# ---- block 1 ----
File: config.mk
export PLATFORM = sky130hd
export DESIGN_NAME = serial_tx_shifter
export DESIGN_NICKNAME = d
export VERILOG_FILES = /design/src/rtl/serial_tx_pkg.sv /design/src/rtl/serial_bit_timer.sv /design/src/rtl/serial_tx_shifter.sv
export SDC_FILE = /design/constraint.sdc
export NUM_CORES = 1
export LEC_CHECK = 0
export CAP_MARGIN = 10
export CELL_PAD_IN_SITES_DETAIL_PLACEMENT = 0
export CELL_PAD_IN_SITES_GLOBAL_PLACEMENT = 1
export CORE_ASPECT_RATIO = 2
export CORE_MARGIN = 1
export CORE_UTILIZATION = 44
export DETAILED_ROUTE_END_ITERATION = 10
export GPL_TIMING_DRIVEN = 0
export PLACE_DENSITY_LB_ADDON = 0.1
export SETUP_SLACK_MARGIN = 0.1
export SLEW_MARGIN = 20
export SYNTH_ARGS = -nofsm -noshare
export SYNTH_HDL_FRONTEND = slang
export SYNTH_SLANG_ARGS = --single-unit
File: constraint.sdc
create_clock -name CLK -period 3.1 [get_ports CLK]
set_input_delay 0.465 -clock CLK [delete_from_list [all_inputs] [get_ports CLK]]
set_output_delay 0.465 -clock CLK [all_outputs]
set_load 0.02 [all_outputs]
File: src/rtl/serial_tx_pkg.sv
// Shared types for the serial transmitter: FSM state encoding and counter sizing.
// Optional feature macro used by the design: SERIAL_TX_PARITY_EN.
package serial_tx_pkg;

  typedef enum logic [1:0] {
    IDLE   = 2'd0,
    SHIFT  = 2'd1,
    PARITY = 2'd2
  } tx_state_e;

  // Bit counter must be able to hold DATA_W itself (it steps past the last bit).
  function automatic int cnt_width(input int data_w);
    return $clog2(data_w + 1);
  endfunction

endpackage

File: src/rtl/serial_bit_timer.sv
// Per-bit divider: counts 0..DIV-1 while enabled and marks the bit end and SCLK phase.
// Built the same way with or without SERIAL_TX_PARITY_EN.
module serial_bit_timer
  import serial_tx_pkg::*;
#(
  parameter int DIV = 4
) (
  input  logic CLK,
  input  logic RESET,
  input  logic i_clear,
  input  logic i_en,
  output logic o_bit_end,
  output logic o_sclk_phase,
  output logic o_sclk_rise
);

  localparam int DW = (DIV > 2) ? $clog2(DIV) : 1;
  localparam logic [DW-1:0] DIV_LAST = DW'(DIV - 1);
  localparam logic [DW-1:0] DIV_HALF = DW'(DIV / 2);
  localparam logic [DW-1:0] DIV_PRE  = DW'(DIV / 2 - 1);

  logic [DW-1:0] r_div;

  always_ff @(posedge CLK or posedge RESET) begin
    if (RESET) begin
      r_div <= '0;
    end else if (i_clear) begin
      r_div <= '0;
    end else if (i_en) begin
      r_div <= (r_div == DIV_LAST) ? '0 : r_div + 1'b1;
    end
  end

  assign o_bit_end    = i_en && (r_div == DIV_LAST);
  assign o_sclk_phase = (r_div >= DIV_HALF);
  // One cycle before the second half starts, so a registered SCLK rises on time.
  assign o_sclk_rise  = i_en && (r_div == DIV_PRE);

endmodule

File: src/rtl/serial_tx_shifter.sv
// Single-clock parallel-in/serial-out transmitter with holding register and generated SCLK.
// Define SERIAL_TX_PARITY_EN to append one even-parity bit after the data bits.
module serial_tx_shifter
  import serial_tx_pkg::*;
#(
  parameter int DATA_W    = 32,
  parameter int DIV       = 4,
  parameter int MSB_FIRST = 0
) (
  input  logic              CLK,
  input  logic              RESET,
  input  logic [DATA_W-1:0] DIN,
  input  logic              LOAD,
  input  logic              START_TX,
  output logic              TX_BUSY,
  output logic              TX_DONE,
  output logic              SOUT,
  output logic              SCLK
);

  // Handshake: LOAD writes DIN into the holding register on any cycle. START_TX is a
  // one-cycle request honoured only in IDLE (never queued); TX_BUSY covers the frame
  // and TX_DONE pulses in the first idle cycle after it.

  localparam int CNT_W = cnt_width(DATA_W);
  localparam logic [CNT_W-1:0] CNT_LAST = CNT_W'(DATA_W - 1);

  tx_state_e         r_state;
  tx_state_e         w_state_next;
  logic [DATA_W-1:0] r_hold;
  logic [DATA_W-1:0] r_shift;
  logic [DATA_W-1:0] w_shift_next;
  logic [DATA_W-1:0] w_word;
  logic [CNT_W-1:0]  r_cnt;
  logic              r_sout;
  logic              r_sclk;
  logic              r_done;
  logic              w_start;
  logic              w_end_frame;
  logic              w_active;
  logic              w_bit_end;
  logic              w_sclk_phase;
  logic              w_sclk_rise;
`ifdef SERIAL_TX_PARITY_EN
  logic              r_parity;
`endif

  function automatic logic edge_bit(input logic [DATA_W-1:0] w);
    return (MSB_FIRST != 0) ? w[DATA_W-1] : w[0];
  endfunction

  serial_bit_timer #(.DIV(DIV)) u_timer (
    .CLK         (CLK),
    .RESET       (RESET),
    .i_clear     (w_start),
    .i_en        (w_active),
    .o_bit_end   (w_bit_end),
    .o_sclk_phase(w_sclk_phase),
    .o_sclk_rise (w_sclk_rise)
  );

  assign w_active     = (r_state != IDLE);
  assign w_start      = (r_state == IDLE) && START_TX;
  assign w_word       = LOAD ? DIN : r_hold;
  assign w_shift_next = (MSB_FIRST != 0) ? {r_shift[DATA_W-2:0], 1'b0}
                                         : {1'b0, r_shift[DATA_W-1:1]};
  assign w_end_frame  = w_active && (w_state_next == IDLE);

  always_comb begin
    w_state_next = r_state;
    case (r_state)
      IDLE:   if (START_TX) w_state_next = SHIFT;
      SHIFT: begin
        if (w_bit_end && (r_cnt == CNT_LAST)) begin
`ifdef SERIAL_TX_PARITY_EN
          w_state_next = PARITY;
`else
          w_state_next = IDLE;
`endif
        end
      end
      PARITY: if (w_bit_end) w_state_next = IDLE;
      default: w_state_next = IDLE;
    endcase
  end

  always_ff @(posedge CLK or posedge RESET) begin
    if (RESET) begin
      r_state <= IDLE;
      r_hold  <= '0;
      r_shift <= '0;
      r_cnt   <= '0;
      r_sout  <= 1'b0;
      r_sclk  <= 1'b0;
      r_done  <= 1'b0;
`ifdef SERIAL_TX_PARITY_EN
      r_parity <= 1'b0;
`endif
    end else begin
      r_state <= w_state_next;
      r_done  <= w_end_frame;
      if (LOAD) r_hold <= DIN;
      if (w_start) begin
        r_shift <= w_word;
        r_cnt   <= '0;
        r_sout  <= edge_bit(w_word);
        r_sclk  <= 1'b0;
`ifdef SERIAL_TX_PARITY_EN
        r_parity <= ^w_word;
`endif
      end else if (w_end_frame) begin
        r_sout <= 1'b0;
        r_sclk <= 1'b0;
      end else if (w_active) begin
        // SCLK rises mid-bit and drops back at the bit boundary.
        r_sclk <= w_sclk_rise || (w_sclk_phase && !w_bit_end);
        if (w_bit_end) begin
          r_cnt   <= r_cnt + 1'b1;
          r_shift <= w_shift_next;
`ifdef SERIAL_TX_PARITY_EN
          r_sout  <= (w_state_next == PARITY) ? r_parity : edge_bit(w_shift_next);
`else
          r_sout  <= edge_bit(w_shift_next);
`endif
        end
      end
    end
  end

  assign TX_BUSY = w_active;
  assign TX_DONE = r_done;
  assign SOUT    = r_sout;
  assign SCLK    = r_sclk;

endmodule

# ---- block 2 ----
==> config.mk <==
export PLATFORM = sky130hd
export DESIGN_NAME = zbuf_arbiter
export DESIGN_NICKNAME = d
export VERILOG_FILES = /design/src/rtl/zbuf_arbiter.sv
export SDC_FILE = /design/constraint.sdc
export NUM_CORES = 1
export LEC_CHECK = 0
export CAP_MARGIN = 25
export CELL_PAD_IN_SITES_DETAIL_PLACEMENT = 0
export CELL_PAD_IN_SITES_GLOBAL_PLACEMENT = 1
export CORE_UTILIZATION = 31
export CTS_CLUSTER_DIAMETER = 60
export DETAILED_ROUTE_END_ITERATION = 8
export GPL_TIMING_DRIVEN = 0
export HOLD_SLACK_MARGIN = 0.06
export PLACE_DENSITY_LB_ADDON = 0.05
export SYNTH_ARGS = -nofsm -noshare
export SYNTH_HDL_FRONTEND = slang
export SYNTH_SLANG_ARGS = --single-unit
export TNS_END_PERCENT = 30
==> constraint.sdc <==
create_clock -name clk -period 4.92 [get_ports clk]
set_input_delay 0.738 -clock clk [delete_from_list [all_inputs] [get_ports clk]]
set_output_delay 0.738 -clock clk [all_outputs]
set_load 0.1 [all_outputs]
==> src/rtl/zbuf_arbiter.sv <==
// Round-robin arbiter with urgency and anti-starvation tiers, feeding one
// registered valid/ready slot toward the z-buffer from four pixel FIFOs.
module zbuf_arbiter #(
  parameter int PIXEL_WIDTH  = 16,
  parameter int MEM_LENGTH   = 8,
  parameter int URGENT_LEVEL = 6,
  parameter int MAX_WAIT     = 4
) (
  input  logic                   clk,
  input  logic                   reset,
  input  logic                   req_1,
  input  logic                   req_2,
  input  logic                   req_3,
  input  logic                   req_4,
  input  logic [MEM_LENGTH-1:0]  fill_1,
  input  logic [MEM_LENGTH-1:0]  fill_2,
  input  logic [MEM_LENGTH-1:0]  fill_3,
  input  logic [MEM_LENGTH-1:0]  fill_4,
  input  logic [PIXEL_WIDTH-1:0] pix_in_1,
  input  logic [PIXEL_WIDTH-1:0] pix_in_2,
  input  logic [PIXEL_WIDTH-1:0] pix_in_3,
  input  logic [PIXEL_WIDTH-1:0] pix_in_4,
  input  logic                   rdy_z_buffer,
  output logic                   pop_1,
  output logic                   pop_2,
  output logic                   pop_3,
  output logic                   pop_4,
  output logic [PIXEL_WIDTH-1:0] pix_out,
  output logic                   send_z_buffer,
  output logic [1:0]             grant_id
);

  typedef enum logic {EMPTY, FULL} state_t;

  state_t                 state, state_nxt;
  logic [3:0]             req, starved, urgent, pop_vec;
  logic [MEM_LENGTH-1:0]  fill   [4];
  logic [PIXEL_WIDTH-1:0] pix_in [4];
  logic [3:0]             wait_cnt [4];
  logic [1:0]             ptr, winner;
  logic                   load_ok, grant;

  assign req       = {req_4, req_3, req_2, req_1};
  assign fill[0]   = fill_1;
  assign fill[1]   = fill_2;
  assign fill[2]   = fill_3;
  assign fill[3]   = fill_4;
  assign pix_in[0] = pix_in_1;
  assign pix_in[1] = pix_in_2;
  assign pix_in[2] = pix_in_3;
  assign pix_in[3] = pix_in_4;

  // First set member found scanning upward from base+1, wrapping.
  function automatic logic [1:0] rr_pick(input logic [3:0] set, input logic [1:0] base);
    logic [1:0] idx, res;
    logic       found;
    res   = '0;
    found = 1'b0;
    for (int unsigned k = 1; k <= 4; k++) begin
      idx = base + 2'(k);
      if (!found && set[idx]) begin
        res   = idx;
        found = 1'b1;
      end
    end
    return res;
  endfunction

  always_comb begin
    for (int unsigned i = 0; i < 4; i++) begin
      starved[i] = req[i] && (wait_cnt[i] == 4'(MAX_WAIT));
      urgent[i]  = req[i] && fill[i][URGENT_LEVEL-1];
    end
    if (|starved)     winner = rr_pick(starved, ptr);
    else if (|urgent) winner = rr_pick(urgent, ptr);
    else              winner = rr_pick(req, ptr);
  end

  always_comb begin
    state_nxt = state;
    pop_vec   = '0;
    load_ok   = (state == EMPTY) || rdy_z_buffer;
    grant     = reset && load_ok && (|req);
    if (grant) pop_vec[winner] = 1'b1;
    case (state)
      EMPTY:   if (grant) state_nxt = FULL;
      FULL:    if (rdy_z_buffer && !grant) state_nxt = EMPTY;
      default: state_nxt = EMPTY;
    endcase
  end

  assign pop_1         = pop_vec[0];
  assign pop_2         = pop_vec[1];
  assign pop_3         = pop_vec[2];
  assign pop_4         = pop_vec[3];
  assign send_z_buffer = (state == FULL);

  always_ff @(posedge clk) begin
    if (!reset) state <= EMPTY;
    else        state <= state_nxt;
  end

  // ptr resets to 3 so the first round-robin search begins at FIFO 1.
  always_ff @(posedge clk) begin
    if (!reset) begin
      pix_out  <= '0;
      grant_id <= '0;
      ptr      <= 2'd3;
      for (int unsigned i = 0; i < 4; i++) wait_cnt[i] <= '0;
    end else begin
      if (grant) begin
        pix_out  <= pix_in[winner];
        grant_id <= winner;
        ptr      <= winner;
      end
      for (int unsigned i = 0; i < 4; i++) begin
        if (!req[i] || (grant && winner == 2'(i)))
          wait_cnt[i] <= '0;
        else if (grant && wait_cnt[i] < 4'(MAX_WAIT))
          wait_cnt[i] <= wait_cnt[i] + 4'd1;
      end
    end
  end

endmodule


==> layout pictures side by side <==
Signal metal coverage by tile.
picture 1
The bar under the picture is 20 µm long. 18 x 18 tiles, from dark blue (low) to red (high), scaled to the fullest tile. Values are wire area over tile area, all layers added.
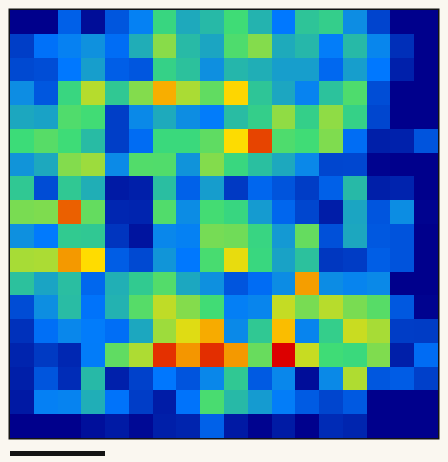
picture 2
The bar under the picture is 20 µm long. 13 x 25 tiles, from dark blue (low) to red (high), scaled to the fullest tile. Values are wire area over tile area, all layers added.
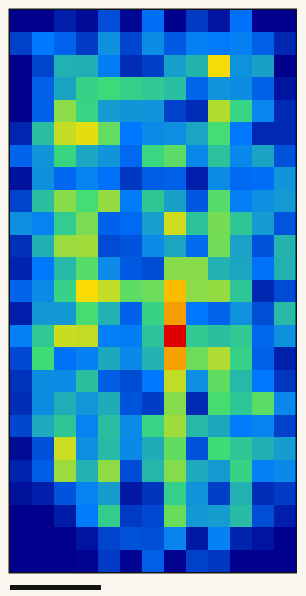
Block 2 is picture 1.
Block 1 is picture 2.

Fig. 1: block 1, local utilization
The bar under the picture is 20 µm long. 6 x 12 tiles, from dark blue (low) to red (high), 0 to 100% covered.
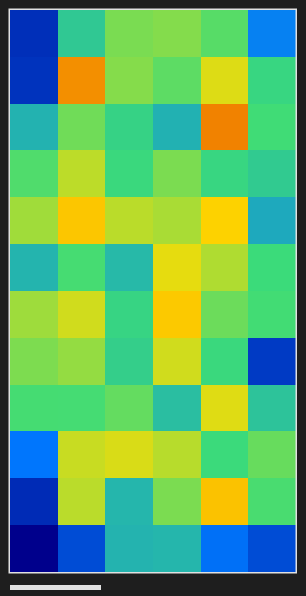
8.3% of the tiles are over 75% full. The fullest tile reaches 85%. 1.4% of the tiles are nearly empty. The emptiest ninth of the die: south-west. The mean over all tiles is 51%.
Final Util: 56.3%
Core ar.: 0.00721 mm²
fp_density: 45.0%

Fig. 2: block 1, cell classes on the final placement
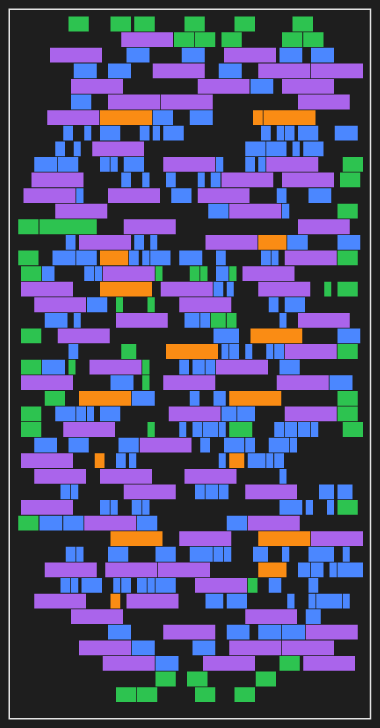
Key: blue = combinational and other logic [cells 179]; orange = clock drivers and dummy loads [cells 16]; purple = sequential cells [cells 76]; green = remaining buffers and delay cells [cells 55]
design area: 0.00406 mm²
flop share of the area: 46.8%
Site Rows: 44

==> results.txt, block 1 <==
run results: post-synthesis simple-gate area fraction under 10%, DR vias 2,138, Adders+Majority by Area about 1.5%, Total GRT Usage 18.8%, critical path's largest stage delay 0.57 ns, Biggest Area Class registers, CTS buffer count 9, Crit. End Element output pin, Crit. Startpoint r_state[1]$_DFF_PP0_, status completed, DRT Pass-1 Iters 4, top comb family, area multiplexers, final hold vios 0, die area 0.00775 mm², NonClk Buf Share 12.0%, CTS root buffer clkbuf_16, Int Pwr approximately 2.1 mW, Multi-input comb cells 174, Worst path depth 3, # hold bufs at CTS 0, Max Cap Viol 0, number of non-clock inverters in the layout 5
-- block 1: flip-flops by register name (all words and copies together), names as in the netlist --
register	count
SCLK	1
SOUT	1
TX_DONE	1
r_cnt	6
r_hold	32
r_shift	31
r_state	2
u_timer.r_div	2
-- block 1: per-layer routing --
layer  track usage [%]  wire (µm)  share of wire (%)  vias up
met1              21.4       2630                 42     1055
met4              8.28        129                2.0        0
met2              32.9       3390                 54       31
li1                  -          -                  -     1044
met3              4.70        155                2.5        8
met5                 0          0                  0        -
Fig. 3: block 2, sizing map
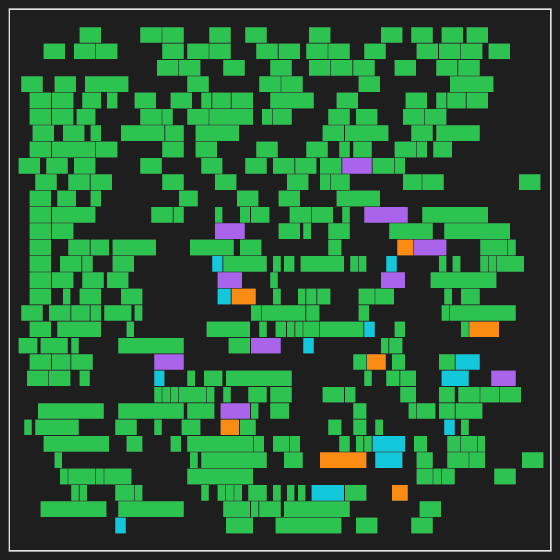
Key: orange = _3 and _4 cells [cells 7, share 2.0%]; cyan = _2 cells [cells 13, share 3.7%]; purple = _6 and larger [cells 10, share 2.9%]; green = _0 and _1 cells [cells 318, share 91%]
design area: 0.00358 mm²
Plain + repair buffers: 113

Fig. 4: block 2, cell classes on the final placement
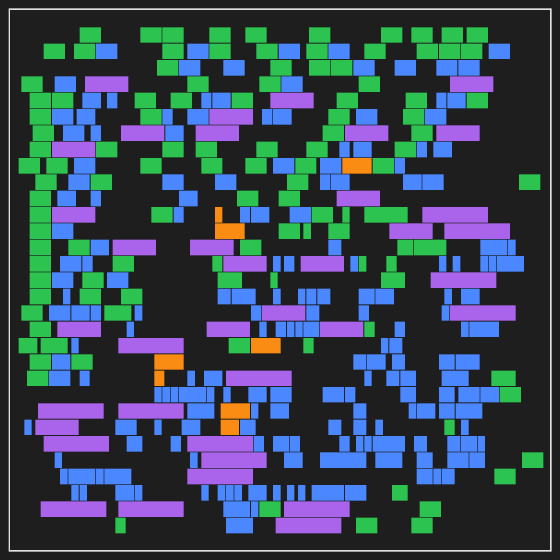
Key: blue = combinational and other logic [cells 190]; orange = clock drivers and dummy loads [cells 8]; green = remaining buffers and delay cells [cells 113]; purple = sequential cells [cells 37]
Core ar.: 0.00737 mm²
Final Util: 48.6%
flop share of the area: 25.2%
Site Rows: 31

==> results.txt, block 2 <==
run results: Post-synth seq share 37.7%, initial antenna violation count 0, syn avg cell area 9.93 µm², status completed, Starting DRT DRC Count 82, die height 89.8 µm, switching power total 544 µW, post-DR vias/cell 5.02, YS chip area 0.00239 mm², die area 0.00807 mm², Overflow after GRT 0, Max-area cell share 20.1%, Crit. End Element output pin, Setup Viol. Count Final 0, Tapcells 99, number of non-clock inverters in the layout 14, Synth Flop Type dfxtp_1, proportion of power drawn by the clock network 17.6%, Commonest Layout Cell clkdlybuf4s50_1, worst min path class reg2reg, Int Pwr 676 µW, WP data required between 4 and 5 ns, top comb family, area AND-OR/OR-AND gates, Fill cells 715, Flops 37, Final min period approximately 4.7 ns
==> block 2: through the flow <==
step                cell area [µm²]  total power [mW]  utilization [%]  setup slack (ns)  TNS, ns
CTS                            3570              1.23             48.5            0.0945        0
floorplan                      2400             0.830                -             0.861        0
detailed placement             3490              1.01             47.3           -0.0361  -0.0513
finish                         3580              1.22             48.6             0.223        0
global route                   3580              1.28             48.6            0.0217        0
global placement               3490              1.01             47.3           -0.0747   -0.141
==> block 2: metal layers <==
metal,global-route usage (%),share of wire [%],vias up
li1,-,-,1122
met1,23.4,46,1051
met2,28.3,46,62
met3,6.09,6.2,9
met4,5.60,1.4,0
met5,0,0,-

# ---- block 3 ----
Fig. 5: block 3, cell classes on the final placement
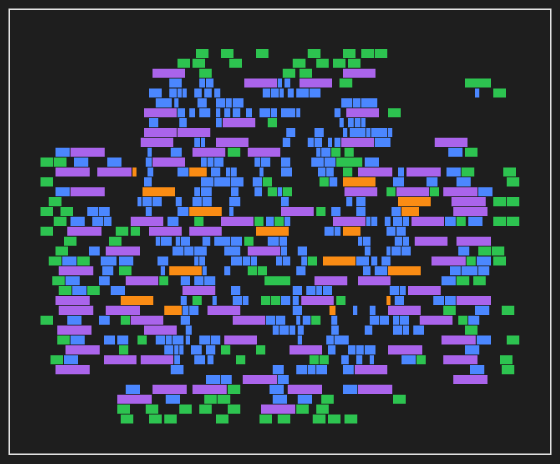

[config.mk]
export PLATFORM = sky130hd
export DESIGN_NAME = counter_ctrl_flat
export DESIGN_NICKNAME = d
export VERILOG_FILES = /design/src/rtl/counter_ctrl_pkg.sv /design/src/rtl/counter_ctrl_if.sv /design/src/rtl/counter_ctrl_core.sv /design/src/rtl/counter_ctrl.sv /design/src/flat_wrapper.sv
export SDC_FILE = /design/constraint.sdc
export NUM_CORES = 1
export LEC_CHECK = 0
export CAP_MARGIN = 20
export CORE_ASPECT_RATIO = 0.8
export CORE_MARGIN = 8
export CORE_UTILIZATION = 30
export DETAILED_ROUTE_END_ITERATION = 6
export PLACE_DENSITY = 0.47
export SYNTH_ARGS = -nofsm -noshare
export SYNTH_HDL_FRONTEND = slang
export SYNTH_SLANG_ARGS = --single-unit
[constraint.sdc]
create_clock -name clk -period 2.56 [get_ports clk]
set_input_delay 0.256 -clock clk [delete_from_list [all_inputs] [get_ports clk]]
set_output_delay 0.256 -clock clk [all_outputs]
set_load 0.02 [all_outputs]
[src/rtl/counter_ctrl_pkg.sv]
// counter_ctrl_pkg: shared state encoding and default widths for the counter_ctrl block.
`default_nettype none

package counter_ctrl_pkg;

  localparam int DEF_WIDTH  = 32;
  localparam int DEF_WRAP_W = 8;

  typedef enum logic [1:0] {
    IDLE  = 2'd0,
    RUN   = 2'd1,
    PAUSE = 2'd2,
    DONE  = 2'd3
  } state_t;

endpackage

`default_nettype wire

[src/rtl/counter_ctrl_if.sv]
// counter_ctrl_if: command, config and status bundle between the control logic and counter_ctrl.
`default_nettype none

interface counter_ctrl_if
  import counter_ctrl_pkg::*;
#(
  parameter int WIDTH  = DEF_WIDTH,
  parameter int WRAP_W = DEF_WRAP_W
);

  logic              cfg_valid;
  logic              cfg_ready;
  logic [WIDTH-1:0]  cfg_limit;
  logic              cfg_periodic;
  logic              start;
  logic              stop;
  logic              clear;
  logic [WIDTH-1:0]  count;
  logic              busy;
  logic              match_pulse;
  logic              done;
  logic [WRAP_W-1:0] wrap_cnt;

  modport master (
    output cfg_valid, cfg_limit, cfg_periodic, start, stop, clear,
    input  cfg_ready, count, busy, match_pulse, done, wrap_cnt
  );

  modport slave (
    input  cfg_valid, cfg_limit, cfg_periodic, start, stop, clear,
    output cfg_ready, count, busy, match_pulse, done, wrap_cnt
  );

endinterface

`default_nettype wire

[src/rtl/counter_ctrl_core.sv]
// counter_core: WIDTH-bit up-counter with async reset, clear, load-zero, increment enable and limit compare.
`default_nettype none

module counter_core #(
  parameter int WIDTH = 32
) (
  input  logic             clk,
  input  logic             rst,
  input  logic             clr_i,
  input  logic             load_zero_i,
  input  logic             inc_i,
  input  logic [WIDTH-1:0] limit_i,
  output logic [WIDTH-1:0] count_o,
  output logic             eq_o
);

  logic [WIDTH-1:0] count_q;
  logic [WIDTH-1:0] count_d;

  always_comb begin
    count_d = count_q;
    if (clr_i || load_zero_i) begin
      count_d = '0;
    end else if (inc_i) begin
      count_d = count_q + WIDTH'(1);
    end
  end

  always_ff @(posedge clk or posedge rst) begin
    if (rst) begin
      count_q <= '0;
    end else begin
      count_q <= count_d;
    end
  end

  assign count_o = count_q;
  assign eq_o    = (count_q == limit_i);

endmodule

`default_nettype wire

[src/rtl/counter_ctrl.sv]
// counter_ctrl: start/stop/clear sequencer with compare limit, one-shot/periodic modes and wrap count.
// Optional prescaler enabled by defining COUNTER_CTRL_PRESCALE_EN.
`default_nettype none

module counter_ctrl
  import counter_ctrl_pkg::*;
#(
  parameter int WIDTH  = DEF_WIDTH,
  parameter int WRAP_W = DEF_WRAP_W
) (
  input  logic                clk,
  input  logic                rst,
`ifdef COUNTER_CTRL_PRESCALE_EN
  input  logic [7:0]          prescale,
`endif
  counter_ctrl_if.slave       bus
);

  state_t              state_q, state_d;
  logic [WIDTH-1:0]    limit_q, limit_d;
  logic                periodic_q, periodic_d;
  logic [WRAP_W-1:0]   wrap_q, wrap_d;
  logic                match_q, match_d;

  logic                core_clr, core_zero, core_inc, core_eq;
  logic [WIDTH-1:0]    core_count;
  logic                cfg_ready;
  logic                cfg_acc;
  logic                tick;

  counter_core #(.WIDTH(WIDTH)) u_core (
    .clk         (clk),
    .rst         (rst),
    .clr_i       (core_clr),
    .load_zero_i (core_zero),
    .inc_i       (core_inc),
    .limit_i     (limit_q),
    .count_o     (core_count),
    .eq_o        (core_eq)
  );

  assign cfg_ready = (state_q == IDLE) || (state_q == DONE);
  assign cfg_acc   = bus.cfg_valid && cfg_ready;

`ifdef COUNTER_CTRL_PRESCALE_EN
  logic [7:0] presc_q, presc_d;
  logic       presc_zero;

  assign tick       = (presc_q == prescale);
  assign presc_zero = bus.clear || cfg_acc || (bus.start && cfg_ready);

  // A stop without a tick freezes the prescaler so PAUSE resumes mid-period.
  always_comb begin
    presc_d = presc_q;
    if (presc_zero || (state_q == RUN && tick)) begin
      presc_d = '0;
    end else if (state_q == RUN && !bus.stop) begin
      presc_d = presc_q + 8'd1;
    end
  end

  always_ff @(posedge clk or posedge rst) begin
    if (rst) begin
      presc_q <= '0;
    end else begin
      presc_q <= presc_d;
    end
  end
`else
  assign tick = 1'b1;
`endif

  always_comb begin
    state_d    = state_q;
    limit_d    = limit_q;
    periodic_d = periodic_q;
    wrap_d     = wrap_q;
    match_d    = 1'b0;
    core_clr   = 1'b0;
    core_zero  = 1'b0;
    core_inc   = 1'b0;

    if (bus.clear) begin
      state_d  = IDLE;
      core_clr = 1'b1;
      wrap_d   = '0;
    end else if (cfg_acc) begin
      state_d    = IDLE;
      limit_d    = bus.cfg_limit;
      periodic_d = bus.cfg_periodic;
      core_zero  = 1'b1;
      wrap_d     = '0;
    end else begin
      case (state_q)
        RUN: begin
          // The match is handled before a coincident stop is honoured.
          if (tick && core_eq) begin
            match_d = 1'b1;
            if (periodic_q) begin
              core_zero = 1'b1;
              if (wrap_q != '1) begin
                wrap_d = wrap_q + WRAP_W'(1);
              end
              if (bus.stop) begin
                state_d = PAUSE;
              end
            end else begin
              state_d = DONE;
            end
          end else if (bus.stop) begin
            state_d = PAUSE;
          end else if (tick) begin
            core_inc = 1'b1;
          end
        end
        PAUSE: begin
          if (bus.start) begin
            state_d = RUN;
          end
        end
        default: begin
          if (bus.start) begin
            state_d   = RUN;
            core_zero = 1'b1;
            wrap_d    = '0;
          end
        end
      endcase
    end
  end

  always_ff @(posedge clk or posedge rst) begin
    if (rst) begin
      state_q    <= IDLE;
      limit_q    <= '1;
      periodic_q <= 1'b0;
      wrap_q     <= '0;
      match_q    <= 1'b0;
    end else begin
      state_q    <= state_d;
      limit_q    <= limit_d;
      periodic_q <= periodic_d;
      wrap_q     <= wrap_d;
      match_q    <= match_d;
    end
  end

  assign bus.cfg_ready   = cfg_ready;
  assign bus.count       = core_count;
  assign bus.busy        = (state_q == RUN);
  assign bus.done        = (state_q == DONE);
  assign bus.match_pulse = match_q;
  assign bus.wrap_cnt    = wrap_q;

endmodule

`default_nettype wire

[src/flat_wrapper.sv]
// flat-port wrapper written by rule: the top's interface ports become plain ports
module counter_ctrl_flat import counter_ctrl_pkg::*;
#(
  parameter int WIDTH  = DEF_WIDTH,
  parameter int WRAP_W = DEF_WRAP_W
)
  (clk, rst, bus_cfg_valid, bus_cfg_limit, bus_cfg_periodic, bus_start, bus_stop, bus_clear, bus_cfg_ready, bus_count, bus_busy, bus_match_pulse, bus_done, bus_wrap_cnt);
  counter_ctrl_if #(.WIDTH(WIDTH), .WRAP_W(WRAP_W)) bus_i ();
  input  logic clk;
  input  logic rst;
  input wire logic [$bits(bus_i.cfg_valid)-1:0] bus_cfg_valid;
  input wire logic [$bits(bus_i.cfg_limit)-1:0] bus_cfg_limit;
  input wire logic [$bits(bus_i.cfg_periodic)-1:0] bus_cfg_periodic;
  input wire logic [$bits(bus_i.start)-1:0] bus_start;
  input wire logic [$bits(bus_i.stop)-1:0] bus_stop;
  input wire logic [$bits(bus_i.clear)-1:0] bus_clear;
  output wire logic [$bits(bus_i.cfg_ready)-1:0] bus_cfg_ready;
  output wire logic [$bits(bus_i.count)-1:0] bus_count;
  output wire logic [$bits(bus_i.busy)-1:0] bus_busy;
  output wire logic [$bits(bus_i.match_pulse)-1:0] bus_match_pulse;
  output wire logic [$bits(bus_i.done)-1:0] bus_done;
  output wire logic [$bits(bus_i.wrap_cnt)-1:0] bus_wrap_cnt;
  assign bus_i.cfg_valid = bus_cfg_valid;
  assign bus_i.cfg_limit = bus_cfg_limit;
  assign bus_i.cfg_periodic = bus_cfg_periodic;
  assign bus_i.start = bus_start;
  assign bus_i.stop = bus_stop;
  assign bus_i.clear = bus_clear;
  assign bus_cfg_ready = bus_i.cfg_ready;
  assign bus_count = bus_i.count;
  assign bus_busy = bus_i.busy;
  assign bus_match_pulse = bus_i.match_pulse;
  assign bus_done = bus_i.done;
  assign bus_wrap_cnt = bus_i.wrap_cnt;
  counter_ctrl #(.WIDTH(WIDTH), .WRAP_W(WRAP_W)) u_core (.clk(clk), .rst(rst), .bus(bus_i));
endmodule
# ---- block 4 ----
### src/rtl/dcache_ctrl.sv
// Direct-mapped write-through D-cache with sequential 4-word refill, no write-allocate; optional DCACHE_STATS_EN adds hit/miss counters.
// Latency: read hit 0 cycles; read miss 1 + sum of per-word ack waits + 1 lookup cycle; store IDLE + WRITE(>=1) + WDONE.
// Backpressure: Stall holds the core while a backing request is outstanding; Mem_req stays high until Mem_ack.
module dcache_ctrl #(
    parameter int LINES = 16,
    parameter int WORDS = 4
) (
    input  logic        CLK,
    input  logic        RESET,
    input  logic [31:0] Address,
    input  logic [31:0] Write_data,
    input  logic        MemRead,
    input  logic        MemWrite,
    output logic [31:0] Read_data,
    output logic        Stall,
    output logic        Mem_req,
    output logic        Mem_we,
    output logic [31:0] Mem_addr,
    output logic [31:0] Mem_wdata,
    input  logic [31:0] Mem_rdata,
    input  logic        Mem_ack
`ifdef DCACHE_STATS_EN
    ,
    output logic [31:0] Hit_count,
    output logic [31:0] Miss_count
`endif
);
    localparam int INDEX_BITS = $clog2(LINES);
    localparam int OFF_BITS   = $clog2(WORDS);
    localparam int TAG_BITS   = 28 - INDEX_BITS;

    typedef enum logic [1:0] {IDLE, REFILL, WRITE, WDONE} state_t;

    state_t state, next_state;

    logic [LINES-1:0]    valid;
    logic [TAG_BITS-1:0] tag_mem  [LINES];
    logic [31:0]         data_mem [LINES][WORDS];

    logic [OFF_BITS-1:0] cnt;
    logic [31:2]         lat_addr;

    // Lookup fields of the live core address
    logic [TAG_BITS-1:0]   tag;
    logic [INDEX_BITS-1:0] idx;
    logic [OFF_BITS-1:0]   off;
    logic                  hit;

    // Same fields of the latched address for the transaction in flight
    logic [TAG_BITS-1:0]   lat_tag;
    logic [INDEX_BITS-1:0] lat_idx;
    logic [OFF_BITS-1:0]   lat_off;
    logic                  lat_hit;

    logic unused_byte_bits;

    assign tag = Address[31:4+INDEX_BITS];
    assign idx = Address[3+INDEX_BITS:4];
    assign off = Address[3:2];
    assign hit = valid[idx] && (tag_mem[idx] == tag);

    assign lat_tag = lat_addr[31:4+INDEX_BITS];
    assign lat_idx = lat_addr[3+INDEX_BITS:4];
    assign lat_off = lat_addr[3:2];
    assign lat_hit = valid[lat_idx] && (tag_mem[lat_idx] == lat_tag);

    assign unused_byte_bits = ^Address[1:0];

    // State register
    always_ff @(posedge CLK or negedge RESET) begin
        if (!RESET) state <= IDLE;
        else        state <= next_state;
    end

    // Next state, stall and hit read data
    always_comb begin
        next_state = state;
        Stall      = 1'b0;
        Read_data  = '0;
        case (state)
            IDLE: begin
                if (MemWrite) begin
                    Stall      = 1'b1;
                    next_state = WRITE;
                end else if (MemRead) begin
                    if (hit) begin
                        Read_data = data_mem[idx][off];
                    end else begin
                        Stall      = 1'b1;
                        next_state = REFILL;
                    end
                end
            end
            REFILL: begin
                Stall = 1'b1;
                if (Mem_ack && cnt == 2'd3) next_state = IDLE;
            end
            WRITE: begin
                Stall = 1'b1;
                if (Mem_ack) next_state = WDONE;
            end
            WDONE:   next_state = IDLE;
            default: next_state = IDLE;
        endcase
    end

    // Backing-memory request registers, word counter and valid bits
    always_ff @(posedge CLK or negedge RESET) begin
        if (!RESET) begin
            valid     <= '0;
            cnt       <= '0;
            lat_addr  <= '0;
            Mem_req   <= 1'b0;
            Mem_we    <= 1'b0;
            Mem_addr  <= '0;
            Mem_wdata <= '0;
        end else begin
            case (state)
                IDLE: begin
                    if (MemWrite) begin
                        lat_addr  <= Address[31:2];
                        Mem_req   <= 1'b1;
                        Mem_we    <= 1'b1;
                        Mem_addr  <= {Address[31:2], 2'b00};
                        Mem_wdata <= Write_data;
                    end else if (MemRead && !hit) begin
                        // Line is rewritten word by word, so drop it until the fill completes
                        valid[idx] <= 1'b0;
                        lat_addr   <= Address[31:2];
                        cnt        <= '0;
                        Mem_req    <= 1'b1;
                        Mem_we     <= 1'b0;
                        Mem_addr   <= {Address[31:4], 4'b0000};
                    end
                end
                REFILL: begin
                    if (Mem_ack) begin
                        cnt <= cnt + 2'd1;
                        if (cnt == 2'd3) begin
                            valid[lat_idx] <= 1'b1;
                            Mem_req        <= 1'b0;
                        end else begin
                            Mem_addr <= {lat_addr[31:4], cnt + 2'd1, 2'b00};
                        end
                    end
                end
                WRITE: begin
                    if (Mem_ack) Mem_req <= 1'b0;
                end
                default: ;
            endcase
        end
    end

    // Tag and data arrays: refill words, final tag, write-hit update
    always_ff @(posedge CLK) begin
        if (state == REFILL && Mem_ack) begin
            data_mem[lat_idx][cnt] <= Mem_rdata;
            if (cnt == 2'd3) tag_mem[lat_idx] <= lat_tag;
        end
        if (state == WRITE && Mem_ack && lat_hit) begin
            data_mem[lat_idx][lat_off] <= Mem_wdata;
        end
    end

`ifdef DCACHE_STATS_EN
    // Load hit and refill-start counters; stores are not counted
    always_ff @(posedge CLK or negedge RESET) begin
        if (!RESET) begin
            Hit_count  <= '0;
            Miss_count <= '0;
        end else if (state == IDLE && MemRead && !MemWrite) begin
            if (hit) Hit_count  <= Hit_count + 32'd1;
            else     Miss_count <= Miss_count + 32'd1;
        end
    end
`endif

endmodule

### config.mk
export PLATFORM = sky130hd
export DESIGN_NAME = dcache_ctrl
export DESIGN_NICKNAME = d
export VERILOG_FILES = /design/src/rtl/dcache_ctrl.sv
export SDC_FILE = /design/constraint.sdc
export NUM_CORES = 2
export LEC_CHECK = 0
export CORE_ASPECT_RATIO = 1.75
export CORE_UTILIZATION = 30
export DETAILED_ROUTE_END_ITERATION = 8
export SYNTH_ARGS = -nofsm -noshare
export SYNTH_HDL_FRONTEND = slang
export SYNTH_SLANG_ARGS = --single-unit
export TNS_END_PERCENT = 1
### constraint.sdc
create_clock -name CLK -period 10.25 [get_ports CLK]
set_input_delay 2.05 -clock CLK [delete_from_list [all_inputs] [get_ports CLK]]
set_output_delay 2.05 -clock CLK [all_outputs]
set_load 0.005 [all_outputs]
# ---- block 5 ----
<file path="config.mk">
export PLATFORM = sky130hd
export DESIGN_NAME = reset_sequencer
export DESIGN_NICKNAME = d
export VERILOG_FILES = /design/src/rtl/rst_seq_pkg.sv /design/src/rtl/rst_seq_timer.sv /design/src/rtl/reset_sequencer.sv
export SDC_FILE = /design/constraint.sdc
export NUM_CORES = 1
export LEC_CHECK = 0
export ABC_AREA = 1
export CAP_MARGIN = 20
export CORE_UTILIZATION = 53
export CTS_CLUSTER_SIZE = 20
export DETAILED_ROUTE_END_ITERATION = 6
export PLACE_DENSITY_LB_ADDON = 0.3
export SLEW_MARGIN = 20
export SYNTH_ARGS = -nofsm -noshare
export SYNTH_HDL_FRONTEND = slang
export SYNTH_SLANG_ARGS = --single-unit
</file>
<file path="constraint.sdc">
create_clock -name clk -period 1.7 [get_ports clk]
set_input_delay 0.34 -clock clk [delete_from_list [all_inputs] [get_ports clk]]
set_output_delay 0.34 -clock clk [all_outputs]
set_load 0.01 [all_outputs]
</file>
<file path="src/rtl/rst_seq_pkg.sv">
// Shared types and defaults for the staged reset sequencer.
package rst_seq_pkg;

  typedef enum logic [2:0] {
    IDLE,
    CLK_ON,
    WAIT_ACK,
    DONE,
    FAULT,
    DRAIN
  } state_t;

  localparam int DEF_NUM_STAGES  = 4;
  localparam int DEF_GAP_CYCLES  = 8;
  localparam int DEF_ACK_TIMEOUT = 64;

  function automatic int tmr_w(input int gap, input int ack);
    int m;
    m = (gap > ack) ? gap : ack;
    return (m > 1) ? $clog2(m) : 1;
  endfunction

endpackage

</file>
<file path="src/rtl/rst_seq_timer.sv">
// Loadable down-counter shared by the sequencer's timed states.
module rst_seq_timer
  import rst_seq_pkg::*;
#(
  parameter int W = 6
) (
  input  logic         clk,
  input  logic         reset,
  input  logic         load,
  input  logic [W-1:0] value,
  output logic         zero
);

  logic [W-1:0] cnt;

  always_ff @(posedge clk) begin
    if (reset)
      cnt <= '0;
    else if (load)
      cnt <= value;
    else if (cnt != '0)
      cnt <= cnt - 1'b1;
  end

  assign zero = (cnt == '0);

endmodule

</file>
<file path="src/rtl/reset_sequencer.sv">
// Staged per-domain reset release with ack/timeout and controlled re-assert.
// Optional: RSTSEQ_REVERSE_EN re-asserts stages one at a time, highest first.
module reset_sequencer
  import rst_seq_pkg::*;
#(
  parameter int NUM_STAGES  = DEF_NUM_STAGES,
  parameter int GAP_CYCLES  = DEF_GAP_CYCLES,
  parameter int ACK_TIMEOUT = DEF_ACK_TIMEOUT,
  localparam int IW = (NUM_STAGES > 1) ? $clog2(NUM_STAGES) : 1
) (
  input  logic                  clk,
  input  logic                  reset,
  input  logic                  release_i,
  input  logic [NUM_STAGES-1:0] stage_ack_i,
  output logic [NUM_STAGES-1:0] rst_o,
  output logic [NUM_STAGES-1:0] clk_en_o,
  output logic [IW-1:0]         stage_idx_o,
  output logic                  done_o,
  output logic                  timeout_o
);

  localparam int TW = tmr_w(GAP_CYCLES, ACK_TIMEOUT);
  localparam logic [TW-1:0] GAP_LD = TW'(GAP_CYCLES - 1);
  localparam logic [TW-1:0] ACK_LD = TW'(ACK_TIMEOUT - 1);
  localparam logic [IW-1:0] LAST   = IW'(NUM_STAGES - 1);

  state_t state, state_nx;
  logic [NUM_STAGES-1:0] rst_nx, en_nx;
  logic [IW-1:0] idx_nx;
  logic done_nx, tmo_nx;
  logic load, zero;
  logic [TW-1:0] load_val;

  rst_seq_timer #(.W(TW)) u_timer (
    .clk   (clk),
    .reset (reset),
    .load  (load),
    .value (load_val),
    .zero  (zero)
  );

  always_ff @(posedge clk) begin
    if (reset) begin
      state       <= IDLE;
      rst_o       <= '1;
      clk_en_o    <= '0;
      stage_idx_o <= '0;
      done_o      <= 1'b0;
      timeout_o   <= 1'b0;
    end else begin
      state       <= state_nx;
      rst_o       <= rst_nx;
      clk_en_o    <= en_nx;
      stage_idx_o <= idx_nx;
      done_o      <= done_nx;
      timeout_o   <= tmo_nx;
    end
  end

  always_comb begin
    state_nx = state;
    rst_nx   = rst_o;
    en_nx    = clk_en_o;
    idx_nx   = stage_idx_o;
    done_nx  = done_o;
    tmo_nx   = timeout_o;
    load     = 1'b0;
    load_val = GAP_LD;

    if (state != IDLE && state != DRAIN && !release_i) begin
      // Dropping release wins over any ack or timeout this cycle.
      state_nx = DRAIN;
      done_nx  = 1'b0;
      tmo_nx   = 1'b0;
      load     = 1'b1;
`ifdef RSTSEQ_REVERSE_EN
      rst_nx[stage_idx_o] = 1'b1;
`else
      rst_nx = '1;
`endif
    end else begin
      unique case (state)
        IDLE: begin
          if (release_i) begin
            state_nx = CLK_ON;
            en_nx[0] = 1'b1;
            load     = 1'b1;
          end
        end
        CLK_ON: begin
          if (zero) begin
            state_nx            = WAIT_ACK;
            rst_nx[stage_idx_o] = 1'b0;
            load                = 1'b1;
            load_val            = ACK_LD;
          end
        end
        WAIT_ACK: begin
          if (stage_ack_i[stage_idx_o]) begin
            if (stage_idx_o == LAST) begin
              state_nx = DONE;
              done_nx  = 1'b1;
            end else begin
              state_nx      = CLK_ON;
              idx_nx        = stage_idx_o + 1'b1;
              en_nx[idx_nx] = 1'b1;
              load          = 1'b1;
            end
          end else if (zero) begin
            state_nx = FAULT;
            tmo_nx   = 1'b1;
          end
        end
        DRAIN: begin
          if (zero) begin
`ifdef RSTSEQ_REVERSE_EN
            en_nx[stage_idx_o] = 1'b0;
            if (stage_idx_o == '0) begin
              state_nx = IDLE;
            end else begin
              idx_nx         = stage_idx_o - 1'b1;
              rst_nx[idx_nx] = 1'b1;
              load           = 1'b1;
            end
`else
            en_nx    = '0;
            idx_nx   = '0;
            state_nx = IDLE;
`endif
          end
        end
        default: ;
      endcase
    end
  end

endmodule

</file>
# ---- block 6 ----
File: src/rtl/irq_ctrl.sv
// Eight-source interrupt controller: enable/pending/mode registers, lowest-index
// arbitration and an IDLE/ACTIVE/GAP handshake. Define IRQ_SYNC_EN to add a 2-flop input synchronizer.
module irq_ctrl (
  input  logic        clk,
  input  logic        reset,
  input  logic [31:2] address,
  input  logic        WE,
  input  logic [31:0] dataIn,
  output logic [31:0] dataOut,
  input  logic [7:0]  irq_src,
  output logic        IRQ,
  output logic [2:0]  irq_id
);

  typedef enum logic [1:0] {
    IDLE   = 2'd0,
    ACTIVE = 2'd1,
    GAP    = 2'd2
  } state_e;

  state_e      state_q, state_d;
  logic [7:0]  enable_q, enable_d;
  logic [7:0]  pending_q, pending_d;
  logic [7:0]  mode_q, mode_d;
  logic [7:0]  srcDly_q;
  logic [2:0]  irqId_q, irqId_d;
  logic [1:0]  armCnt_q;
  logic [7:0]  srcSample;

`ifdef IRQ_SYNC_EN
  // Edge detection stays disarmed until the synchronizer and delayed copy hold real samples.
  localparam logic [1:0] ArmEdges = 2'd3;

  logic [7:0] sync1_q, sync2_q;

  always_ff @(posedge clk or negedge reset) begin
    if (!reset) begin
      sync1_q <= '0;
      sync2_q <= '0;
    end else begin
      sync1_q <= irq_src;
      sync2_q <= sync1_q;
    end
  end

  assign srcSample = sync2_q;
`else
  localparam logic [1:0] ArmEdges = 2'd1;

  assign srcSample = irq_src;
`endif

  logic [1:0] regSel;
  logic       wrEnable, wrPending, wrMode, wrClaim;
  logic       armed;
  logic       claimHit;
  logic [7:0] rise;
  logic [7:0] w1cMask;
  logic [7:0] doneMask;
  logic [7:0] pendReq;
  logic [2:0] winner;
  logic       unusedBits;

  assign unusedBits = ^{address[31:4], dataIn[31:8]};

  assign regSel    = address[3:2];
  assign wrEnable  = WE && (regSel == 2'd0);
  assign wrPending = WE && (regSel == 2'd1);
  assign wrMode    = WE && (regSel == 2'd2);
  assign wrClaim   = WE && (regSel == 2'd3);

  assign armed    = (armCnt_q == ArmEdges);
  assign rise     = srcSample & ~srcDly_q & {8{armed}};
  assign claimHit = (state_q == ACTIVE) && wrClaim && (dataIn[2:0] == irqId_q);
  assign w1cMask  = wrPending ? dataIn[7:0] : 8'h00;
  assign doneMask = claimHit ? (8'h01 << irqId_q) : 8'h00;

  assign enable_d = wrEnable ? dataIn[7:0] : enable_q;
  assign mode_d   = wrMode ? dataIn[7:0] : mode_q;

  // Edge-pending survives only while the bit was already an edge source, so a
  // stale level value is never carried across a level-to-edge mode switch.
  assign pending_d = (mode_d & (rise | (pending_q & mode_q & ~(w1cMask | doneMask))))
                   | (~mode_d & srcSample);

  assign pendReq = pending_q & enable_q;

  always_comb begin
    winner = 3'd0;
    for (int i = 7; i >= 0; i--) begin
      if (pendReq[i]) begin
        winner = i[2:0];
      end
    end
  end

  always_comb begin
    state_d = state_q;
    irqId_d = irqId_q;
    case (state_q)
      IDLE: begin
        if (|pendReq) begin
          irqId_d = winner;
          state_d = ACTIVE;
        end
      end
      ACTIVE: begin
        if (claimHit || !enable_q[irqId_q]) begin
          state_d = GAP;
        end
      end
      GAP: begin
        state_d = IDLE;
      end
      default: begin
        state_d = IDLE;
      end
    endcase
  end

  always_ff @(posedge clk or negedge reset) begin
    if (!reset) begin
      state_q   <= IDLE;
      enable_q  <= '0;
      pending_q <= '0;
      mode_q    <= '0;
      srcDly_q  <= '0;
      irqId_q   <= '0;
      armCnt_q  <= '0;
    end else begin
      state_q   <= state_d;
      enable_q  <= enable_d;
      pending_q <= pending_d;
      mode_q    <= mode_d;
      srcDly_q  <= srcSample;
      irqId_q   <= irqId_d;
      if (!armed) begin
        armCnt_q <= armCnt_q + 2'd1;
      end
    end
  end

  assign IRQ    = (state_q == ACTIVE);
  assign irq_id = irqId_q;

  always_comb begin
    dataOut = 32'h0;
    case (regSel)
      2'd0:    dataOut = {24'h0, enable_q};
      2'd1:    dataOut = {24'h0, pending_q};
      2'd2:    dataOut = {24'h0, mode_q};
      default: dataOut = {27'h0, IRQ, 1'b0, irqId_q};
    endcase
  end

endmodule

File: config.mk
export PLATFORM = sky130hd
export DESIGN_NAME = irq_ctrl
export DESIGN_NICKNAME = d
export VERILOG_FILES = /design/src/rtl/irq_ctrl.sv
export SDC_FILE = /design/constraint.sdc
export NUM_CORES = 1
export LEC_CHECK = 0
export ABC_AREA = 1
export CORE_ASPECT_RATIO = 1.1
export CORE_MARGIN = 2
export CORE_UTILIZATION = 30
export DETAILED_ROUTE_END_ITERATION = 7
export HOLD_SLACK_MARGIN = 0.05
export PLACE_DENSITY = 0.64
export SLEW_MARGIN = 20
export SYNTH_ARGS = -nofsm -noshare
export SYNTH_HDL_FRONTEND = slang
export SYNTH_SLANG_ARGS = --single-unit
export TNS_END_PERCENT = 50
File: constraint.sdc
create_clock -name clk -period 1.9 [get_ports clk]
set_input_delay 0.285 -clock clk [delete_from_list [all_inputs] [get_ports clk]]
set_output_delay 0.285 -clock clk [all_outputs]
set_load 0.05 [all_outputs]
Fig. 6: block 5, local utilization
The bar under the picture is 20 µm long. 10 x 10 tiles, from dark blue (low) to red (high), 0 to 100% covered.
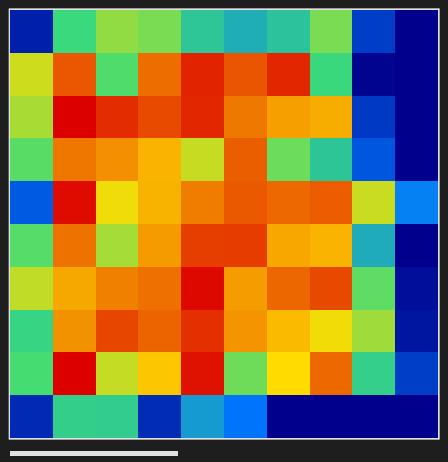
10% of the tiles are nearly empty. The densest ninth of the die: center. The emptiest ninth of the die: north-east. The mean over all tiles is 60%.

Fig. 7: block 5, sizing map
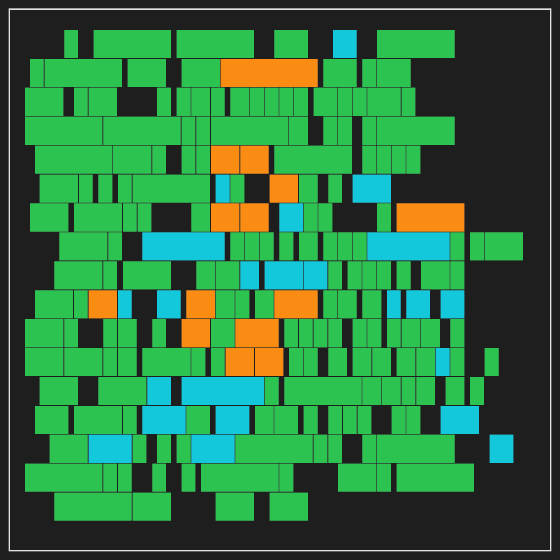
Key: cyan = _2 cells [cells 23, share 11%]; green = _0 and _1 cells [cells 175, share 83%]; orange = _3 and _4 cells [cells 14, share 6.6%]
area grow syn2layout: 24.8%
design area: 0.00158 mm²

==> results.txt, block 5 <==
run results: status completed, final period utilization approximately 96%, Yosys top cell by area dfxtp_1, WL met3 136 µm, hold slack approximately 0.46 ns, Reg-to-Reg End u_timer.cnt[3]$_SDFFE_PP0P_, Post-Syn Instances 183, # hold bufs at CTS 0, Placement Setup Slack -0.0211 ns, routed len/inst 11.6 µm, VDD IR max 0.000993 V, mux contribution to synthesized area 0%, flop share of the area 26.9%, CP startpoint kind flip-flop, top comb family, area simple AND/OR/NAND/NOR gates, input/output buffers 18, CP cell instances clkdlybuf4s50_1, num ports 19, Max-area cell share ~33%, Biggest Area Class logic gates, critical path class reg2out, switching power total 1.24 mW, Synth Warn # 0, Tot Pwr 2.56 mW, WHS Endpoint rst_o[0]$_SDFFE_PP1P_, Arr. time, crit path 1.29 ns, synth unique cells 23, Setup crit end stage_idx_o[1], Logic cell area 752 µm², FF/Latch Area 424 µm²
[block 5: tightest hold or removal path, cell delays in order, from the launching register on]
cell and delay, ns:
dfxtp_1 0.33, nand2_1 0.06, nand2_1 0.04
[block 5: power by group through the flow]
stage                     Clock, mW  Combinational (mW)  Sequential (mW)
after floorplan                   0                1.11            0.756
after global placement            0                1.45            0.748
after detailed placement          0                1.51            0.756
after CTS                     0.245                1.52            0.748
after global routing          0.276                1.80            0.770
final                         0.250                1.56            0.754
[block 5: layer usage]
layer	GRT usage (%)	vias up
met4	9.26	0
li1	-	631
met3	3.64	5
met2	45.3	50
met5	0	-
met1	31.3	557
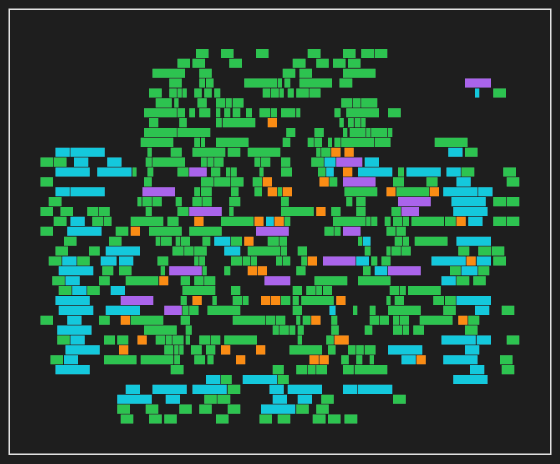
Fig. 8. Sizing map (block 3).
Key: orange = _3 and _4 cells [cells 38, share 7.5%]; green = _0 and _1 cells [cells 376, share 74%]; purple = _6 and larger [cells 16, share 3.2%]; cyan = _2 cells [cells 77, share 15%]

Notes on Fig. 5 above:
Key: purple = sequential cells [cells 76]; orange = clock drivers and dummy loads [cells 16]; blue = combinational and other logic [cells 293]; green = remaining buffers and delay cells [cells 122]
Core ar.: 0.0136 mm²
design area: 0.00575 mm²
Site Rows: 38

==> results.txt, block 3 <==
run results: Comb pwr share 13.2%, HPWL after DPL 9280 µm, syn avg cell area around 11 µm², Worst path depth 8, die area between 0.015 and 0.02 mm², Clock Path Buffers 2, CP cell instances inv_1, ha_1, a21oi_2, nand2_2, or3_1, buf_4, or4_1, a21oi_1, critical path class reg2reg, Tot Pwr 3.12 mW, status completed, # hold bufs at CTS 0, Max Cap Viol 0, proportion of power drawn by the clock network between 30% and 40%, ANT cells 0, CP startpoint kind flip-flop, layout cells sized above 1 25.8%, Commonest Layout Cell clkdlybuf4s50_1, area grow syn2layout 36.2%, DRT Wirelength 12,600 µm, Final min period 2.42 ns, switch share a little under a quarter
-- block 3: kinds of logic after synthesis --
logic type	count (synthesis)	share of synthesized area (%)
XOR/XNOR	37	7.67
multiplexers	35	9.27
AND/OR/NAND/NOR	121	17.9
buffers and inverters	33	4.50
flip-flops	76	46.0
adder cells (fa/ha/maj)	6	1.78
AND-OR/OR-AND	83	12.9
-- block 3: layout make-up --
type / instances / area share [%]
clock inverter: 1 / 0.0870
inverter: 11 / 0.718
tap: 180 / 3.92
clock buffer: 15 / 5.00
timing repair buffer: 122 / 20.1
sequential: 76 / 33.8
multi-input combinational: 282 / 36.4
Fig. 9: block 6, track usage over the die
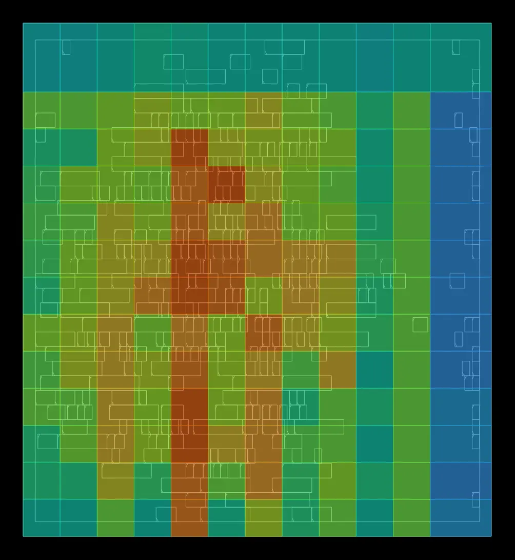
GR Util met3: 2.77%
Final Util: 40.0%
Total GRT Usage: 14.3%
busiest grt layer: met2
routed len/inst: 12.0 µm

Fig. 10: block 6, sizing map
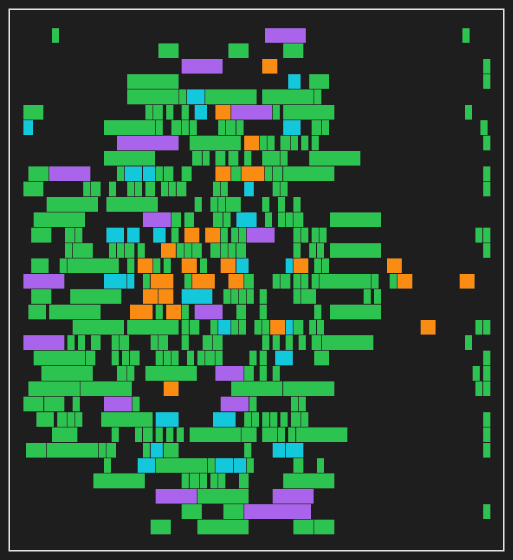
Key: green = _0 and _1 cells [cells 290, share 81%]; cyan = _2 cells [cells 28, share 7.8%]; orange = _3 and _4 cells [cells 25, share 7.0%]; purple = _6 and larger [cells 16, share 4.5%]

==> results.txt, block 6 <==
run results: Post-synth seq share 42.6%, Overflow after GRT 0, Multi-input comb cells ~220, Final min period 1.76 ns, final non-filler cell total roughly 450, num ports 109, WL met2 2590 µm, number of enable flip-flop cells 0, Starting DRT DRC Count 118, CTS buffer count 5, Top cells excl fill/tap nand2_1 (87), dfrtp_1 (39), inv_1 (36), nor2_1 (28), conb_1 (24), status completed, ys async rst share 100%, ClkCell Share roughly 4.0%, flop share of the area 32.9%, unrepaired setup endpoints after global routing no, CP delay by family, top buffers and inverters, PD cells 1080 mW/mm², ANT cells 0, FF/Latch Area 976 µm², number of standard cells reported by yosys a little over 300
==> block 6: worst reg2reg max path: stages (launching register included) <==
cell and delay [ns]:
dfrtp_1 0.48, inv_1 0.14, a21oi_1 0.17, nand3_2 0.10
nor2_4 0.23, buf_4 0.16, inv_2 0.02, a21oi_1 0.14
==> block 6: power breakdown <==
part	switching [mW]	internal, mW
clock	0.298	0.425
combinational	0.884	0.497
sequential	0.134	0.972
total	1.32	1.89
Fig. 11: block 4, local utilization
The bar under the picture is 100 µm long. 22 x 39 tiles, from dark blue (low) to red (high), 0 to 100% covered.
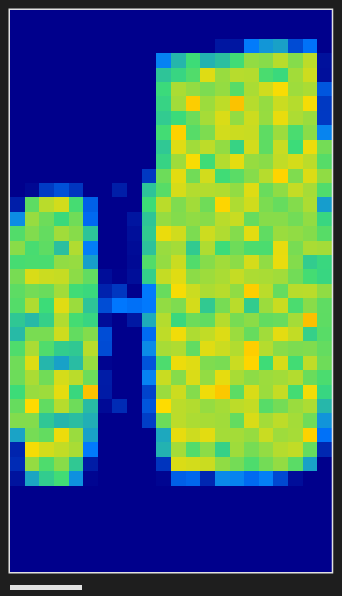
The densest ninth of the die: east. 39% of the tiles are nearly empty. The mean over all tiles is 33%.
Core ar.: 0.343 mm²
fp_density: 30.2%

Fig. 12: block 4, track usage over the die
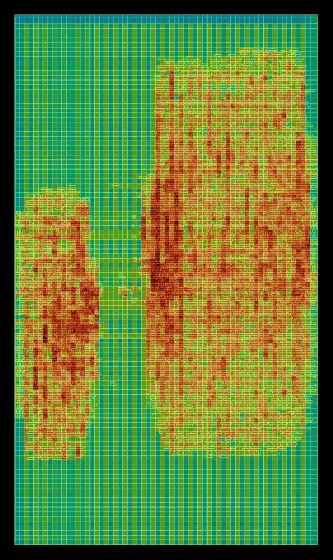
Total GRT Usage: 17.1%
met2 usage: 29.9%
GR Util met3: 3.40%
Final Util: 34.9%

==> results.txt, block 4 <==
run results: DRT Wirelength 302,000 µm, WL met1 108,000 µm, Max-slew headroom a little under a quarter, Worst Reg2Reg Path Length in Cells 12, input/output buffers between 150 and 200, Top cells by area edfxtp_1 (71%), mux4_2 (19%), dfrtp_1 (2.8%), TritonCTS Sinks about 2,500, status completed, YS chip area 0.103 mm², Adders+Majority by Area 0.0967%, CP cell instances buf_8, nor2b_1, a221oi_1, xnor2_1, a41oi_1, or4_4, nor3_1, nand3_2, buf_12, nor2b_1, clkdlybuf4s50_1, syn avg cell area 22.7 µm², xor+xnor area frac less than 1%, Yosys top cell by area edfxtp_1, Starting DRT DRC Count 5,579, top-count cell post-synth edfxtp_1, largest net degree at the start of global routing 116, FF/Latch Area approximately 0.076 mm², design area between 0.1 and 0.15 mm², Top cells excl fill/tap edfxtp_1 (2,432), mux4_2 (881), clkbuf_16 (246), clkdlybuf4s50_1 (188), mux2_2 (187), DRT Pass-1 Iters 6, final hold vios 0, worst min path class reg2reg
[block 4: cell type report]
cell class                 instances  share of cell area, %
antenna                           19                 0.0398
sequential                      2546                   63.5
multi-input combinational       1708                   22.5
clock buffer                     301                   5.36
timing repair buffer             333                   2.61
clock inverter                   148                   1.18
inverter                          20                 0.0628
tap                             4576                   4.79
[block 4: state kept, by name (all words and copies together) (netlist names)]
name	count
Mem_we	1
Mem_addr	30
state	2
Mem_req	1
tag_mem	384
cnt	2
data_mem	2048
valid	16
lat_addr	30
Mem_wdata	32

==> notes/layouts.md <==
Pictures saved along the way, in no particular order.

Cell classes on the final placement.
image #1
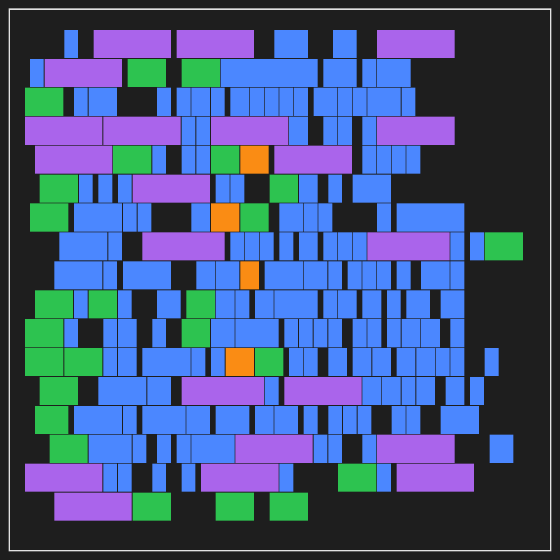
image #2
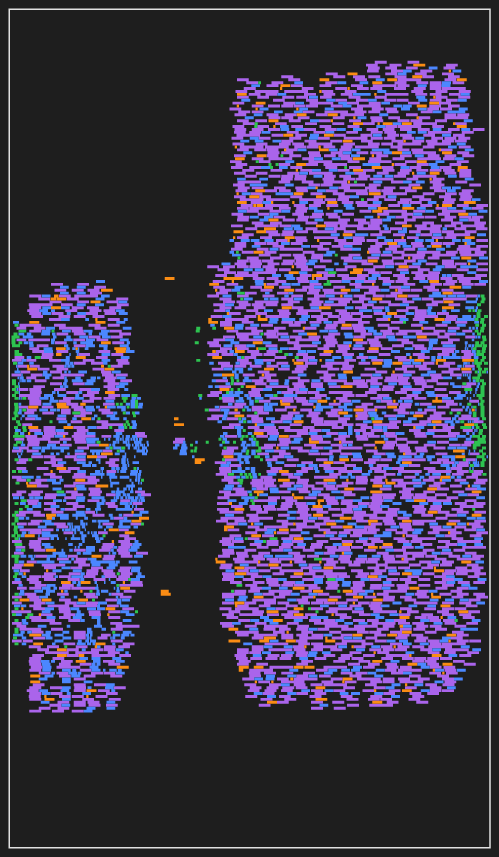
image #3
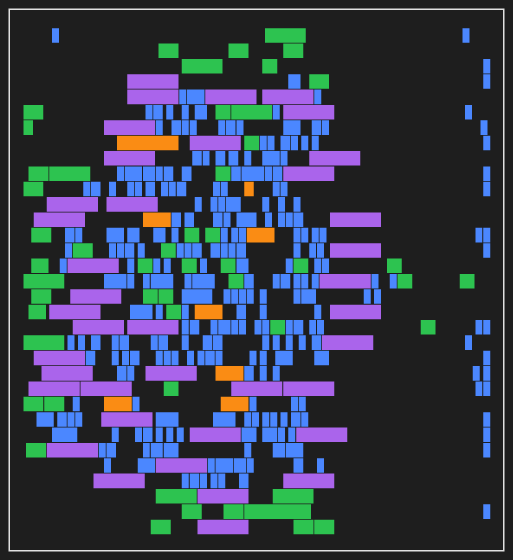
| from | picture |
|---|---|
| block 4 | image #2 |
| block 6 | image #3 |
| block 5 | image #1 |
- most cells: image #2
- fewest cells: image #1

Key to image #3:
Key: green = remaining buffers and delay cells [cells 51]; orange = clock drivers and dummy loads [cells 8]; blue = combinational and other logic [cells 261]; purple = sequential cells [cells 39]



==> layout pictures side by side <==
Signal metal coverage by tile.
shot_01.png
The bar under the picture is 50 µm long. 30 x 24 tiles, from dark blue (low) to red (high), scaled to the fullest tile. Values are wire area over tile area, all layers added.
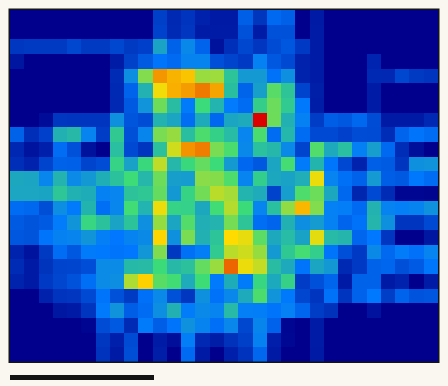
shot_02.png
The bar under the picture is 100 µm long. 22 x 39 tiles, from dark blue (low) to red (high), scaled to the fullest tile. Values are wire area over tile area, all layers added.
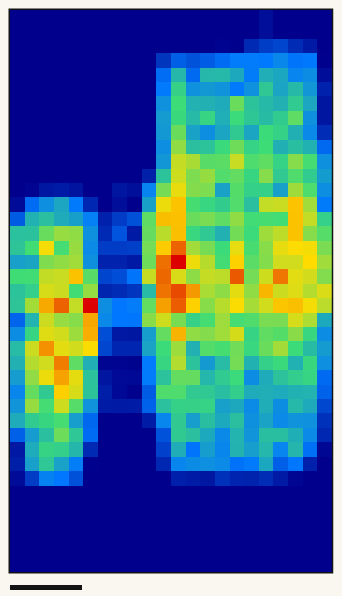
shot_03.png
The bar under the picture is 20 µm long. 10 x 10 tiles, from dark blue (low) to red (high), scaled to the fullest tile. Values are wire area over tile area, all layers added.
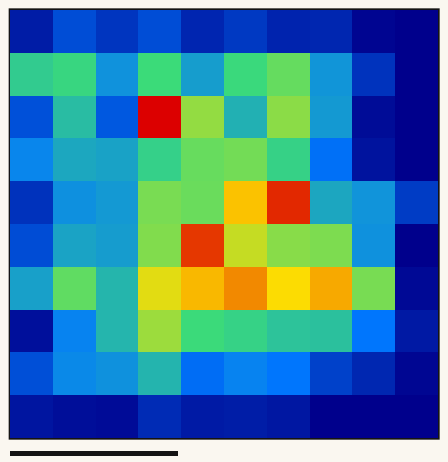
shot_04.png
The bar under the picture is 20 µm long. 17 x 19 tiles, from dark blue (low) to red (high), scaled to the fullest tile. Values are wire area over tile area, all layers added.
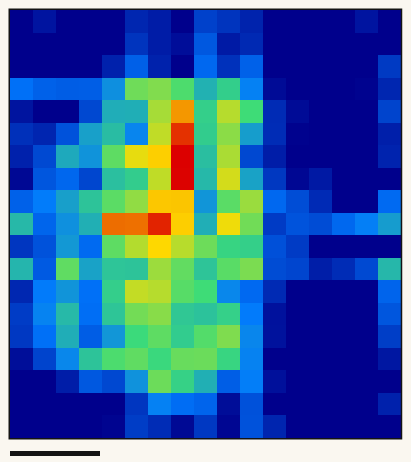
| from | picture |
|---|---|
| block 6 | shot_04.png |
| block 5 | shot_03.png |
| block 4 | shot_02.png |
| block 3 | shot_01.png |
Of these, smallest die: shot_03.png
Of these, largest die: shot_02.png


==> gallery <==
Local utilization.
(a)
The bar under the picture is 20 µm long. 9 x 10 tiles, from dark blue (low) to red (high), 0 to 100% covered.
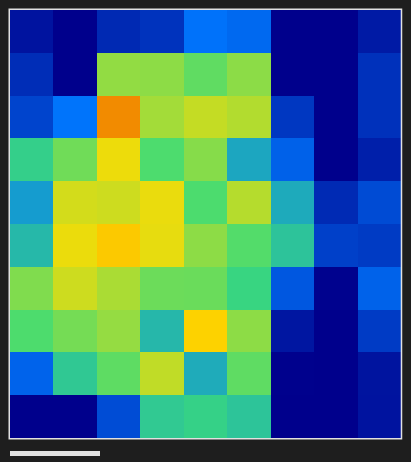
(b)
The bar under the picture is 50 µm long. 15 x 12 tiles, from dark blue (low) to red (high), 0 to 100% covered.
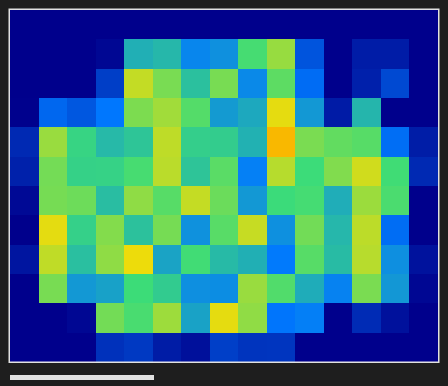
(c)
The bar under the picture is 20 µm long. 9 x 9 tiles, from dark blue (low) to red (high), 0 to 100% covered.
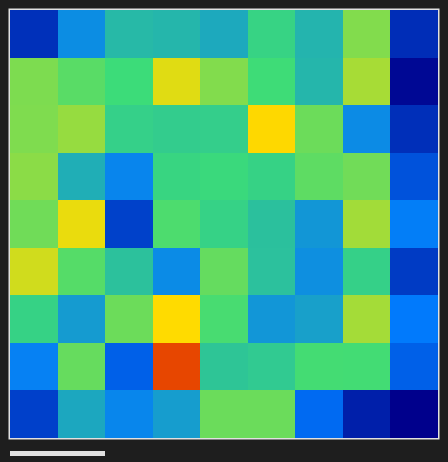
block 6: (a)
block 3: (b)
block 2: (c)

Power figures rest on the tool's default switching activity, not on a simulated workload.
